==================== block 1
**Block 1: the metal 2 layer**

Drawn at 4 px/µm.
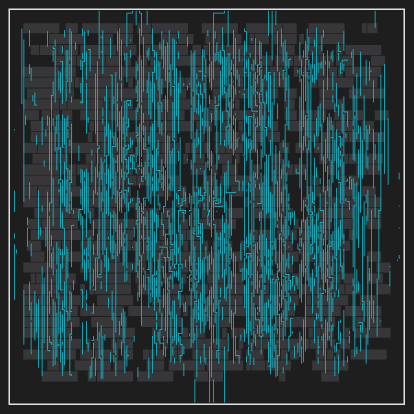
**Block 1: cell classes on the final placement**

Drawn at 4 px/µm. Fill, decap, tap and diode cells in gray.
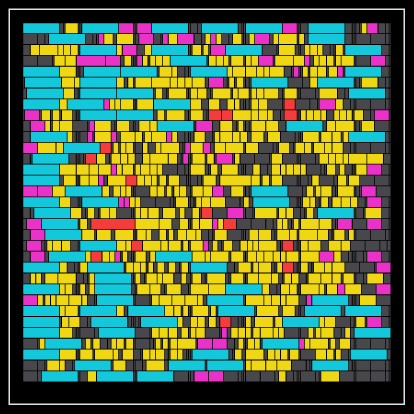
**Block 1: clock nets**

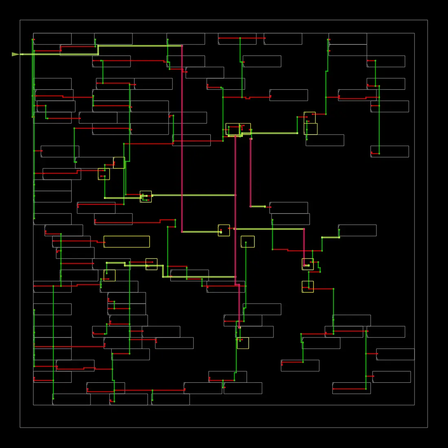
File: config.mk
export PLATFORM = sky130hd
export DESIGN_NAME = alarm_timekeeper
export DESIGN_NICKNAME = d
export VERILOG_FILES = /design/src/rtl/alarm_pkg.sv /design/src/rtl/alarm_timekeeper_debounce.sv /design/src/rtl/alarm_timekeeper.sv
export SDC_FILE = /design/constraint.sdc
export NUM_CORES = 1
export LEC_CHECK = 0
export CORE_MARGIN = 3
export CORE_UTILIZATION = 65
export CTS_BUF_LIST = sky130_fd_sc_hd__clkbuf_4
export CTS_CLUSTER_SIZE = 25
export DETAILED_ROUTE_END_ITERATION = 7
export GPL_TIMING_DRIVEN = 0
export HOLD_SLACK_MARGIN = 0.12
export PLACE_DENSITY = 0.87
export SLEW_MARGIN = 20
export SYNTH_ARGS = -nofsm -noshare
export SYNTH_HDL_FRONTEND = slang
export SYNTH_SLANG_ARGS = --single-unit
File: constraint.sdc
create_clock -name clk -period 8.2 [get_ports clk]
set_clock_uncertainty 0.05 [all_clocks]
set_input_delay 1.64 -clock clk [delete_from_list [all_inputs] [get_ports clk]]
set_output_delay 1.64 -clock clk [all_outputs]
set_load 0.02 [all_outputs]
File: src/rtl/alarm_pkg.sv
// Shared types, digit indices, wrap limits and BCD helpers for the alarm clock core.
package alarm_pkg;

  typedef enum logic [1:0] {
    RUN       = 2'd0,
    SET_TIME  = 2'd1,
    SET_ALARM = 2'd2
  } mode_t;

  localparam logic [2:0] SEC_U = 3'd0;
  localparam logic [2:0] SEC_T = 3'd1;
  localparam logic [2:0] MIN_U = 3'd2;
  localparam logic [2:0] MIN_T = 3'd3;
  localparam logic [2:0] HR_U  = 3'd4;
  localparam logic [2:0] HR_T  = 3'd5;

  localparam logic [3:0] SEC_U_MAX  = 4'd9;
  localparam logic [3:0] SEC_T_MAX  = 4'd5;
  localparam logic [3:0] MIN_U_MAX  = 4'd9;
  localparam logic [3:0] MIN_T_MAX  = 4'd5;
  localparam logic [3:0] HR_T_MAX   = 4'd2;
  localparam logic [3:0] HR_U_MAX   = 4'd9;
  localparam logic [3:0] HR_U_MAX_2 = 4'd3;   // hrU limit once hrT = 2

  typedef struct packed {
    logic [3:0] hr_t;
    logic [3:0] hr_u;
    logic [3:0] min_t;
    logic [3:0] min_u;
    logic [3:0] sec_t;
    logic [3:0] sec_u;
  } bcd_time_t;

  // Single BCD digit increment with wrap at lim.
  function automatic logic [3:0] wrap_inc(input logic [3:0] d, input logic [3:0] lim);
    return (d >= lim) ? 4'd0 : d + 4'd1;
  endfunction

  // Set-mode increment of one digit, no carry into neighbours.
  function automatic bcd_time_t inc_digit(input bcd_time_t t, input logic [2:0] idx);
    bcd_time_t r;
    r = t;
    case (idx)
      SEC_U: r.sec_u = wrap_inc(t.sec_u, SEC_U_MAX);
      SEC_T: r.sec_t = wrap_inc(t.sec_t, SEC_T_MAX);
      MIN_U: r.min_u = wrap_inc(t.min_u, MIN_U_MAX);
      MIN_T: r.min_t = wrap_inc(t.min_t, MIN_T_MAX);
      HR_U:  r.hr_u  = wrap_inc(t.hr_u, (t.hr_t == HR_T_MAX) ? HR_U_MAX_2 : HR_U_MAX);
      HR_T: begin
        r.hr_t = wrap_inc(t.hr_t, HR_T_MAX);
        if ((r.hr_t == HR_T_MAX) && (t.hr_u > HR_U_MAX_2)) r.hr_u = HR_U_MAX_2;
      end
      default: ;
    endcase
    return r;
  endfunction

  // One-second advance with full carry, 23:59:59 wraps to 00:00:00.
  function automatic bcd_time_t advance_second(input bcd_time_t t);
    bcd_time_t r;
    r = t;
    r.sec_u = wrap_inc(t.sec_u, SEC_U_MAX);
    if (t.sec_u == SEC_U_MAX) begin
      r.sec_t = wrap_inc(t.sec_t, SEC_T_MAX);
      if (t.sec_t == SEC_T_MAX) begin
        r.min_u = wrap_inc(t.min_u, MIN_U_MAX);
        if (t.min_u == MIN_U_MAX) begin
          r.min_t = wrap_inc(t.min_t, MIN_T_MAX);
          if (t.min_t == MIN_T_MAX) begin
            if ((t.hr_t == HR_T_MAX) && (t.hr_u == HR_U_MAX_2)) begin
              r.hr_t = 4'd0;
              r.hr_u = 4'd0;
            end else begin
              r.hr_u = wrap_inc(t.hr_u, HR_U_MAX);
              if (t.hr_u == HR_U_MAX) r.hr_t = t.hr_t + 4'd1;
            end
          end
        end
      end
    end
    return r;
  endfunction

  // 24-hour BCD hour to 12-hour display: {pm, tens, units}.
  function automatic logic [8:0] hour_12(input logic [3:0] ht, input logic [3:0] hu);
    logic [4:0] h;
    logic [4:0] d;
    logic       is_pm;
    h = 5'(ht) * 5'd10 + 5'(hu);
    if (h == 5'd0)       d = 5'd12;
    else if (h > 5'd12)  d = h - 5'd12;
    else                 d = h;
    is_pm = (h >= 5'd12);
    if (d >= 5'd10) return {is_pm, 4'd1, 4'(d - 5'd10)};
    return {is_pm, 4'd0, 4'(d)};
  endfunction

endpackage

File: src/rtl/alarm_timekeeper_debounce.sv
// Raw button to single-cycle press pulse: 2-flop synchroniser, stability counter, rising edge.
module button_debounce #(
  parameter int unsigned DEBOUNCE_CYCLES = 8
) (
  input  logic clk,
  input  logic reset,
  input  logic i_raw,
  output logic o_pulse
);

  localparam int unsigned CW = $clog2(DEBOUNCE_CYCLES) + 1;

  logic          r_s1;
  logic          r_s2;
  logic          r_level;
  logic          r_pulse;
  logic [CW-1:0] r_cnt;

  // Accept a new level after DEBOUNCE_CYCLES consecutive differing samples; pulse on accepted rise.
  always_ff @(posedge clk or posedge reset) begin
    if (reset) begin
      r_s1    <= 1'b0;
      r_s2    <= 1'b0;
      r_level <= 1'b0;
      r_pulse <= 1'b0;
      r_cnt   <= '0;
    end else begin
      r_s1    <= i_raw;
      r_s2    <= r_s1;
      r_pulse <= 1'b0;
      if (r_s2 == r_level) begin
        r_cnt <= '0;
      end else if (r_cnt == CW'(DEBOUNCE_CYCLES - 1)) begin
        r_cnt   <= '0;
        r_level <= r_s2;
        r_pulse <= r_s2;
      end else begin
        r_cnt <= r_cnt + CW'(1);
      end
    end
  end

  assign o_pulse = r_pulse;

endmodule

File: src/rtl/alarm_timekeeper.sv
// BCD time-of-day core with set modes, hh:mm alarm with latched ring, optional 12-hour view.
module alarm_timekeeper
  import alarm_pkg::*;
#(
  parameter int unsigned CLK_PER_SEC     = 100,
  parameter int unsigned DEBOUNCE_CYCLES = 8,
  parameter int unsigned HOUR_12         = 0
) (
  input  logic       clk,
  input  logic       reset,
  input  logic       set_time,
  input  logic       set_alarm,
  input  logic       switch_select_in,
  input  logic       increment_in,
  input  logic       alarm_enable,
  input  logic       dismiss_in,
  output logic [3:0] secU,
  output logic [3:0] secT,
  output logic [3:0] minU,
  output logic [3:0] minT,
  output logic [3:0] hrU,
  output logic [3:0] hrT,
  output logic [2:0] sel_digit,
  output logic       pm,
  output logic       alarm_ring,
  output logic       tick
);

  localparam int unsigned PW = $clog2(CLK_PER_SEC);

  mode_t     r_mode;
  logic [2:0] r_sel;
  logic [PW-1:0] r_presc;
  logic      r_tick;
  logic      r_ring;
  bcd_time_t r_time;
  bcd_time_t r_alarm;

  mode_t     w_mode;
  logic      w_sel_p;
  logic      w_inc_p;
  logic      w_dis_p;
  logic      w_tick_now;
  logic      w_match;
  bcd_time_t w_next;
  bcd_time_t w_view;
  logic [8:0] w_hr12;

  button_debounce #(.DEBOUNCE_CYCLES(DEBOUNCE_CYCLES)) u_db_sel (
    .clk(clk), .reset(reset), .i_raw(switch_select_in), .o_pulse(w_sel_p));
  button_debounce #(.DEBOUNCE_CYCLES(DEBOUNCE_CYCLES)) u_db_inc (
    .clk(clk), .reset(reset), .i_raw(increment_in), .o_pulse(w_inc_p));
  button_debounce #(.DEBOUNCE_CYCLES(DEBOUNCE_CYCLES)) u_db_dis (
    .clk(clk), .reset(reset), .i_raw(dismiss_in), .o_pulse(w_dis_p));

  // Mode from level inputs; set_time has priority.
  always_comb begin
    w_mode = RUN;
    if (set_time)       w_mode = SET_TIME;
    else if (set_alarm) w_mode = SET_ALARM;
  end

  assign w_tick_now = (w_mode == RUN) && (r_presc == PW'(CLK_PER_SEC - 1));
  assign w_next     = advance_second(r_time);
  assign w_match    = (w_next.sec_t == 4'd0) && (w_next.sec_u == 4'd0) &&
                      (w_next.min_u == r_alarm.min_u) && (w_next.min_t == r_alarm.min_t) &&
                      (w_next.hr_u == r_alarm.hr_u) && (w_next.hr_t == r_alarm.hr_t);

  // Prescaler runs only in RUN and restarts from 0 whenever a set mode is active.
  always_ff @(posedge clk or posedge reset) begin
    if (reset) begin
      r_presc <= '0;
      r_tick  <= 1'b0;
    end else begin
      r_tick <= w_tick_now;
      if ((w_mode != RUN) || w_tick_now) r_presc <= '0;
      else                               r_presc <= r_presc + PW'(1);
    end
  end

  // Time/alarm registers, digit selection and mode tracking.
  always_ff @(posedge clk or posedge reset) begin
    if (reset) begin
      r_mode  <= RUN;
      r_sel   <= SEC_U;
      r_time  <= '0;
      r_alarm <= '0;
    end else begin
      r_mode <= w_mode;
      if (w_tick_now) r_time <= w_next;
      if (w_mode != r_mode) begin
        r_sel <= SEC_U;
      end else if (w_mode != RUN) begin
        if (w_sel_p) r_sel <= (r_sel == HR_T) ? SEC_U : r_sel + 3'd1;
        if (w_inc_p) begin
          if (w_mode == SET_TIME)  r_time  <= inc_digit(r_time, r_sel);
          else if (r_sel >= MIN_U) r_alarm <= inc_digit(r_alarm, r_sel);
        end
      end
    end
  end

  // Ring latch; any clear source overrides a same-cycle match.
  always_ff @(posedge clk or posedge reset) begin
    if (reset) begin
      r_ring <= 1'b0;
    end else if (w_dis_p || !alarm_enable || (w_mode != RUN)) begin
      r_ring <= 1'b0;
    end else if (w_tick_now && w_match) begin
      r_ring <= 1'b1;
    end
  end

  assign w_view = (r_mode == SET_ALARM) ? r_alarm : r_time;
  assign w_hr12 = hour_12(w_view.hr_t, w_view.hr_u);

  // Display digits straight from registers, with optional 12-hour hour mapping.
  always_comb begin
    secU = w_view.sec_u;
    secT = w_view.sec_t;
    minU = w_view.min_u;
    minT = w_view.min_t;
    hrU  = w_view.hr_u;
    hrT  = w_view.hr_t;
    pm   = 1'b0;
    if (HOUR_12 != 0) begin
      hrT = w_hr12[7:4];
      hrU = w_hr12[3:0];
      pm  = w_hr12[8];
    end
  end

  assign sel_digit  = r_sel;
  assign alarm_ring = r_ring;
  assign tick       = r_tick;

endmodule

==> ci_impl_report.md <==
## PnR job results

| Metric | Value |
|---|---|
| Total count of max-transition violations in the final report | `0` |
| Die span in x | `~100 µm` |
| Layout overhead on the synthesized area | `11.91%` |
| Cells after synthesis | `616` |
| Biggest area consumer among cell classes | `combinational gates` |
| First drt pass iteration count | `6` |
| Outcome | `finished clean` |
| Clock buffer and inverter area fraction after layout | `0.02237` |
| Tally of OpenROAD warnings | `about 42` |
| Peak per-stage delay on the critical path | `0.58 ns` |
| Synth logic family | `simple AND/OR/NAND/NOR gates` |
| Core utilization at floorplan | `0.6718` |
| Fmax | `~220 MHz` |
| Switching power | `0.2687 mW` |
| Critical Path Fanout Max | `10` |
| Inverter count | `37` |
| Destination of the critical timing path | `minT[2]` |
| Die Outline Area | `9680 µm²` |
| Class of the tightest hold or removal check | `flip-flop to flip-flop` |
About 'the metal 2 layer' of block 1:
share of all routed wire: 49%
longest straight run: 40.5 µm
nets with wire on the layer: 606
main direction: vertical
total wire length: 14350 µm
via count: 4995
met2 GRT Util: 0.5153

About 'cell classes on the final placement' of block 1:
legend:
  yellow:
    class: combinational and other logic
    cells: 497
  cyan:
    class: flops
    cells: 86
  magenta:
    class: other buffers and delay cells
    cells: 70
  red:
    class: clock drivers and dummy loads
    cells: 15
number of rows in the core area: 33
core occupancy in the finished layout: 0.7518
sequential share of cell area: 0.3466
core area: 8258 µm²

About 'clock nets' of block 1:
Clk Latency, worst-skew pair: 0.46 ns
P_clk: 0.260 mW

## routing by layer
metal | vias to the layer above | global-route usage | part of all wire
li1 | 2277 | - | -
met1 | 2413 | 0.3694 | 0.40
met2 | 244 | 0.5153 | 0.49
met3 | 61 | 0.07071 | 0.068
met4 | 0 | 0.1313 | 0.040
met5 | - | 0 | 0
## synthesized netlist by cell type, drive strengths merged, types with 5 or more instances
master	number	area, µm²
nor2b	8	50.05
nand2b	13	81.33
xor2	6	52.55
mux2	19	214.0
nand3	22	110.1
a21oi	37	188.9
o21ai	54	270.3
dfrtp	86	2152
a21o	5	37.54
xnor2	25	219.0
nand4	7	58.81
a31oi	6	37.54
mux2i	6	60.06
o211ai	5	37.54
nor2	44	165.2
nor3	16	80.08
clkbuf	24	90.09
ha	35	437.9
and3b	6	52.55
nor3b	8	60.06
nand3b	9	67.56
inv	37	138.9
nand2	54	205.2
o31ai	7	52.55
buf	9	81.32
o22a	5	43.79
and3	6	37.54
## metrics by stage
stage,setup slack (ns),hold WS [ns],std cells
2_1_floorplan,4.288,0.2812,616
3_3_place_gp,3.013,0.2867,757
3_5_place_dp,3.935,0.2889,758
4_1_cts,3.560,0.3227,773
5_1_grt,3.419,0.3260,773
6_report,3.556,0.3096,773

==================== block 2
===== src/rtl/udp_tx_scheduler_if.sv =====
// Bundles the channel FIFO ports and the MAC/UDP stack ports of udp_tx_scheduler.
// The master modport is the scheduler's view. The slave modport is the view of the FIFOs and the stack.
interface udp_tx_scheduler_if;
  logic [10:0] ch0_data_count;
  logic [15:0] ch0_length;
  logic [7:0]  ch0_data;
  logic        ch0_rd_en;
  logic [10:0] ch1_data_count;
  logic [15:0] ch1_length;
  logic [7:0]  ch1_data;
  logic        ch1_rd_en;
  logic        fifo_rd_en;
  logic [7:0]  fifo_data;
  logic [15:0] udp_send_data_length;
  logic [15:0] identify_code;
  logic        udp_tx_req;
  logic        arp_request_req;
  logic        mac_send_end;
  logic        arp_found;
  logic        mac_not_exist;
  logic        active_ch;
  logic        busy;
  logic        err_timeout;

  modport master (
    input  ch0_data_count, ch0_length, ch0_data,
    input  ch1_data_count, ch1_length, ch1_data,
    input  fifo_rd_en, mac_send_end, arp_found, mac_not_exist,
    output ch0_rd_en, ch1_rd_en, fifo_data, udp_send_data_length, identify_code,
    output udp_tx_req, arp_request_req, active_ch, busy, err_timeout
  );

  modport slave (
    output ch0_data_count, ch0_length, ch0_data,
    output ch1_data_count, ch1_length, ch1_data,
    output fifo_rd_en, mac_send_end, arp_found, mac_not_exist,
    input  ch0_rd_en, ch1_rd_en, fifo_data, udp_send_data_length, identify_code,
    input  udp_tx_req, arp_request_req, active_ch, busy, err_timeout
  );
endinterface


===== src/rtl/udp_tx_scheduler.sv =====
// Sequences start-up ARP resolution, then shares one UDP transmit path between two
// byte-stream channels round-robin. It re-runs ARP when the peer MAC is lost.
module udp_tx_scheduler #(
  parameter logic [31:0] INIT_WAIT    = 32'd1250000,
  parameter logic [31:0] ARP_RETRY    = 32'd125000000,
  parameter logic [31:0] SEND_TIMEOUT = 32'd125000,
  parameter logic [31:0] IFG_CYCLES   = 32'd16
) (
  input logic               gmii_tx_clk,
  input logic               rst_n,
  udp_tx_scheduler_if.master bus
);

  typedef enum logic [3:0] {
    ST_INIT, ST_ARP_REQ, ST_ARP_SEND, ST_ARP_WAIT, ST_ARB,
    ST_REQ, ST_SEND, ST_GAP, ST_CHECK_ARP
  } state_e;

  state_e      state_q, state_d;
  logic [31:0] wait_cnt_q, wait_cnt_d;
  logic        active_ch_q, active_ch_d;
  logic        last_grant_q, last_grant_d;
  logic [15:0] length_q, length_d;
  logic [15:0] identify_code_q, identify_code_d;

  logic ch0_eligible, ch1_eligible, grant_valid, grant_ch, timeout, counting;
  logic arp_req, tx_req, busy, err_timeout, send_rd;

  assign ch0_eligible = (bus.ch0_length != 16'd0) && ({5'd0, bus.ch0_data_count} >= bus.ch0_length);
  assign ch1_eligible = (bus.ch1_length != 16'd0) && ({5'd0, bus.ch1_data_count} >= bus.ch1_length);
  assign grant_valid  = ch0_eligible | ch1_eligible;
  // On a tie, the channel that did not win last time takes the grant.
  assign grant_ch     = (ch0_eligible && ch1_eligible) ? ~last_grant_q : ch1_eligible;
  assign timeout      = (wait_cnt_q == SEND_TIMEOUT);

  always_ff @(posedge gmii_tx_clk) begin
    if (!rst_n) state_q <= ST_INIT;
    else        state_q <= state_d;
  end

  always_comb begin
    state_d = state_q;
    case (state_q)
      ST_INIT:      if (wait_cnt_q == INIT_WAIT) state_d = ST_ARP_REQ;
      ST_ARP_REQ:   state_d = ST_ARP_SEND;
      ST_ARP_SEND: begin
        if (bus.mac_send_end) state_d = ST_ARP_WAIT;
        else if (timeout)     state_d = ST_ARP_REQ;
      end
      ST_ARP_WAIT: begin
        if (bus.arp_found)              state_d = ST_ARB;
        else if (wait_cnt_q == ARP_RETRY) state_d = ST_ARP_REQ;
      end
      ST_ARB:       if (grant_valid) state_d = ST_REQ;
      ST_REQ:       state_d = ST_SEND;
      ST_SEND:      if (bus.mac_send_end || timeout) state_d = ST_GAP;
      ST_GAP:       if (wait_cnt_q == IFG_CYCLES - 32'd1) state_d = ST_CHECK_ARP;
      ST_CHECK_ARP: state_d = bus.mac_not_exist ? ST_ARP_REQ : ST_ARB;
      default:      state_d = ST_INIT;
    endcase
  end

  always_comb begin
    counting = (state_q == ST_INIT) || (state_q == ST_ARP_SEND) || (state_q == ST_ARP_WAIT) ||
               (state_q == ST_SEND) || (state_q == ST_GAP);
    wait_cnt_d      = (state_d != state_q) ? 32'd0 : (counting ? wait_cnt_q + 32'd1 : wait_cnt_q);
    active_ch_d     = active_ch_q;
    last_grant_d    = last_grant_q;
    length_d        = length_q;
    identify_code_d = identify_code_q;
    if (state_q == ST_ARB && grant_valid) begin
      active_ch_d  = grant_ch;
      last_grant_d = grant_ch;
      length_d     = grant_ch ? bus.ch1_length : bus.ch0_length;
    end
    // A timed-out frame was never confirmed sent, so it does not consume an identifier.
    if (state_q == ST_SEND && bus.mac_send_end) identify_code_d = identify_code_q + 16'd1;
  end

  always_ff @(posedge gmii_tx_clk) begin
    if (!rst_n) begin
      wait_cnt_q      <= 32'd0;
      active_ch_q     <= 1'b0;
      last_grant_q    <= 1'b1;
      length_q        <= 16'd0;
      identify_code_q <= 16'd0;
    end else begin
      wait_cnt_q      <= wait_cnt_d;
      active_ch_q     <= active_ch_d;
      last_grant_q    <= last_grant_d;
      length_q        <= length_d;
      identify_code_q <= identify_code_d;
    end
  end

  always_comb begin
    arp_req     = (state_q == ST_ARP_REQ);
    tx_req      = (state_q == ST_REQ);
    busy        = (state_q == ST_ARP_SEND) || (state_q == ST_SEND);
    err_timeout = busy && timeout && !bus.mac_send_end;
    // Gating with rst_n keeps strobes off the FIFOs while reset is held, before the state clears.
    send_rd     = bus.fifo_rd_en && rst_n && (state_q == ST_SEND);
  end

  assign bus.arp_request_req      = arp_req;
  assign bus.udp_tx_req           = tx_req;
  assign bus.busy                 = busy;
  assign bus.err_timeout          = err_timeout;
  assign bus.ch0_rd_en            = send_rd & ~active_ch_q;
  assign bus.ch1_rd_en            = send_rd & active_ch_q;
  assign bus.fifo_data            = active_ch_q ? bus.ch1_data : bus.ch0_data;
  assign bus.active_ch            = active_ch_q;
  assign bus.udp_send_data_length = length_q;
  assign bus.identify_code        = identify_code_q;

endmodule


===== src/flat_wrapper.sv =====
// flat-port wrapper written by rule: the top's interface ports become plain ports
module udp_tx_scheduler_flat 
#(
  parameter logic [31:0] INIT_WAIT    = 32'd1250000,
  parameter logic [31:0] ARP_RETRY    = 32'd125000000,
  parameter logic [31:0] SEND_TIMEOUT = 32'd125000,
  parameter logic [31:0] IFG_CYCLES   = 32'd16
)
  (gmii_tx_clk, rst_n, bus_ch0_data_count, bus_ch0_length, bus_ch0_data, bus_ch1_data_count, bus_ch1_length, bus_ch1_data, bus_fifo_rd_en, bus_mac_send_end, bus_arp_found, bus_mac_not_exist, bus_ch0_rd_en, bus_ch1_rd_en, bus_fifo_data, bus_udp_send_data_length, bus_identify_code, bus_udp_tx_req, bus_arp_request_req, bus_active_ch, bus_busy, bus_err_timeout);
  udp_tx_scheduler_if bus_i ();
  input logic gmii_tx_clk;
  input logic rst_n;
  input wire logic [$bits(bus_i.ch0_data_count)-1:0] bus_ch0_data_count;
  input wire logic [$bits(bus_i.ch0_length)-1:0] bus_ch0_length;
  input wire logic [$bits(bus_i.ch0_data)-1:0] bus_ch0_data;
  input wire logic [$bits(bus_i.ch1_data_count)-1:0] bus_ch1_data_count;
  input wire logic [$bits(bus_i.ch1_length)-1:0] bus_ch1_length;
  input wire logic [$bits(bus_i.ch1_data)-1:0] bus_ch1_data;
  input wire logic [$bits(bus_i.fifo_rd_en)-1:0] bus_fifo_rd_en;
  input wire logic [$bits(bus_i.mac_send_end)-1:0] bus_mac_send_end;
  input wire logic [$bits(bus_i.arp_found)-1:0] bus_arp_found;
  input wire logic [$bits(bus_i.mac_not_exist)-1:0] bus_mac_not_exist;
  output wire logic [$bits(bus_i.ch0_rd_en)-1:0] bus_ch0_rd_en;
  output wire logic [$bits(bus_i.ch1_rd_en)-1:0] bus_ch1_rd_en;
  output wire logic [$bits(bus_i.fifo_data)-1:0] bus_fifo_data;
  output wire logic [$bits(bus_i.udp_send_data_length)-1:0] bus_udp_send_data_length;
  output wire logic [$bits(bus_i.identify_code)-1:0] bus_identify_code;
  output wire logic [$bits(bus_i.udp_tx_req)-1:0] bus_udp_tx_req;
  output wire logic [$bits(bus_i.arp_request_req)-1:0] bus_arp_request_req;
  output wire logic [$bits(bus_i.active_ch)-1:0] bus_active_ch;
  output wire logic [$bits(bus_i.busy)-1:0] bus_busy;
  output wire logic [$bits(bus_i.err_timeout)-1:0] bus_err_timeout;
  assign bus_i.ch0_data_count = bus_ch0_data_count;
  assign bus_i.ch0_length = bus_ch0_length;
  assign bus_i.ch0_data = bus_ch0_data;
  assign bus_i.ch1_data_count = bus_ch1_data_count;
  assign bus_i.ch1_length = bus_ch1_length;
  assign bus_i.ch1_data = bus_ch1_data;
  assign bus_i.fifo_rd_en = bus_fifo_rd_en;
  assign bus_i.mac_send_end = bus_mac_send_end;
  assign bus_i.arp_found = bus_arp_found;
  assign bus_i.mac_not_exist = bus_mac_not_exist;
  assign bus_ch0_rd_en = bus_i.ch0_rd_en;
  assign bus_ch1_rd_en = bus_i.ch1_rd_en;
  assign bus_fifo_data = bus_i.fifo_data;
  assign bus_udp_send_data_length = bus_i.udp_send_data_length;
  assign bus_identify_code = bus_i.identify_code;
  assign bus_udp_tx_req = bus_i.udp_tx_req;
  assign bus_arp_request_req = bus_i.arp_request_req;
  assign bus_active_ch = bus_i.active_ch;
  assign bus_busy = bus_i.busy;
  assign bus_err_timeout = bus_i.err_timeout;
  udp_tx_scheduler #(.INIT_WAIT(INIT_WAIT), .ARP_RETRY(ARP_RETRY), .SEND_TIMEOUT(SEND_TIMEOUT), .IFG_CYCLES(IFG_CYCLES)) u_core (.gmii_tx_clk(gmii_tx_clk), .rst_n(rst_n), .bus(bus_i));
endmodule

===== config.mk =====
export PLATFORM = sky130hd
export DESIGN_NAME = udp_tx_scheduler_flat
export DESIGN_NICKNAME = d
export VERILOG_FILES = /design/src/rtl/udp_tx_scheduler_if.sv /design/src/rtl/udp_tx_scheduler.sv /design/src/flat_wrapper.sv
export SDC_FILE = /design/constraint.sdc
export NUM_CORES = 1
export LEC_CHECK = 0
export CAP_MARGIN = 20
export CORE_AREA = 10 10 112 114
export CTS_CLUSTER_SIZE = 8
export DETAILED_ROUTE_END_ITERATION = 10
export DIE_AREA = 0 0 122 124
export PLACE_DENSITY = 0.78
export SYNTH_ARGS = -nofsm -noshare
export SYNTH_HDL_FRONTEND = slang
export SYNTH_SLANG_ARGS = --single-unit

===== constraint.sdc =====
create_clock -name gmii_tx_clk -period 3.8 [get_ports gmii_tx_clk]
set_input_delay 1.14 -clock gmii_tx_clk [delete_from_list [all_inputs] [get_ports gmii_tx_clk]]
set_output_delay 1.14 -clock gmii_tx_clk [all_outputs]
set_load 0.05 [all_outputs]

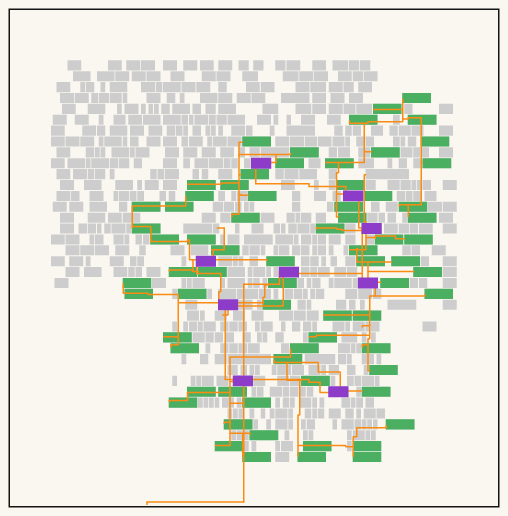
**Above:** block 2 (clock distribution).
Drawn at 4 px/µm.
legend:
  purple:
    item: clock drivers
    count: 9
  orange:
    item: clock wires
    length: 900 µm
  green:
    item: flip-flops
    count: 70
routed clock nets: 10
Clk Latency, worst-skew pair: 0.35 ns
Layout Skew: 0.01103 ns

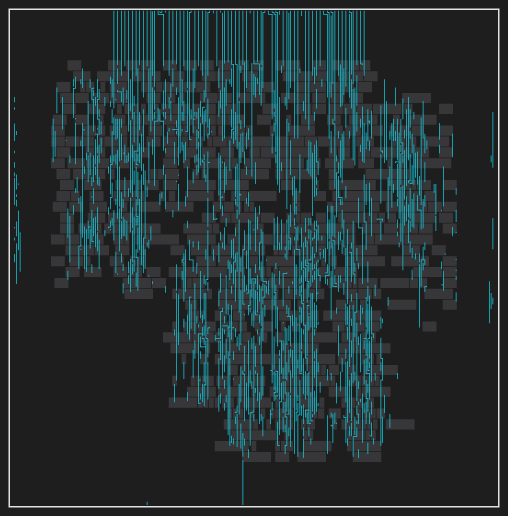
**Above:** block 2 (the metal 2 layer).
Drawn at 4 px/µm.
longest straight run: 51.0 µm
nets with wire on the layer: 629
main direction: vertical
wire length on this layer: 6190 µm
share of all routed wire: 50%
total wire length: 12420 µm
via count: 4133
met2 GRT Util: 0.2776

==> ci_impl_report.md <==
## PnR job results

| Metric | Value |
|---|---|
| Synth Area in Adders | `0.07364` |
| Number of cells in the design after placement | `between 700 and 800` |
| Total number of nets in the final design | `742` |
| Post-synthesis share of cell area spent on xor and xnor gates | `0.09072` |
| Total negative slack | `0 ns` |
| Synth logic family | `simple AND/OR/NAND/NOR gates` |
| Share of synthesized registers carrying an async set or reset | `0` |
| Drt wl/cell | `15.88 µm` |
| P_clk | `about 0.67 mW` |
| Count of antenna diodes in the layout | `0` |
| Outcome | `finished clean` |
| Switching fraction of total power | `0.2855` |
| Logic gate share of total power | `0.204` |
| Ordered list of cells on the worst path | `clkdlybuf4s50_1, nor4_1, and2_1, buf_12` |
| Post-synth regs | `70` |
| Non-clock buffer count in the final layout | `128` |
| Slew at the pin with the worst max-slew slack | `around 0.62 ns` |
==> routing by layer <==
layer | global-route usage | wire [µm]
met4 | 0.06781 | 313
met3 | 0.04163 | 815
met5 | 0 | 0
met1 | 0.1818 | 5102
met2 | 0.2776 | 6188
==> layout by cell type (no fill, tap or decap), drive strengths merged, types with 3 or more instances in the layout <==
cell type      Yosys  routed
a211oi             8       8
nor2b              5       5
nor4              23      23
dfxtp             70      70
nand3             14      14
inv               35      36
clkdlybuf4s50      0     111
xnor2             23      23
nand2b             4       4
or3                5       5
and3              15      15
mux2               8       8
nor2              52      52
a21oi             14      14
nor3b              3       3
mux2i             13      13
o21ai             19      19
a31oi              3       3
and2              13      13
o211ai             3       3
nor3              11      11
clkbuf            19       9
and4               7       7
nand4             20      20
buf                4      17
a21boi             7       7
xor2              21      21
nand2             60      60
ha                25      25
==> Yosys cell counts, types with 14 or more instances <==
cell,number,area share
a21oi_1,14,0.016
and3_1,15,0.022
clkbuf_1,19,0.017
dfxtp_1,70,0.33
ha_1,25,0.074
inv_1,35,0.031
nand2_1,60,0.053
nand3_1,14,0.016
nand4_1,20,0.029
nor2_1,52,0.046
nor4_1,21,0.031
o21ai_0,19,0.022
xnor2_1,23,0.047
xor2_1,21,0.043

==================== block 3
$ cat src/rtl/tcam_array_if.sv
// rtl/tcam_array_if.sv - command/response bundle for tcam_array
interface tcam_array_if #(
  parameter int WIDTH = 16,
  parameter int DEPTH = 16
);
  localparam int IDX_W = $clog2(DEPTH);

  logic             cmd_valid;
  logic             cmd_ready;
  logic [1:0]       cmd_op;
  logic [WIDTH-1:0] cmd_data;
  logic [WIDTH-1:0] cmd_mask;
  logic [IDX_W-1:0] cmd_index;
  logic             rsp_valid;
  logic             rsp_ok;
  logic             rsp_multi;
  logic [IDX_W-1:0] rsp_index;
  logic [DEPTH-1:0] rsp_hits;
  logic [IDX_W:0]   count;
  logic             full;
  logic             empty;

  modport master (
    output cmd_valid, cmd_op, cmd_data, cmd_mask, cmd_index,
    input  cmd_ready, rsp_valid, rsp_ok, rsp_multi, rsp_index, rsp_hits, count, full, empty
  );

  modport slave (
    input  cmd_valid, cmd_op, cmd_data, cmd_mask, cmd_index,
    output cmd_ready, rsp_valid, rsp_ok, rsp_multi, rsp_index, rsp_hits, count, full, empty
  );
endinterface

$ cat src/rtl/tcam_array.sv
// rtl/tcam_array.sv - ternary CAM with masked search, delete and multi-cycle flush
// TCAM_SEARCH_PIPE_EN: register the match vector and encode in a second stage (latency 2).
module tcam_array #(
  parameter int WIDTH = 16,
  parameter int DEPTH = 16
) (
  input  logic        clk,
  input  logic        reset_n,
  tcam_array_if.slave bus
);
  localparam int IDX_W = $clog2(DEPTH);
  localparam logic [1:0]       OP_SEARCH = 2'b00;
  localparam logic [1:0]       OP_WRITE  = 2'b01;
  localparam logic [1:0]       OP_DELETE = 2'b10;
  localparam logic [1:0]       OP_FLUSH  = 2'b11;
  localparam logic [IDX_W-1:0] LAST_IDX  = IDX_W'(DEPTH - 1);
  localparam logic [IDX_W-1:0] IDX_ONE   = IDX_W'(1);
  localparam logic [IDX_W:0]   CNT_ONE   = (IDX_W+1)'(1);
  localparam logic [IDX_W:0]   CNT_FULL  = (IDX_W+1)'(DEPTH);
  localparam logic [DEPTH-1:0] HIT_ONE   = DEPTH'(1);

  typedef enum logic {ST_IDLE, ST_FLUSH} state_t;

  state_t           state_q, state_d;
  logic [WIDTH-1:0] data_q [DEPTH];
  logic [WIDTH-1:0] mask_q [DEPTH];
  logic [DEPTH-1:0] valid_q;
  logic [IDX_W-1:0] flush_idx_q;
  logic [IDX_W:0]   count_q;
  logic             ready, accept, flush_active, flush_last;
  logic [DEPTH-1:0] hits;
  logic             free_found, del_ok;
  logic [IDX_W-1:0] free_idx;
  logic             do_write, do_delete;

  logic             ev_valid, ev_search, ev_ok;
  logic [IDX_W-1:0] ev_index;
  logic [DEPTH-1:0] ev_hits;
  logic             src_valid, src_search, src_ok;
  logic [IDX_W-1:0] src_index;
  logic [DEPTH-1:0] src_hits;
  logic             enc_ok, enc_multi;
  logic [IDX_W-1:0] enc_index;

  logic             rsp_valid_q, rsp_ok_q, rsp_multi_q;
  logic [IDX_W-1:0] rsp_index_q;
  logic [DEPTH-1:0] rsp_hits_q;

  always_ff @(posedge clk) begin
    if (!reset_n) state_q <= ST_IDLE;
    else          state_q <= state_d;
  end

  always_comb begin
    state_d = state_q;
    case (state_q)
      ST_IDLE:  if (accept && bus.cmd_op == OP_FLUSH) state_d = ST_FLUSH;
      ST_FLUSH: if (flush_last) state_d = ST_IDLE;
      default:  state_d = ST_IDLE;
    endcase
  end

  always_comb begin
    ready        = reset_n && (state_q == ST_IDLE);
    flush_active = (state_q == ST_FLUSH);
    flush_last   = flush_active && (flush_idx_q == LAST_IDX);
  end

  assign accept = bus.cmd_valid && ready;

  always_comb begin
    hits       = '0;
    free_found = 1'b0;
    free_idx   = '0;
    for (int i = 0; i < DEPTH; i++)
      hits[i] = valid_q[i] && (((data_q[i] ^ bus.cmd_data) & ~(mask_q[i] | bus.cmd_mask)) == '0);
    for (int i = DEPTH - 1; i >= 0; i--) begin
      if (!valid_q[i]) begin
        free_found = 1'b1;
        free_idx   = IDX_W'(i);
      end
    end
  end

  assign del_ok    = (int'(bus.cmd_index) < DEPTH) && valid_q[bus.cmd_index];
  assign do_write  = accept && (bus.cmd_op == OP_WRITE) && free_found;
  assign do_delete = accept && (bus.cmd_op == OP_DELETE) && del_ok;

  // Flush owns the storage while active; no command can be accepted then.
  always_ff @(posedge clk) begin
    if (!reset_n) begin
      valid_q     <= '0;
      count_q     <= '0;
      flush_idx_q <= '0;
    end else if (flush_active) begin
      valid_q[flush_idx_q] <= 1'b0;
      if (valid_q[flush_idx_q]) count_q <= count_q - CNT_ONE;
      flush_idx_q <= flush_last ? '0 : flush_idx_q + IDX_ONE;
    end else if (do_write) begin
      valid_q[free_idx] <= 1'b1;
      count_q           <= count_q + CNT_ONE;
    end else if (do_delete) begin
      valid_q[bus.cmd_index] <= 1'b0;
      count_q                <= count_q - CNT_ONE;
    end
  end

  always_ff @(posedge clk) begin
    if (do_write) begin
      data_q[free_idx] <= bus.cmd_data;
      mask_q[free_idx] <= bus.cmd_mask;
    end
  end

  always_comb begin
    ev_valid  = 1'b0;
    ev_search = 1'b0;
    ev_ok     = 1'b0;
    ev_index  = '0;
    ev_hits   = '0;
    if (flush_last) begin
      ev_valid = 1'b1;
      ev_ok    = 1'b1;
      ev_index = LAST_IDX;
    end else if (accept) begin
      case (bus.cmd_op)
        OP_SEARCH: begin
          ev_valid  = 1'b1;
          ev_search = 1'b1;
          ev_hits   = hits;
        end
        OP_WRITE: begin
          ev_valid = 1'b1;
          ev_ok    = free_found;
          ev_index = free_found ? free_idx : '0;
        end
        OP_DELETE: begin
          ev_valid = 1'b1;
          ev_ok    = del_ok;
          ev_index = bus.cmd_index;
        end
        default: ;
      endcase
    end
  end

`ifdef TCAM_SEARCH_PIPE_EN
  logic             s1_valid_q, s1_search_q, s1_ok_q;
  logic [IDX_W-1:0] s1_index_q;
  logic [DEPTH-1:0] s1_hits_q;

  always_ff @(posedge clk) begin
    if (!reset_n) s1_valid_q <= 1'b0;
    else          s1_valid_q <= ev_valid;
    s1_search_q <= ev_search;
    s1_ok_q     <= ev_ok;
    s1_index_q  <= ev_index;
    s1_hits_q   <= ev_hits;
  end

  assign src_valid  = s1_valid_q;
  assign src_search = s1_search_q;
  assign src_ok     = s1_ok_q;
  assign src_index  = s1_index_q;
  assign src_hits   = s1_hits_q;
`else
  assign src_valid  = ev_valid;
  assign src_search = ev_search;
  assign src_ok     = ev_ok;
  assign src_index  = ev_index;
  assign src_hits   = ev_hits;
`endif

  always_comb begin
    enc_ok    = src_ok;
    enc_index = src_index;
    enc_multi = 1'b0;
    if (src_search) begin
      enc_ok    = |src_hits;
      enc_index = '0;
      for (int i = DEPTH - 1; i >= 0; i--)
        if (src_hits[i]) enc_index = IDX_W'(i);
      enc_multi = |(src_hits & (src_hits - HIT_ONE));
    end
  end

  // Response fields hold their last value between strobes.
  always_ff @(posedge clk) begin
    if (!reset_n) begin
      rsp_valid_q <= 1'b0;
      rsp_ok_q    <= 1'b0;
      rsp_multi_q <= 1'b0;
      rsp_index_q <= '0;
      rsp_hits_q  <= '0;
    end else begin
      rsp_valid_q <= src_valid;
      if (src_valid) begin
        rsp_ok_q    <= enc_ok;
        rsp_multi_q <= enc_multi;
        rsp_index_q <= enc_index;
        rsp_hits_q  <= src_hits;
      end
    end
  end

  assign bus.cmd_ready = ready;
  assign bus.rsp_valid = rsp_valid_q;
  assign bus.rsp_ok    = rsp_ok_q;
  assign bus.rsp_multi = rsp_multi_q;
  assign bus.rsp_index = rsp_index_q;
  assign bus.rsp_hits  = rsp_hits_q;
  assign bus.count     = count_q;
  assign bus.full      = (count_q == CNT_FULL);
  assign bus.empty     = (count_q == '0);
endmodule

$ cat src/flat_wrapper.sv
// flat-port wrapper written by rule: the top's interface ports become plain ports
module tcam_array_flat 
#(
  parameter int WIDTH = 16,
  parameter int DEPTH = 16
)
  (clk, reset_n, bus_cmd_valid, bus_cmd_op, bus_cmd_data, bus_cmd_mask, bus_cmd_index, bus_cmd_ready, bus_rsp_valid, bus_rsp_ok, bus_rsp_multi, bus_rsp_index, bus_rsp_hits, bus_count, bus_full, bus_empty);
  tcam_array_if #(.WIDTH(WIDTH), .DEPTH(DEPTH)) bus_i ();
  input  logic clk;
  input  logic reset_n;
  input wire logic [$bits(bus_i.cmd_valid)-1:0] bus_cmd_valid;
  input wire logic [$bits(bus_i.cmd_op)-1:0] bus_cmd_op;
  input wire logic [$bits(bus_i.cmd_data)-1:0] bus_cmd_data;
  input wire logic [$bits(bus_i.cmd_mask)-1:0] bus_cmd_mask;
  input wire logic [$bits(bus_i.cmd_index)-1:0] bus_cmd_index;
  output wire logic [$bits(bus_i.cmd_ready)-1:0] bus_cmd_ready;
  output wire logic [$bits(bus_i.rsp_valid)-1:0] bus_rsp_valid;
  output wire logic [$bits(bus_i.rsp_ok)-1:0] bus_rsp_ok;
  output wire logic [$bits(bus_i.rsp_multi)-1:0] bus_rsp_multi;
  output wire logic [$bits(bus_i.rsp_index)-1:0] bus_rsp_index;
  output wire logic [$bits(bus_i.rsp_hits)-1:0] bus_rsp_hits;
  output wire logic [$bits(bus_i.count)-1:0] bus_count;
  output wire logic [$bits(bus_i.full)-1:0] bus_full;
  output wire logic [$bits(bus_i.empty)-1:0] bus_empty;
  assign bus_i.cmd_valid = bus_cmd_valid;
  assign bus_i.cmd_op = bus_cmd_op;
  assign bus_i.cmd_data = bus_cmd_data;
  assign bus_i.cmd_mask = bus_cmd_mask;
  assign bus_i.cmd_index = bus_cmd_index;
  assign bus_cmd_ready = bus_i.cmd_ready;
  assign bus_rsp_valid = bus_i.rsp_valid;
  assign bus_rsp_ok = bus_i.rsp_ok;
  assign bus_rsp_multi = bus_i.rsp_multi;
  assign bus_rsp_index = bus_i.rsp_index;
  assign bus_rsp_hits = bus_i.rsp_hits;
  assign bus_count = bus_i.count;
  assign bus_full = bus_i.full;
  assign bus_empty = bus_i.empty;
  tcam_array #(.WIDTH(WIDTH), .DEPTH(DEPTH)) u_core (.clk(clk), .reset_n(reset_n), .bus(bus_i));
endmodule
$ cat config.mk
export PLATFORM = sky130hd
export DESIGN_NAME = tcam_array_flat
export DESIGN_NICKNAME = d
export VERILOG_FILES = /design/src/rtl/tcam_array_if.sv /design/src/rtl/tcam_array.sv /design/src/flat_wrapper.sv
export SDC_FILE = /design/constraint.sdc
export NUM_CORES = 1
export LEC_CHECK = 0
export CAP_MARGIN = 20
export CORE_MARGIN = 2
export CORE_UTILIZATION = 52
export DETAILED_ROUTE_END_ITERATION = 7
export DONT_BUFFER_PORTS = 1
export PLACE_DENSITY = 0.74
export SLEW_MARGIN = 10
export SYNTH_ARGS = -nofsm -noshare
export SYNTH_HDL_FRONTEND = slang
export SYNTH_SLANG_ARGS = --single-unit
$ cat constraint.sdc
create_clock -name clk -period 5.05 [get_ports clk]
set_input_delay 1.01 -clock clk [delete_from_list [all_inputs] [get_ports clk]]
set_output_delay 1.01 -clock clk [all_outputs]
set_load 0.05 [all_outputs]
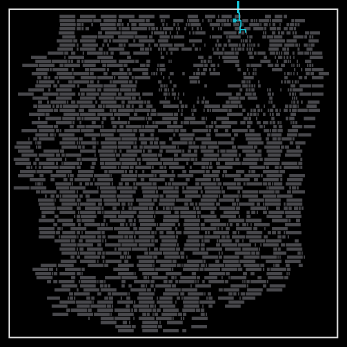
**Above:** block 3 (nets reached from selected ports).
Drawn at 1.5 px/µm.
legend:
  cyan:
    port: `bus_cmd_ready`
    bits: 1
    direction: output
    end_cells: 1
    wire: 24.5 µm
top-level port count: 72
number of port buffers: 0

==> ci_impl_report.md <==
## PnR job results

| Metric | Value |
|---|---|
| Fmax | `283.1 MHz` |
| Internal power | `7.570 mW` |
| Crit path arrival time | `3.83 ns` |
| TritonCTS clock tree | `done` |
| Number of buffers between clock root and the deepest sink | `3` |
| Mean instance size in the synthesized netlist | `14.38 µm²` |
| Layout Skew | `0.01227 ns` |
| Most common logic cell in the routed design | `edfxtp_1` |
| Total clock buffers created by CTS | `55` |
| H-Tree Level Count | `2` |
| Most common cell in the synthesized netlist | `edfxtp_1` |
| Core area | `45280 µm²` |
| First drt pass iteration count | `5` |
| Post-route clock period utilization | `0.6996` |
| Clk Latency, worst-skew pair | `0.60 ns` |
| Area share of buffers outside the clock network | `0.004810` |
| Clock buffer and inverter area fraction after layout | `0.06921` |
| Total wire length | `55100 µm` |
| Post-Synthesis Net Count | `1707` |
| Slew at the pin with the worst max-slew slack | `approximately 1.1 ns` |
| Commonest cells in the synthesized netlist | `edfxtp_1, nor2_1, nor3_1, xnor2_1, xor2_1` |
| Portion of the post-synthesis area used by sequential elements | `0.6878` |
| Launch point of the worst path | `u_core.valid_q[0]` |
| Post-route cell area | `26010 µm²` |
| Core utilization at floorplan | `0.5251` |
| Final tally of setup violations | `0` |
| Number of rows in the core area | `78` |
| Placement-stage cell area | `24180 µm²` |
| Tally of OpenROAD warnings | `35` |
| Number of fill cells in the layout | `3486` |
| Clock tree sinks | `561` |
| Biggest area consumer among synthesized cells | `edfxtp_1` |
| GRT met1 Usage | `0.3233` |
| Antenna violations before repair | `0` |
| Combinational Area | `6884 µm²` |
| Outcome | `finished clean` |
| Endpoint required time on the critical path | `5.35 ns` |
| Minimum setup slack among reg-to-reg paths | `approximately 1.5 ns` |
| Number of different library cells in the post-synthesis netlist | `between 70 and 80` |
| Wire length on met1 | `about 24000 µm` |
cells by family after synthesis:
family,share of synthesized area
adders and majority gates,0.006787
xor gates and xnor gates,0.09865
and+or+nand+nor,0.1103
buffers and inverters,0.02815
DFF,0.6878
muxes,0.01031
AOI/OAI and AO/OA,0.05803
metrics by stage:
step	utilization	hold slack, ns	setup slack (ns)	power (mW)
floorplan	-	0.4928	0.02763	5.491
global placement	0.5339	0.6080	1.183	5.457
detailed placement	0.5339	0.6298	1.050	5.464
CTS	0.5737	0.4703	1.573	9.507
global route	0.5745	0.4742	1.272	9.692
finish	0.5745	0.5051	1.517	9.465
state kept, by name, summed over array words and instances (netlist names), 4 cells and up:
register and flops:
u_core.bus.count 5, u_core.bus.rsp_hits 16, u_core.bus.rsp_index 4, u_core.data_q 256, u_core.flush_idx_q 4, u_core.mask_q 256, u_core.valid_q 16
final timing paths:
check	to	depth (start not counted)
worst max-delay path	u_core.mask_q[8][3]	10
worst min-delay path	u_core.data_q[7][12]	0
worst max register to register	u_core.mask_q[8][3]	10
worst min register to register	u_core.valid_q[14]	2

==================== block 4
**Block 4: the metal 2 layer**

Drawn at 1.5 px/µm.
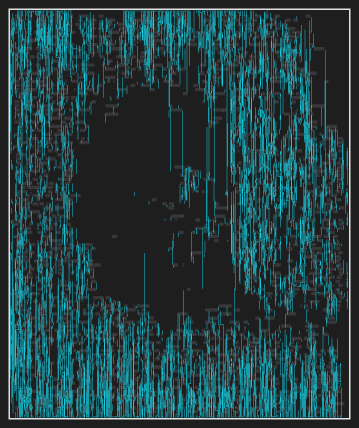
**Block 4: cell classes on the final placement**

Drawn at 1.5 px/µm. Fill, decap, tap and diode cells in gray.
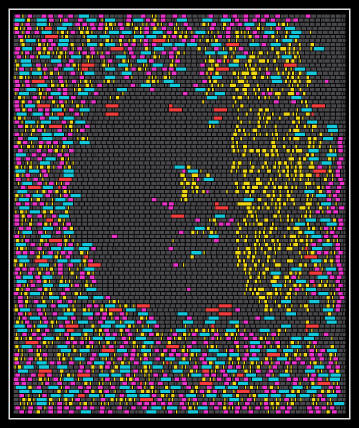
--- src/rtl/ascon_text_sequencer.sv ---
// ascon_text_sequencer: steps text blocks through the Ascon datapath; optional abort via ASCON_SEQ_ABORT_EN
module ascon_text_sequencer #(
  parameter int LEN_W = 32
) (
  input  logic             clk,
  input  logic             rst_n,
  input  logic             start,
  input  logic             mode_sel,
  input  logic [LEN_W-1:0] text_length,
  input  logic             in_valid,
  output logic             in_ready,
  input  logic [127:0]     in_data,
  output logic             out_valid,
  input  logic             out_ready,
  output logic [127:0]     out_data,
  output logic             out_last,
  output logic [4:0]       out_bytes,
  output logic             dp_process_en,
  output logic             dp_mode_sel,
  output logic [LEN_W-1:0] dp_text_length,
  output logic [LEN_W-1:0] dp_text_position,
  output logic [127:0]     dp_data_in,
  input  logic [127:0]     dp_data_out,
  output logic             state_we,
`ifdef ASCON_SEQ_ABORT_EN
  input  logic             abort,
  output logic             aborted,
`endif
  output logic             busy,
  output logic             done
);
  typedef enum logic [2:0] {IDLE, WAIT_IN, PROC, CAPT, OUT, FIN} state_t;
  state_t state, state_nx;
  logic ab, last;
  logic [LEN_W-1:0] remaining;
`ifdef ASCON_SEQ_ABORT_EN
  assign ab = abort && state != IDLE;
`else
  assign ab = 1'b0;
`endif
  assign remaining     = dp_text_length - dp_text_position;
  assign last          = remaining < LEN_W'(16);
  assign busy          = state != IDLE;
  // abort suppresses every strobe of the cycle it arrives in
  assign in_ready      = state == WAIT_IN && !ab;
  assign dp_process_en = state == PROC && !ab;
  assign state_we      = state == CAPT && !ab;
  assign out_valid     = state == OUT && !ab;
  assign done          = state == FIN && !ab;
  always_comb begin
    state_nx = state;
    case (state)
      IDLE:    state_nx = start ? WAIT_IN : IDLE;
      WAIT_IN: state_nx = in_valid ? PROC : WAIT_IN;
      PROC:    state_nx = CAPT;
      CAPT:    state_nx = OUT;
      OUT:     state_nx = out_ready ? (out_last ? FIN : WAIT_IN) : OUT;
      default: state_nx = IDLE;
    endcase
    if (ab) state_nx = IDLE;
  end
  always_ff @(posedge clk) begin
    if (!rst_n) begin
      state            <= IDLE;
      dp_mode_sel      <= 1'b0;
      dp_text_length   <= '0;
      dp_text_position <= '0;
      dp_data_in       <= '0;
      out_data         <= '0;
      out_last         <= 1'b0;
      out_bytes        <= '0;
    end else begin
      state <= state_nx;
      if (state == IDLE && start) begin
        dp_mode_sel      <= mode_sel;
        dp_text_length   <= text_length;
        dp_text_position <= '0;
      end
      if (in_valid && in_ready) dp_data_in <= in_data;
      if (state_we) begin
        out_data  <= dp_data_out;
        out_last  <= last;
        out_bytes <= last ? {1'b0, remaining[3:0]} : 5'd16;
      end
      if (out_valid && out_ready && !out_last) dp_text_position <= dp_text_position + LEN_W'(16);
    end
  end
`ifdef ASCON_SEQ_ABORT_EN
  always_ff @(posedge clk) begin
    if (!rst_n) aborted <= 1'b0;
    else aborted <= ab;
  end
`endif
endmodule

--- config.mk ---
export PLATFORM = sky130hd
export DESIGN_NAME = ascon_text_sequencer
export DESIGN_NICKNAME = d
export VERILOG_FILES = /design/src/rtl/ascon_text_sequencer.sv
export SDC_FILE = /design/constraint.sdc
export NUM_CORES = 1
export LEC_CHECK = 0
export CAP_MARGIN = 20
export CELL_PAD_IN_SITES_DETAIL_PLACEMENT = 1
export CELL_PAD_IN_SITES_GLOBAL_PLACEMENT = 2
export CORE_AREA = 2 2 224 270
export DETAILED_ROUTE_END_ITERATION = 8
export DIE_AREA = 0 0 226 272
export PLACE_DENSITY = 0.91
export RECOVER_POWER = 25
export SLEW_MARGIN = 20
export SYNTH_ARGS = -nofsm -noshare
export SYNTH_HDL_FRONTEND = slang
export SYNTH_SLANG_ARGS = --single-unit
--- constraint.sdc ---
create_clock -name clk -period 8.6 [get_ports clk]
set_input_delay 0.86 -clock clk [delete_from_list [all_inputs] [get_ports clk]]
set_output_delay 0.86 -clock clk [all_outputs]
set_load 0.005 [all_outputs]
==> ci_impl_report.md <==
## PnR job results

| Metric | Value |
|---|---|
| Syn Std Cell Area | `14600 µm²` |
| Largest Pwr Group | `clock` |
| Post-route cell area | `22730 µm²` |
| Die Outline Area | `61470 µm²` |
| First drt pass iteration count | `5` |
| Outcome | `complete, but fails checks` |
| Layout cell share with drive strength beyond 1 | `0.03929` |
| Sequential Power | `1.59 mW` |
| Final Hold Violating Endpoints | `0` |
| Post-Route Hold Slack | `0.4605 ns` |
| Slew at the pin with the worst max-slew slack | `2.690 ns` |
| Total count of max-transition violations in the final report | `143` |
| Total negative slack | `0 ns` |
| Wire length on met1 | `24460 µm` |
| Worst-path clk slew | `around 0.060 ns` |
| Overall global routing resource usage | `0.2026` |
| Final tally of setup violations | `0` |
| GRT met1 Usage | `0.2181` |
| Area share of buffers outside the clock network | `0.2774` |
| Busiest metal layer after global routing | `met2` |
| Vias in the first global route | `about 16000` |
| Fraction of power consumed by sequential logic | `0.404` |
| Fmax | `approximately 180 MHz` |
| Peak supply drop | `0.1302 mV` |
| Crit path arrival time | `~4.6 ns` |
| Number of maximum-capacitance violations | `3` |
| Violated checks | `max-capacitance violations, max-slew violations` |
| Top-level port count | `627` |
| Count of library flops with an enable pin | `0` |
| Ordered list of cells on the worst path | `nand3b_1, clkbuf_1, inv_4, clkdlybuf4s50_1` |
| Switching power | `about 1.1 mW` |
| Layout Skew | `0.01945 ns` |
| RSZ-0062 raised after global routing | `false` |
## Picture notes: 'the metal 2 layer' of block 4
wire length on this layer: 32.6 mm
longest straight run: 115 µm
main direction: vertical
share of all routed wire: 51%
met2 GRT Util: 0.3687
via count: 15001
total wire length: 63980 µm

## Picture notes: 'cell classes on the final placement' of block 4
legend:
  cyan:
    class: flops
    cells: 326
  yellow:
    class: combinational and other logic
    cells: 1387
  red:
    class: clock drivers and dummy loads
    cells: 72
  magenta:
    class: other buffers and delay cells
    cells: 633
core occupancy in the finished layout: 0.3854
number of rows in the core area: 98

flip-flops by register name, indices dropped and copies added, names as in the netlist:
name	cells
out_data	128
state	3
dp_data_in	128
dp_mode_sel	1
dp_text_position	28
out_bytes	5
out_last	1
dp_text_length	32
worst max-delay path: cells and delay by family (launching register included):
family / cells / cell delay, ns
buffers and inverters: 3 / 3.32
DFF: 1 / 0.56
and+or+nand+nor: 1 / 0.16
per-stage QoR:
stage | utilization | cells
final | 0.3854 | 3223
after global routing | 0.3853 | 3221
after CTS | 0.3853 | 3218
after detailed placement | 0.3632 | 3146
after global placement | 0.3632 | 3146
after floorplan | - | 1842
kinds of logic (layout without fill, tap and decap cells):
group,count (synthesis),in the layout,share of synthesized area
compound gates,468,468,0.2287
buf+inv,169,745,0.04543
fa+ha+maj,30,30,0.02572
flops,326,326,0.4471
mux,13,13,0.009258
simple gates,823,823,0.2390
other cells,2,11,0.0005146
xor+xnor,7,7,0.004201
path summary, 6_finish.rpt:
path,cells past startpoint,slack [ns],to,start
max reg2reg,6,4.05,out_data[20],state[2]
max,4,3.15,state_we,state[2]
min reg2reg,2,0.46,dp_data_in[101],dp_data_in[101]
min,2,0.46,dp_data_in[101],dp_data_in[101]

==================== block 5
**Block 5: nets reached from selected ports**

Drawn at 4 px/µm.
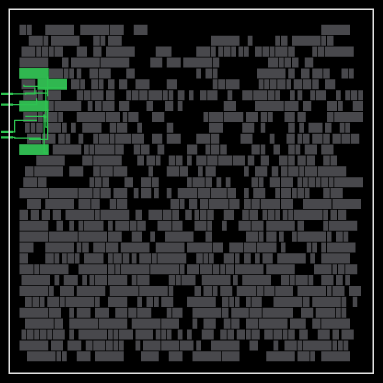
**Block 5: cell classes on the final placement**

Drawn at 4 px/µm. Fill, decap, tap and diode cells in gray.
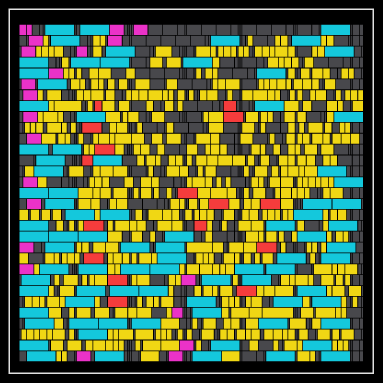
**Block 5: the metal 2 layer**

Drawn at 4 px/µm.
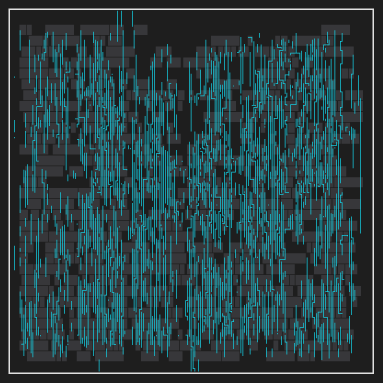
$ cat src/rtl/keypad_scan.sv
// 4x4 keypad scanner: row-multiplexed sampling, frame-level debounce and a
// single-key event FSM feeding a one-deep valid/ack event register.
module keypad_scan #(
    parameter int SCAN_DIV = 10000,
    parameter int DEBOUNCE = 4
) (
    input  logic       clockin,
    input  logic       reset,
    input  logic [3:0] col_in,
    output logic [3:0] row_out,
    output logic [3:0] key_code,
    output logic       key_valid,
    input  logic       key_ack,
    output logic       key_held,
    output logic       overrun,
    output logic [1:0] fsm_state   // 0 RELEASED, 1 PRESSED, 2 BLOCKED
);

    localparam int DW = (SCAN_DIV > 1) ? $clog2(SCAN_DIV) : 1;
    localparam int CW = $clog2(DEBOUNCE + 1);
    localparam logic [DW-1:0] DWELL_LAST = DW'(SCAN_DIV - 1);
    localparam logic [CW-1:0] STAB_MAX   = CW'(DEBOUNCE);

    typedef enum logic [1:0] {
        ST_RELEASED = 2'd0,
        ST_PRESSED  = 2'd1,
        ST_BLOCKED  = 2'd2
    } state_t;

    logic [3:0]    sync1_q, sync1_d, sync2_q, sync2_d;
    logic [DW-1:0] dwell_q, dwell_d;
    logic [1:0]    row_q, row_d;
    logic [11:0]   snap_q, snap_d;
    logic [15:0]   prev_q, prev_d;
    logic [CW-1:0] stab_q, stab_d;
    logic [15:0]   deb_q, deb_d;
    state_t        state_q, state_d;
    logic [3:0]    rep_q, rep_d;
    logic          key_valid_q, key_valid_d;
    logic [3:0]    key_code_q, key_code_d;
    logic          overrun_q, overrun_d;
    logic          key_held_q, key_held_d;

    logic          dwell_end, frame_end, deb_upd, deb_one, evt;
    logic [15:0]   frame_s;
    logic [3:0]    deb_idx;

    // Scan timing and snapshot assembly; row 3 is never stored because its
    // sample completes the frame and is consumed in the same cycle.
    always_comb begin
        sync1_d   = col_in;
        sync2_d   = sync1_q;
        dwell_end = (dwell_q == DWELL_LAST);
        frame_end = dwell_end && (row_q == 2'd3);
        dwell_d   = dwell_end ? '0 : dwell_q + DW'(1);
        row_d     = dwell_end ? row_q + 2'd1 : row_q;
        snap_d    = snap_q;
        if (dwell_end) begin
            case (row_q)
                2'd0:    snap_d[3:0]  = sync2_q;
                2'd1:    snap_d[7:4]  = sync2_q;
                2'd2:    snap_d[11:8] = sync2_q;
                default: snap_d       = snap_q;
            endcase
        end
        frame_s = {sync2_q, snap_q};
    end

    always_comb begin
        prev_d  = prev_q;
        stab_d  = stab_q;
        deb_d   = deb_q;
        deb_upd = 1'b0;
        if (frame_end) begin
            prev_d = frame_s;
            if (frame_s == prev_q)
                stab_d = (stab_q == STAB_MAX) ? stab_q : stab_q + CW'(1);
            else
                stab_d = '0;
            if (stab_d == STAB_MAX) begin
                deb_d   = frame_s;
                deb_upd = 1'b1;
            end
        end
    end

    always_comb begin
        deb_one = (deb_d != 16'd0) && ((deb_d & (deb_d - 16'd1)) == 16'd0);
        deb_idx = 4'd0;
        for (int i = 0; i < 16; i++) begin
            if (deb_d[i]) deb_idx = 4'(i);
        end
    end

    // The FSM only moves on frames where the debounced state is refreshed.
    always_comb begin
        state_d = state_q;
        rep_d   = rep_q;
        evt     = 1'b0;
        if (deb_upd) begin
            case (state_q)
                ST_RELEASED: begin
                    if (deb_one) begin
                        state_d = ST_PRESSED;
                        rep_d   = deb_idx;
                        evt     = 1'b1;
                    end else if (deb_d != 16'd0) begin
                        state_d = ST_BLOCKED;
                    end
                end
                ST_PRESSED: begin
                    if (deb_d == 16'd0)
                        state_d = ST_RELEASED;
                    else if (deb_d != (16'd1 << rep_q))
                        state_d = ST_BLOCKED;
                end
                ST_BLOCKED: begin
                    if (deb_d == 16'd0) state_d = ST_RELEASED;
                end
                default: state_d = ST_RELEASED;
            endcase
        end
        key_held_d = (state_d == ST_PRESSED);
    end

    // Handshake: key_valid holds key_code steady until a cycle with key_ack=1;
    // that cycle consumes the event. A new event on a consuming cycle replaces
    // it; a new event while the old one is unconsumed is lost and flags overrun.
    always_comb begin
        key_valid_d = key_valid_q;
        key_code_d  = key_code_q;
        overrun_d   = overrun_q;
        if (evt) begin
            if (key_valid_q && !key_ack) begin
                overrun_d = 1'b1;
            end else begin
                key_valid_d = 1'b1;
                key_code_d  = deb_idx;
            end
        end else if (key_valid_q && key_ack) begin
            key_valid_d = 1'b0;
        end
    end

    always_ff @(posedge clockin) begin
        if (reset) begin
            sync1_q     <= '0;
            sync2_q     <= '0;
            dwell_q     <= '0;
            row_q       <= 2'd0;
            snap_q      <= '0;
            prev_q      <= '0;
            stab_q      <= '0;
            deb_q       <= '0;
            state_q     <= ST_RELEASED;
            rep_q       <= '0;
            key_valid_q <= 1'b0;
            key_code_q  <= 4'h0;
            overrun_q   <= 1'b0;
            key_held_q  <= 1'b0;
        end else begin
            sync1_q     <= sync1_d;
            sync2_q     <= sync2_d;
            dwell_q     <= dwell_d;
            row_q       <= row_d;
            snap_q      <= snap_d;
            prev_q      <= prev_d;
            stab_q      <= stab_d;
            deb_q       <= deb_d;
            state_q     <= state_d;
            rep_q       <= rep_d;
            key_valid_q <= key_valid_d;
            key_code_q  <= key_code_d;
            overrun_q   <= overrun_d;
            key_held_q  <= key_held_d;
        end
    end

    assign row_out   = 4'b0001 << row_q;
    assign key_code  = key_code_q;
    assign key_valid = key_valid_q;
    assign key_held  = key_held_q;
    assign overrun   = overrun_q;
    assign fsm_state = state_q;

endmodule

$ cat config.mk
export PLATFORM = sky130hd
export DESIGN_NAME = keypad_scan
export DESIGN_NICKNAME = d
export VERILOG_FILES = /design/src/rtl/keypad_scan.sv
export SDC_FILE = /design/constraint.sdc
export NUM_CORES = 1
export LEC_CHECK = 0
export ABC_CLOCK_PERIOD_IN_PS = 6820
export CAP_MARGIN = 10
export CORE_MARGIN = 2
export CORE_UTILIZATION = 65
export CTS_CLUSTER_DIAMETER = 30
export DETAILED_ROUTE_END_ITERATION = 10
export PLACE_DENSITY_LB_ADDON = 0.08
export RECOVER_POWER = 100
export REMOVE_ABC_BUFFERS = 1
export SYNTH_ARGS = -nofsm -noshare
export SYNTH_HDL_FRONTEND = slang
export SYNTH_SLANG_ARGS = --single-unit
$ cat constraint.sdc
create_clock -name clockin -period 6.82 [get_ports clockin]
set_clock_uncertainty 0.05 [all_clocks]
set_input_delay 1.023 -clock clockin [delete_from_list [all_inputs] [get_ports clockin]]
set_output_delay 1.023 -clock clockin [all_outputs]
set_load 0.05 [all_outputs]
==> ci_impl_report.md <==
## PnR job results

| Metric | Value |
|---|---|
| Total count of max-transition violations in the final report | `72` |
| Final weighted congestion of routability-driven global placement | `around 0.97` |
| Overall global routing resource usage | `0.3320` |
| Placement-stage cell area | `5017 µm²` |
| Commonest cells in the synthesized netlist | `nand2_1, dfxtp_1, nor2_1, a21oi_1, clkbuf_1` |
| Combined buffer and inverter count along the critical path | `1` |
| Number of warnings issued by yosys | `0` |
| RSZ-0062 raised after global routing | `false` |
| Outcome | `complete, but fails checks` |
| Tally of OpenROAD warnings | `29` |
| Startpoint of the worst register-to-register path | `stab_q[0]` |
| Biggest area consumer among synthesized cells | `dfxtp_1` |
| Leading cell types by total area after synthesis | `dfxtp_1, nand2_1, mux2i_1` |
| Synth Area in Adders | `0.01794` |
| Post-synthesis share of cell area spent on xor and xnor gates | `0.05204` |
| Clk Latency, worst-skew pair | `between 0.3 and 0.4 ns` |
| Count of antenna diodes in the layout | `0` |
| Worst reg2reg path endpoint | `key_code[1]` |
| Violated checks | `max-capacitance violations, max-slew violations` |
| Main flop type | `dfxtp_1` |
| Max-slew headroom at the worst pin | `-1.022` |
| Peak per-stage delay on the critical path | `0.79 ns` |
| Syn Std Cell Area | `roughly 5000 µm²` |
| Area leader share | `0.3445` |
| Layout overhead on the synthesized area | `6.152%` |
| Resize count post-CTS | `0` |
| TritonCTS clock tree | `done` |
| Antenna violations before repair | `0` |
| Number of buffers between clock root and the deepest sink | `2` |
| Area share of buffers outside the clock network | `0.03936` |
| Total half-perimeter wirelength after legalization and detailed placement | `9090 µm` |
| Count of library flops with an enable pin | `0` |
| Number of maximum-capacitance violations | `1` |
| Library cell appearing most often on the critical path | `mux2i_1` |
| Yosys chip area | `4881 µm²` |
| DR vias/cell | `roughly 6.4` |
| Final non-filler cell total | `approximately 720` |
| Post-route cell area | `5181 µm²` |
| Post-synth regs | `84` |
| Count of instantiated cells in the yosys netlist | `636` |
| Setup repair bufs after CTS | `0` |
| Vias in the first global route | `4387` |
| Peak supply drop | `0.1324 mV` |
| Critical Path Slowest Stage Cell | `nand2_1` |
## Picture notes: 'nets reached from selected ports' of block 5
legend:
  green:
    port: `key_code`
    bits: 4
    direction: output
    end_cells: 4
    wire: 92.3 µm
number of port buffers: 19
top-level port count: 20

## Picture notes: 'cell classes on the final placement' of block 5
legend:
  red:
    class: clock drivers and dummy loads
    cells: 16
  yellow:
    class: combinational and other logic
    cells: 501
  cyan:
    class: flops
    cells: 84
  magenta:
    class: other buffers and delay cells
    cells: 22
sequential share of cell area: 0.3246
number of rows in the core area: 31
core area: 7253 µm²
core occupancy in the finished layout: 0.7143

## Picture notes: 'the metal 2 layer' of block 5
share of all routed wire: 46%
main direction: vertical
longest straight run: 48.3 µm
wire length on this layer: 6040 µm
nets with wire on the layer: 526
total wire length: 13220 µm
met2 GRT Util: 0.5180
via count: 4636

## worst max path at each step
stage / start / endpoint / slack, ns / cells after the start
detailed placement: dwell_q[7] / key_held / 2.91 / 10
floorplan: sync2_q[0] / key_code[0] / 2.71 / 10
global placement: dwell_q[9] / key_held / 2.98 / 10
global route: stab_q[0] / key_code[3] / 1.38 / 12
CTS: dwell_q[7] / key_held / 2.87 / 10
finish: stab_q[0] / key_code[1] / 1.72 / 12
## power by group
part | switching, mW | leakage [nW] | internal (mW) | total, mW
combinational | 0.0156 | 1.13 | 0.00978 | 0.0253
clock | 0.190 | 0.0990 | 0.164 | 0.354
sequential | 0.00523 | 0.679 | 0.494 | 0.499
total | 0.211 | 1.91 | 0.667 | 0.878
## metal layers
layer,routed length [µm],track usage
met2,6036,0.5180
met3,1107,0.06761
met4,357,0.1244
met1,5715,0.4534
met5,0,0
## flip-flops by register name (all words and copies together) (netlist names)
name / flops
key_held: 1
prev_q: 16
sync1_q: 4
fsm_state: 2
rep_q: 4
sync2_q: 4
dwell_q: 14
row_q: 2
overrun: 1
key_valid: 1
key_code: 4
snap_q: 12
stab_q: 3
deb_q: 16

==================== block 6
**Block 6: nets reached from selected ports**

Drawn at 3 px/µm.
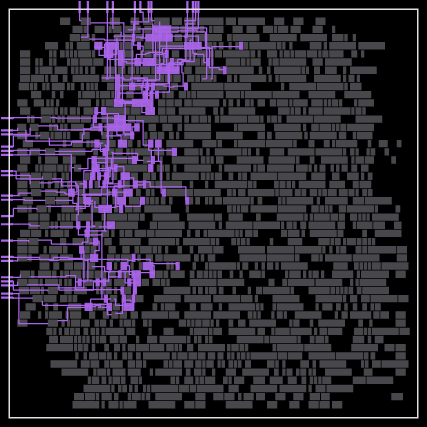
**Block 6: cell classes on the final placement**

Drawn at 3 px/µm. Fill, decap, tap and diode cells in gray.
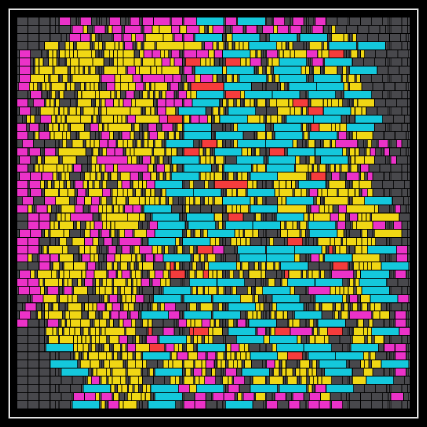
**Block 6: clock nets**

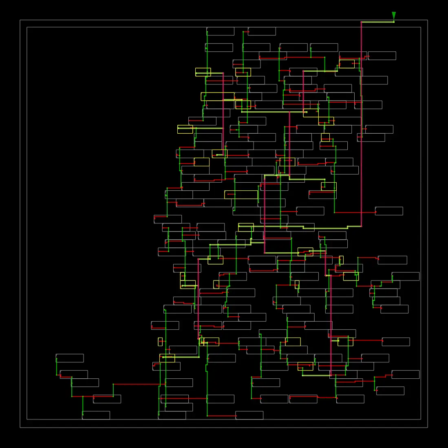
**src/rtl/eig_watch.sv**
```systemverilog
// rtl/eig_watch.sv - eigen-distance watchdog: regime/threshold persistence, sticky alarm, 6-byte event frames
module eig_watch #(
  parameter logic [7:0] FRAME_HDR = 8'hA5,
  parameter int         PERSIST_W = 4
) (
  input  logic                 clk,
  input  logic                 rst_n,
  input  logic                 ena,
  input  logic                 res_valid,
  input  logic [31:0]          kappa,
  input  logic [31:0]          inv_kappa,
  input  logic [2:0]           regime,
  input  logic [31:0]          kappa_th,
  input  logic [PERSIST_W-1:0] persist,
  input  logic                 clr_alarm,
  input  logic                 tx_ready,
  output logic                 tx_valid,
  output logic [7:0]           tx_data,
  output logic                 alarm,
  output logic [1:0]           alarm_code,
  output logic [2:0]           regime_stable,
  output logic [31:0]          kappa_last,
  output logic [7:0]           err_cnt,
  output logic [7:0]           drop_cnt
);

  localparam logic [PERSIST_W-1:0] CNT_MAX = '1;
  localparam logic [PERSIST_W-1:0] CNT_ONE = PERSIST_W'(1);

  typedef enum logic {IDLE = 1'b0, SEND = 1'b1} tx_state_t;

  tx_state_t            state_q, state_d;

  logic [2:0]           prev_regime;
  logic [PERSIST_W-1:0] run_cnt, th_cnt;
  logic [PERSIST_W-1:0] run_next, th_next, eff_persist;
  logic [31:0]          kappa_abs;
  logic                 acc, acc_ok, onehot, th_hit, reg_ev, th_ev;
  logic [1:0]           code;

  // Event produced by the previous accept, consumed by the frame logic
  logic                 ev_valid;
  logic [1:0]           ev_code;

  // Frame being sent and the one-deep pending frame
  logic [2:0]           idx;
  logic [1:0]           act_code, pend_code;
  logic [2:0]           act_regime, pend_regime;
  logic [31:0]          act_kappa, pend_kappa;
  logic                 pend_valid;
  logic                 hs, last_hs, load;

  // inv_kappa travels with the result but nothing here evaluates it
  logic                 unused_inv;
  assign unused_inv = ^inv_kappa;

  // Result classification, magnitude and run-length lookahead
  always_comb begin
    acc         = ena & res_valid;
    onehot      = (regime == 3'b001) || (regime == 3'b010) || (regime == 3'b100);
    acc_ok      = acc & onehot;
    eff_persist = (persist == '0) ? CNT_ONE : persist;
    if (!kappa[31])
      kappa_abs = kappa;
    else if (kappa == 32'h8000_0000)
      kappa_abs = 32'h7FFF_FFFF;
    else
      kappa_abs = ~kappa + 32'd1;
    if (regime == prev_regime)
      run_next = (run_cnt == CNT_MAX) ? run_cnt : run_cnt + CNT_ONE;
    else
      run_next = CNT_ONE;
    th_hit  = (kappa_abs >= kappa_th);
    if (th_hit)
      th_next = (th_cnt == CNT_MAX) ? th_cnt : th_cnt + CNT_ONE;
    else
      th_next = '0;
    reg_ev = (run_next >= eff_persist) && (regime != regime_stable);
    // Fires only on the transition into eff_persist, so a saturated run stays quiet
    th_ev  = th_hit && (th_next == eff_persist) && (th_cnt != eff_persist);
    code   = acc_ok ? {reg_ev, th_ev} : 2'b00;
  end

  // Result bookkeeping, counters and sticky alarm
  always_ff @(posedge clk or negedge rst_n) begin
    if (!rst_n) begin
      kappa_last    <= '0;
      err_cnt       <= '0;
      prev_regime   <= '0;
      run_cnt       <= '0;
      th_cnt        <= '0;
      regime_stable <= '0;
      alarm         <= 1'b0;
      alarm_code    <= '0;
      ev_valid      <= 1'b0;
      ev_code       <= '0;
    end else if (ena) begin
      if (acc)
        kappa_last <= kappa;
      if (acc && !onehot && (err_cnt != 8'hFF))
        err_cnt <= err_cnt + 8'd1;
      if (acc_ok) begin
        prev_regime <= regime;
        run_cnt     <= run_next;
        th_cnt      <= th_next;
        if (code[1])
          regime_stable <= regime;
      end
      if (code != 2'b00) begin
        alarm      <= 1'b1;
        alarm_code <= clr_alarm ? code : (alarm_code | code);
      end else if (clr_alarm) begin
        alarm      <= 1'b0;
        alarm_code <= '0;
      end
      ev_valid <= (code != 2'b00);
      ev_code  <= code;
    end
  end

  assign hs      = tx_valid & tx_ready;
  assign last_hs = hs && (idx == 3'd5);
  assign load    = (state_q == IDLE) || last_hs;

  // TX state register
  always_ff @(posedge clk or negedge rst_n) begin
    if (!rst_n)
      state_q <= IDLE;
    else if (ena)
      state_q <= state_d;
  end

  // TX next state: leave IDLE on any frame source, return only when nothing is queued
  always_comb begin
    state_d = state_q;
    case (state_q)
      IDLE: if (ev_valid || pend_valid) state_d = SEND;
      SEND: if (last_hs && !(ev_valid || pend_valid)) state_d = IDLE;
      default: state_d = IDLE;
    endcase
  end

  // TX outputs: byte mux over the captured frame
  always_comb begin
    tx_valid = (state_q == SEND);
    tx_data  = 8'h00;
    if (state_q == SEND) begin
      case (idx)
        3'd0:    tx_data = FRAME_HDR;
        3'd1:    tx_data = {act_code, 3'b000, act_regime};
        3'd2:    tx_data = act_kappa[31:24];
        3'd3:    tx_data = act_kappa[23:16];
        3'd4:    tx_data = act_kappa[15:8];
        default: tx_data = act_kappa[7:0];
      endcase
    end
  end

  // Frame capture, byte index, pending buffer and drop counting
  always_ff @(posedge clk or negedge rst_n) begin
    if (!rst_n) begin
      idx         <= '0;
      act_code    <= '0;
      act_regime  <= '0;
      act_kappa   <= '0;
      pend_valid  <= 1'b0;
      pend_code   <= '0;
      pend_regime <= '0;
      pend_kappa  <= '0;
      drop_cnt    <= '0;
    end else if (ena) begin
      if (load) begin
        idx <= '0;
        if (pend_valid) begin
          act_code   <= pend_code;
          act_regime <= pend_regime;
          act_kappa  <= pend_kappa;
          pend_valid <= ev_valid;
          if (ev_valid) begin
            pend_code   <= ev_code;
            pend_regime <= regime_stable;
            pend_kappa  <= kappa_last;
          end
        end else if (ev_valid) begin
          act_code   <= ev_code;
          act_regime <= regime_stable;
          act_kappa  <= kappa_last;
        end
      end else begin
        if (hs)
          idx <= idx + 3'd1;
        if (ev_valid) begin
          if (!pend_valid) begin
            pend_valid  <= 1'b1;
            pend_code   <= ev_code;
            pend_regime <= regime_stable;
            pend_kappa  <= kappa_last;
          end else if (drop_cnt != 8'hFF) begin
            drop_cnt <= drop_cnt + 8'd1;
          end
        end
      end
    end
  end

endmodule

```
**config.mk**
```make
export PLATFORM = sky130hd
export DESIGN_NAME = eig_watch
export DESIGN_NICKNAME = d
export VERILOG_FILES = /design/src/rtl/eig_watch.sv
export SDC_FILE = /design/constraint.sdc
export NUM_CORES = 1
export LEC_CHECK = 0
export ABC_AREA = 1
export CORE_MARGIN = 2
export CORE_UTILIZATION = 50
export CTS_BUF_LIST = sky130_fd_sc_hd__clkbuf_8
export DETAILED_ROUTE_END_ITERATION = 7
export GPL_ROUTABILITY_DRIVEN = 0
export MAX_ROUTING_LAYER = met4
export PLACE_DENSITY_LB_ADDON = 0.2
export SYNTH_ARGS = -nofsm -noshare
export SYNTH_HDL_FRONTEND = slang
export SYNTH_SLANG_ARGS = --single-unit
```
**constraint.sdc**
```tcl
create_clock -name clk -period 2.9 [get_ports clk]
set_input_delay 0.725 -clock clk [delete_from_list [all_inputs] [get_ports clk]]
set_output_delay 0.725 -clock clk [all_outputs]
set_load 0.005 [all_outputs]
```
==> ci_impl_report.md <==
## PnR job results

| Metric | Value |
|---|---|
| Outcome | `complete, but fails checks` |
| Violated checks | `negative setup slack` |
| Final tally of setup violations | `9` |
| Inverter count | `148` |
| Worst reg2reg path endpoint | `alarm_code[1]` |
| Fmax | `266.0 MHz` |
| Post-route clock period utilization | `1.296` |
| Launch point of the worst path | `kappa[1]` |
| Highest routed layer | `met4` |
| Non-clock buffer count in the final layout | `275` |
| Total negative slack | `-5.738 ns` |
| Leak Pwr | `6.014 nW` |
| Worst-case setup margin in the final layout | `-0.8597 ns` |
| Synth Area in Adders | `0.06640` |
| Multi-input gates | `755` |
| Hold buffers post-CTS | `0` |
| Library cell appearing most often on the critical path | `nand2_2` |
| Wire length on met1 | `11380 µm` |
| And-or/or-and share of the synthesized area | `0.1290` |
| GRT met1 Usage | `0.3816` |
| Count of library flops with an enable pin | `0` |
| Total number of nets in the final design | `1499` |
| Largest delay contributor family on the critical path | `simple AND/OR/NAND/NOR gates` |
| Area used by sequential logic in the layout | `3681 µm²` |
| Post-synthesis share of cell area spent on xor and xnor gates | `0.02930` |
## Picture notes: 'nets reached from selected ports' of block 6
legend:
  purple:
    port: `kappa`
    bits: 32
    direction: input
    end_cells: 121
    wire: 2040 µm
number of port buffers: 139
top-level port count: 172

## Picture notes: 'cell classes on the final placement' of block 6
legend:
  yellow:
    class: combinational and other logic
    cells: 903
  magenta:
    class: other buffers and delay cells
    cells: 275
  red:
    class: clock drivers and dummy loads
    cells: 30
  cyan:
    class: flops
    cells: 147
post-route cell area: 12110 µm²
sequential share of cell area: 0.3041
number of rows in the core area: 48

## Picture notes: 'clock nets' of block 6
clock tree sinks: 147
Clk Latency, worst-skew pair: 0.46 ns
total clock buffers created by CTS: 17
P_clk: 1.56 mW
flop count: 147

[sequential cells by signal, summed over array words and instances (netlist names), 4 cells and up]
register	cells
act_kappa	32
kappa_last	32
pend_kappa	32
drop_cnt	8
err_cnt	8
run_cnt	4
th_cnt	4
[report_power, final]
part | total [mW] | switching [mW] | internal [mW]
combinational | 2.90 | 1.46 | 1.43
clock | 1.56 | 0.730 | 0.829
sequential | 3.26 | 0.544 | 2.71
total | 7.71 | 2.73 | 4.98
[synth_stat cells (3+ instances only)]
cell,number
a21oi_1,26
a221oi_1,8
a31oi_1,27
buf_2,7
clkbuf_1,28
dfrtp_1,147
ha_1,46
inv_1,142
inv_2,4
mux2_2,18
nand2_1,272
nand2_2,4
nand3_1,51
nand3_2,13
nand4_1,12
nor2_1,81
nor2_4,5
nor3_1,8
nor3_2,4
nor4_1,3
o211ai_1,15
o21ai_0,98
o22ai_1,9
or2_2,4
xnor2_1,12
xor2_1,17

==================== block 7
## src/rtl/event_counter_regs.sv

```systemverilog
// Event counter block with a small register interface.
// Each channel counts rising edges on its event line. The count saturates at
// all-ones. A sticky status flag is raised when the count reaches the
// programmed threshold, and an interrupt output is derived from the status.
module event_counter_regs #(
  parameter int unsigned N_CH     = 4,
  parameter logic [31:0] ID_VALUE = 32'hEA00_0100
) (
  input  logic            clk,
  input  logic            rst,
  input  logic            wr,
  input  logic            rd,
  input  logic [7:0]      addr,
  input  logic [31:0]     wdata,
  output logic [31:0]     rdata,
  input  logic [N_CH-1:0] event_in,
  output logic            irq
);

  localparam logic [7:0] ADDR_CTRL   = 8'h00;
  localparam logic [7:0] ADDR_STATUS = 8'h04;
  localparam logic [7:0] ADDR_THRESH = 8'h08;
  localparam logic [7:0] ADDR_COUNT0 = 8'h10;
  localparam logic [7:0] ADDR_ID     = 8'h3C;

  // Control / configuration state
  logic            r_enable;
  logic            r_irq_en;
  logic [31:0]     r_thresh;
  logic [N_CH-1:0] r_evt_prev;
  logic [31:0]     r_rdata;
  logic            r_irq;

  // Per-channel results gathered from the generate loop
  logic [31:0]     w_count [N_CH];
  logic [N_CH-1:0] w_status;

  // Bus decode. A write always wins over a read in the same cycle.
  logic        w_wr_ctrl;
  logic        w_wr_status;
  logic        w_wr_thresh;
  logic        w_clear;
  logic        w_rd_en;
  logic [31:0] w_rd_value;

  assign w_wr_ctrl   = wr && (addr == ADDR_CTRL);
  assign w_wr_status = wr && (addr == ADDR_STATUS);
  assign w_wr_thresh = wr && (addr == ADDR_THRESH);
  assign w_clear     = w_wr_ctrl && wdata[2];
  assign w_rd_en     = rd && !wr;

  // CTRL register: ENABLE and IRQ_EN. CLEAR is an action bit and is not stored.
  always_ff @(posedge clk) begin
    if (rst) begin
      r_enable <= 1'b0;
      r_irq_en <= 1'b0;
    end else if (w_wr_ctrl) begin
      r_enable <= wdata[0];
      r_irq_en <= wdata[1];
    end
  end

  // THRESH register
  always_ff @(posedge clk) begin
    if (rst) begin
      r_thresh <= 32'd0;
    end else if (w_wr_thresh) begin
      r_thresh <= wdata;
    end
  end

  // Previous-cycle sample of the event lines, used for rising-edge detection
  always_ff @(posedge clk) begin
    if (rst) begin
      r_evt_prev <= '0;
    end else begin
      r_evt_prev <= event_in;
    end
  end

  genvar gi;
  generate
    for (gi = 0; gi < N_CH; gi++) begin : g_ch
      logic [31:0] r_count;
      logic        r_status_bit;
      logic        w_edge;
      logic        w_sat;
      logic        w_inc;
      logic        w_hit;
      logic [31:0] w_count_inc;

      assign w_edge      = event_in[gi] && !r_evt_prev[gi];
      assign w_sat       = &r_count;
      // A saturated counter no longer moves, so it cannot "transition" either.
      assign w_inc       = w_edge && r_enable && !w_sat;
      assign w_count_inc = r_count + 32'd1;
      // The flag fires only on the actual step onto THRESH; a CLEAR in the
      // same cycle cancels the step and therefore the hit as well.
      assign w_hit       = w_inc && !w_clear && (r_thresh != 32'd0) &&
                           (w_count_inc == r_thresh);

      // Edge counter with CLEAR taking priority over an increment
      always_ff @(posedge clk) begin
        if (rst) begin
          r_count <= 32'd0;
        end else if (w_clear) begin
          r_count <= 32'd0;
        end else if (w_inc) begin
          r_count <= w_count_inc;
        end
      end

      // Sticky threshold flag; a new hit beats a same-cycle write-1-to-clear
      always_ff @(posedge clk) begin
        if (rst) begin
          r_status_bit <= 1'b0;
        end else if (w_hit) begin
          r_status_bit <= 1'b1;
        end else if (w_wr_status && wdata[gi]) begin
          r_status_bit <= 1'b0;
        end
      end

      assign w_count[gi]  = r_count;
      assign w_status[gi] = r_status_bit;
    end
  endgenerate

  // Read mux over the current (pre-update) register values
  always_comb begin
    w_rd_value = 32'd0;
    case (addr)
      ADDR_CTRL:   w_rd_value = {30'd0, r_irq_en, r_enable};
      ADDR_STATUS: w_rd_value[N_CH-1:0] = w_status;
      ADDR_THRESH: w_rd_value = r_thresh;
      ADDR_ID:     w_rd_value = ID_VALUE;
      default:     w_rd_value = 32'd0;
    endcase
    for (int i = 0; i < int'(N_CH); i++) begin
      if (addr == (ADDR_COUNT0 + 8'(4 * i))) begin
        w_rd_value = w_count[i];
      end
    end
  end

  // Registered read data, held until the next read-only access
  always_ff @(posedge clk) begin
    if (rst) begin
      r_rdata <= 32'd0;
    end else if (w_rd_en) begin
      r_rdata <= w_rd_value;
    end
  end

  // Registered interrupt
  always_ff @(posedge clk) begin
    if (rst) begin
      r_irq <= 1'b0;
    end else begin
      r_irq <= r_irq_en && (|w_status);
    end
  end

  assign rdata = r_rdata;
  assign irq   = r_irq;

endmodule

```

## config.mk

```make
export PLATFORM = sky130hd
export DESIGN_NAME = event_counter_regs
export DESIGN_NICKNAME = d
export VERILOG_FILES = /design/src/rtl/event_counter_regs.sv
export SDC_FILE = /design/constraint.sdc
export NUM_CORES = 1
export LEC_CHECK = 0
export CAP_MARGIN = 20
export CORE_UTILIZATION = 35
export CTS_CLUSTER_DIAMETER = 100
export CTS_CLUSTER_SIZE = 25
export DETAILED_ROUTE_END_ITERATION = 7
export PLACE_DENSITY = 0.57
export RECOVER_POWER = 25
export SLEW_MARGIN = 5
export SYNTH_ARGS = -nofsm -noshare
export SYNTH_HDL_FRONTEND = slang
export SYNTH_SLANG_ARGS = --single-unit
```

## constraint.sdc

```tcl
create_clock -name clk -period 3.6 [get_ports clk]
set_input_delay 0.72 -clock clk [delete_from_list [all_inputs] [get_ports clk]]
set_output_delay 0.72 -clock clk [all_outputs]
set_load 0.01 [all_outputs]
```

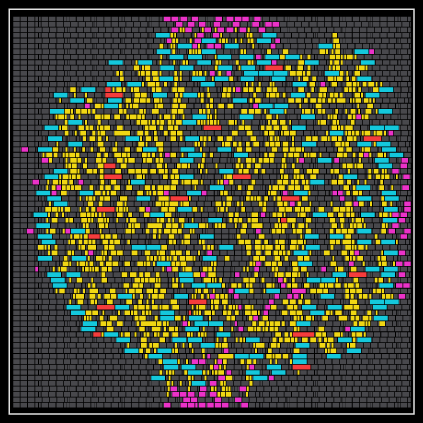
**Above:** block 7 (cell classes on the final placement).
Drawn at 2 px/µm. Fill, decap, tap and diode cells in gray.
legend:
  red:
    class: clock drivers and dummy loads
    cells: 20
  yellow:
    class: combinational and other logic
    cells: 1455
  cyan:
    class: flops
    cells: 203
  magenta:
    class: other buffers and delay cells
    cells: 150
sequential share of cell area: 0.2616
post-route cell area: 15540 µm²
core area: 39010 µm²
number of rows in the core area: 72

==> ci_impl_report.md <==
## PnR job results

| Metric | Value |
|---|---|
| Outcome | `complete, but fails checks` |
| Violated checks | `max-capacitance violations, max-slew violations` |
| Post-Synthesis Net Count | `1892` |
| Portion of the post-synthesis area used by sequential elements | `0.2912` |
| Busiest metal layer after global routing | `met2` |
| Start point of the worst hold path | `rdata[14]` |
| Critical Path End Type | `flip-flop` |
| Fmax | `321.8 MHz` |
| Post-synthesis share of cell area spent on xor and xnor gates | `0.1786` |
| Post-synth regs | `203` |
| Worst reg2reg path endpoint | `g_ch[2].r_status_bit` |
| Tally of OpenROAD warnings | `28` |
| Root Driver | `clkbuf_16` |
| Worst-path clk slew | `0.10 ns` |
| Mux share | `0.02771` |
| Post-route clock period utilization | `0.8632` |
| Total count of max-transition violations in the final report | `about 200` |
| Number of maximum-capacitance violations | `2` |
| Main flop type | `dfxtp_1` |
| Ordered list of cells on the worst path | `ha_1, nand3_1, nor4_1, nand4_1, a221oi_1, nand4_1, nor4_1, a31o_1` |
| Setup repair bufs after CTS | `0` |
| Biggest area consumer among cell classes | `combinational gates` |
| Number of buffers between clock root and the deepest sink | `3` |
| First drt pass iteration count | `7` |
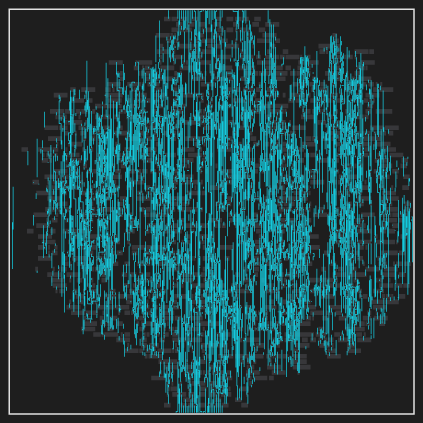
**Above:** block 7 (the metal 2 layer).
Drawn at 2 px/µm.
share of all routed wire: 46%
longest straight run: 70.0 µm
nets with wire on the layer: 1522
main direction: vertical
via count: 13644
met2 GRT Util: 0.4031
total wire length: 51010 µm

## kinds of logic after synthesis
kind of cell / count (synthesis)
DFF: 203
AOI/OAI and AO/OA: 293
and+or+nand+nor: 817
muxes: 38
adders and majority gates: 4
xor gates and xnor gates: 283
buffers and inverters: 202
## state kept, by name (all words and copies together), names as in the netlist
signal / count
rdata: 32
g_ch.r_count: 128
r_irq_en: 1
irq: 1
r_thresh: 32
g_ch.r_status_bit: 4
r_enable: 1
r_evt_prev: 4
## critical path, delay by kind of cell (launching register included)
family / cells / cell delay, ns
compound gates: 2 / 0.58
simple gates: 5 / 1.61
fa+ha+maj: 1 / 0.33
flops: 1 / 0.56
## stage by stage
| step | cells | hold slack (ns) | setup slack, ns |
|---|---|---|---|
| 4_1_cts | 2346 | 0.5069 | 0.4995 |
| 3_3_place_gp | 2326 | 0.4939 | 0.4173 |
| 5_1_grt | 2346 | 0.5247 | 0.3071 |
| 6_report | 2346 | 0.5020 | 0.4924 |
| 2_1_floorplan | 1840 | 0.4642 | 1.073 |
| 3_5_place_dp | 2326 | 0.4923 | 0.3435 |
## power breakdown
group / switching, mW / internal (mW)
Sequential: 0.0184 / 2.27
Combinational: 0.128 / 0.109
Clock: 0.911 / 0.770

==================== block 8
--- src/rtl/fifo_priority_drain.sv ---
// rtl/fifo_priority_drain.sv - read-side drain controller for the two-class priority FIFO
// Reads words with their class tag into a 3-entry skid buffer and streams them out as valid/ready.
module fifo_priority_drain #(
  parameter int DATA_WIDTH   = 16,
  parameter int CNT_WIDTH    = 16,
  parameter int STARVE_LIMIT = 8
) (
  input  logic                  clk,
  input  logic                  rst,
  input  logic                  hp_empty,
  input  logic                  lp_empty,
  output logic                  rd_en,
  input  logic [DATA_WIDTH-1:0] dout,
  output logic                  m_valid,
  input  logic                  m_ready,
  output logic [DATA_WIDTH-1:0] m_data,
  output logic                  m_prio,
  output logic [CNT_WIDTH-1:0]  hp_served,
  output logic [CNT_WIDTH-1:0]  lp_served,
  output logic                  lp_starved
);

  localparam int RUN_W = $clog2(STARVE_LIMIT + 1);
  localparam logic [RUN_W-1:0] RUN_MAX = RUN_W'(STARVE_LIMIT);

  logic [DATA_WIDTH-1:0] buf_data [3];
  logic [2:0]            buf_prio;
  logic [1:0]            occ;
  logic [1:0]            wr_idx;
  logic                  inflight;
  logic                  tag;
  logic [RUN_W-1:0]      run;
  logic                  push;
  logic                  pop;

  // Reserve a buffer slot for every word already requested so the buffer cannot overflow.
  assign rd_en      = !rst && (!hp_empty || !lp_empty) &&
                      (({1'b0, occ} + {2'b00, inflight}) < 3'd3);
  assign push       = inflight;
  assign m_valid    = (occ != 2'd0);
  assign pop        = m_valid && m_ready;
  assign m_data     = buf_data[0];
  assign m_prio     = buf_prio[0];
  assign lp_starved = (run >= RUN_MAX);

  always_comb begin
    wr_idx = occ;
    if (pop) wr_idx = occ - 2'd1;
  end

  always_ff @(posedge clk) begin
    if (rst) begin
      occ       <= 2'd0;
      inflight  <= 1'b0;
      tag       <= 1'b0;
      run       <= '0;
      hp_served <= '0;
      lp_served <= '0;
      buf_prio  <= 3'b000;
      for (int i = 0; i < 3; i++) buf_data[i] <= '0;
    end else begin
      inflight <= rd_en;
      tag      <= !hp_empty;

      if (pop) begin
        buf_data[0] <= buf_data[1];
        buf_data[1] <= buf_data[2];
        buf_prio    <= {buf_prio[2], buf_prio[2:1]};
      end
      // Placed after the shift so a simultaneous push lands behind the remaining words.
      if (push) begin
        buf_data[wr_idx] <= dout;
        buf_prio[wr_idx] <= tag;
      end
      occ <= occ + 2'(push) - 2'(pop);

      if (push && tag && (hp_served != '1))
        hp_served <= hp_served + CNT_WIDTH'(1);
      if (push && !tag && (lp_served != '1))
        lp_served <= lp_served + CNT_WIDTH'(1);

      if (lp_empty)
        run <= '0;
      else if (rd_en && !hp_empty) begin
        if (run != RUN_MAX) run <= run + RUN_W'(1);
      end else if (rd_en)
        run <= '0;
    end
  end

endmodule

--- config.mk ---
export PLATFORM = sky130hd
export DESIGN_NAME = fifo_priority_drain
export DESIGN_NICKNAME = d
export VERILOG_FILES = /design/src/rtl/fifo_priority_drain.sv
export SDC_FILE = /design/constraint.sdc
export NUM_CORES = 1
export LEC_CHECK = 0
export CORE_ASPECT_RATIO = 0.8
export CORE_UTILIZATION = 52
export CTS_CLUSTER_DIAMETER = 80
export DETAILED_ROUTE_END_ITERATION = 10
export GPL_TIMING_DRIVEN = 0
export PLACE_DENSITY = 0.78
export SETUP_SLACK_MARGIN = 0.5
export SLEW_MARGIN = 5
export SYNTH_ARGS = -nofsm -noshare
export SYNTH_HDL_FRONTEND = slang
export SYNTH_SLANG_ARGS = --single-unit
--- constraint.sdc ---
create_clock -name clk -period 4.6 [get_ports clk]
set_input_delay 0.92 -clock clk [delete_from_list [all_inputs] [get_ports clk]]
set_output_delay 0.92 -clock clk [all_outputs]
set_load 0.01 [all_outputs]
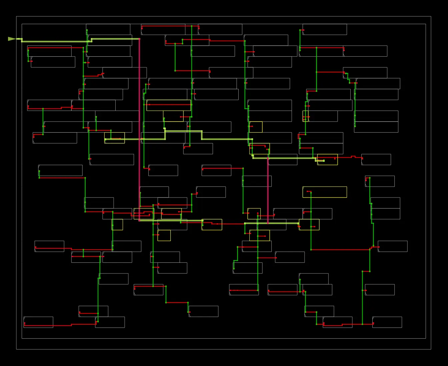
**Above:** block 8 (clock nets).
Clk Latency, worst-skew pair: 0.35 ns
total clock buffers created by CTS: 9
Layout Skew: 0.01426 ns
flop count: 91
clock tree sinks: 91

==> ci_impl_report.md <==
## PnR job results

| Metric | Value |
|---|---|
| Outcome | `finished clean` |
| Worst slack at placement | `1.307 ns` |
| Worst Setup Path Type | `input port to primary output` |
| Hold buffers post-CTS | `0` |
| Portion of the post-synthesis area used by sequential elements | `0.5330` |
| Placement-stage cell area | `5195 µm²` |
| Critical Path Fanout Max | `9` |
| Leading cell types by total area after synthesis | `edfxtp_1, dfxtp_1, a22o_1` |
| Post-route clock period utilization | `0.7151` |
| Minimum setup slack among reg-to-reg paths | `around 1.8 ns` |
| Number of buffers between clock root and the deepest sink | `2` |
| Final tally of setup violations | `0` |
| Wire length on met3 | `411 µm` |
| Ordered list of cells on the worst path | `clkdlybuf4s50_1, nand2_1, and3_1, clkdlybuf4s50_1` |
| Switching fraction of total power | `0.2824` |
| Sequential Power | `1.10 mW` |
| Largest Pwr Group | `registers` |
| Layout overhead on the synthesized area | `25.41%` |
| Clock period minus worst slack | `approximately 3.3 ns` |
| Core utilization at floorplan | `0.5411` |
| Total negative slack | `0 ns` |
| Library cell appearing most often on the critical path | `clkdlybuf4s50_1` |
| Max-slew headroom at the worst pin | `0.4845` |
| Crit path arrival time | `2.37 ns` |
| Total count of max-transition violations in the final report | `0` |
| Via count | `around 3300` |
| Die Outline Area | `approximately 8700 µm²` |
| Final weighted congestion of routability-driven global placement | `0.8240` |
| Multi-input gates | `256` |
| Syn Std Cell Area | `~4300 µm²` |
| Tap Cells | `about 110` |
| Clock buffer and inverter area fraction after layout | `0.04089` |
| Endpoint required time on the critical path | `3.68 ns` |
| Final non-filler cell total | `~580` |
| Setup repair bufs after CTS | `0` |
| Post-Synthesis Net Count | `407` |
| Overflow after GRT | `0` |
| Number of warnings issued by yosys | `0` |
| Antenna violations before repair | `0` |
| Mean instance size in the synthesized netlist | `approximately 11 µm²` |
| Logic gate share of total power | `0.256` |
| Number of design-rule violations left by the first detailed-router iteration | `137` |
| Yosys chip area | `~4300 µm²` |
| Registers with the most flip-flops | `buf_data (48), hp_served (16), lp_served (16)` |
| Combinational Area | `~1900 µm²` |
cells in the final DEF (no fill, tap or decap), types with 5 or more instances in the layout:
cell             netlist  routed
or4_1                 14      14
buf_4                  4       5
or3_1                  9       9
mux2i_1                6       6
a22o_1                32      32
nor2b_1                5       5
nand4_1                7       7
nand3_1                7       7
clkbuf_8               0       9
dfxtp_1               43      43
clkbuf_1               6       6
edfxtp_1              48      48
nand2_1               21      21
inv_1                 14      14
nor2_1                14      14
a21oi_1               23      23
a31oi_1                6       6
clkdlybuf4s50_1        0      71
ha_1                   8       8
buf_2                  6       6
and2_1                18      18
o21ai_0               15      14
o31ai_1               13      13
cell families (layout without fill, tap and decap cells):
logic type,Yosys count,in the layout,synth area share
simple gates,131,131,0.2048
compound gates,104,104,0.1764
fa+ha+maj,8,8,0.02318
flops,91,91,0.5330
mux,10,10,0.02433
buf+inv,31,121,0.03215
xor+xnor,3,3,0.006085
worst paths after layout:
| path | end | cells past startpoint | startpoint |
|---|---|---|---|
| worst max-delay path | rd_en | 4 | hp_empty |
| worst min-delay path | buf_prio[2] | 2 | buf_prio[2] |
| worst max register to register | buf_data[1][10] | 6 | occ[0] |
| worst min register to register | buf_prio[2] | 2 | buf_prio[2] |


==> screenshots <==
Clock nets.
image #1
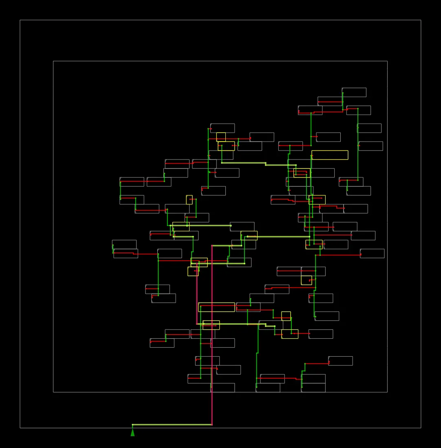
image #2
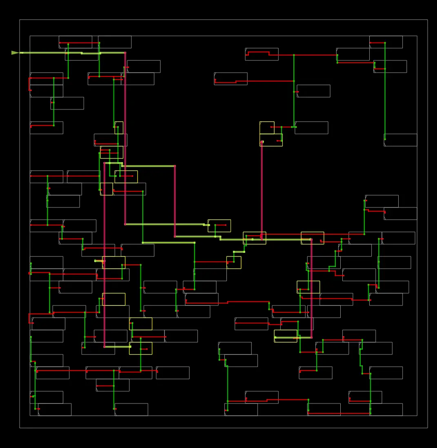
image #3
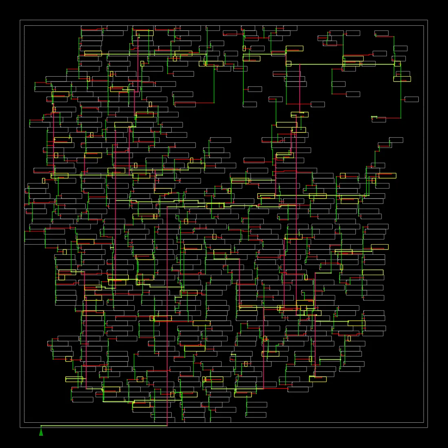
image #4
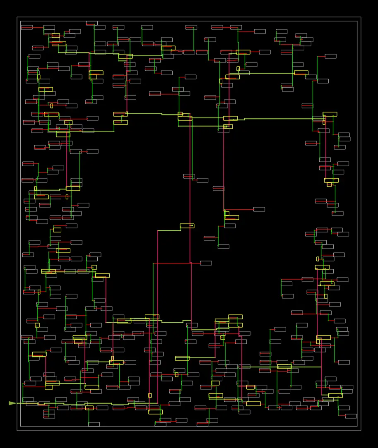
image #5
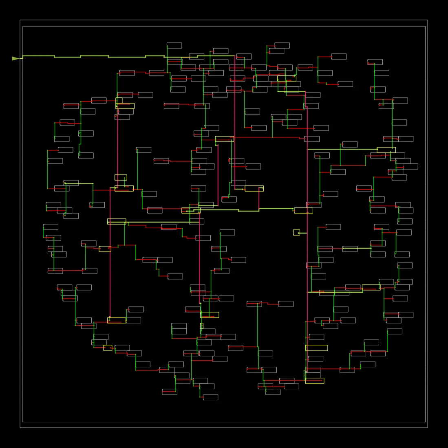
- image #3 = block 3
- image #1 = block 2
- image #5 = block 7
- image #2 = block 5
- image #4 = block 4
The one with the fewest sequential cells is image #1.
The one with the most sequential cells is image #3.


==> layout pictures side by side <==
Cell classes on the final placement.
(a)
Drawn at 4 px/µm. Fill, decap, tap and diode cells in gray.
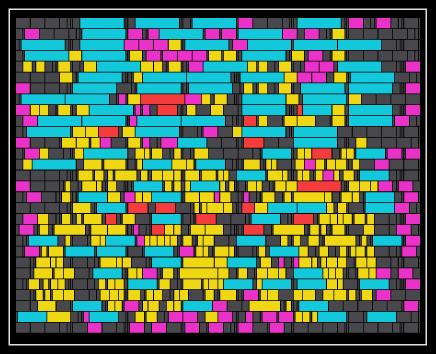
(b)
Drawn at 3 px/µm. Fill, decap, tap and diode cells in gray.
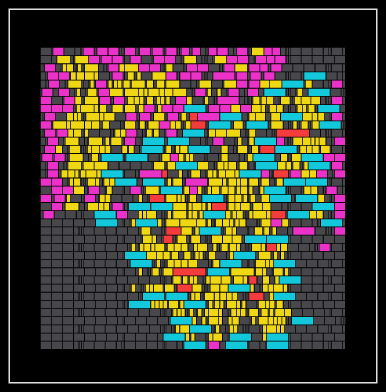
(c)
Drawn at 1.5 px/µm. Fill, decap, tap and diode cells in gray.
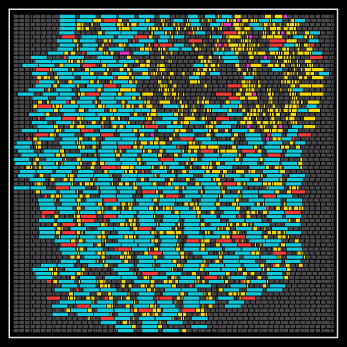
| from | picture |
|---|---|
| block 2 | (b) |
| block 3 | (c) |
| block 8 | (a) |

No activity file was given, so power comes from the tool's default toggle rates.
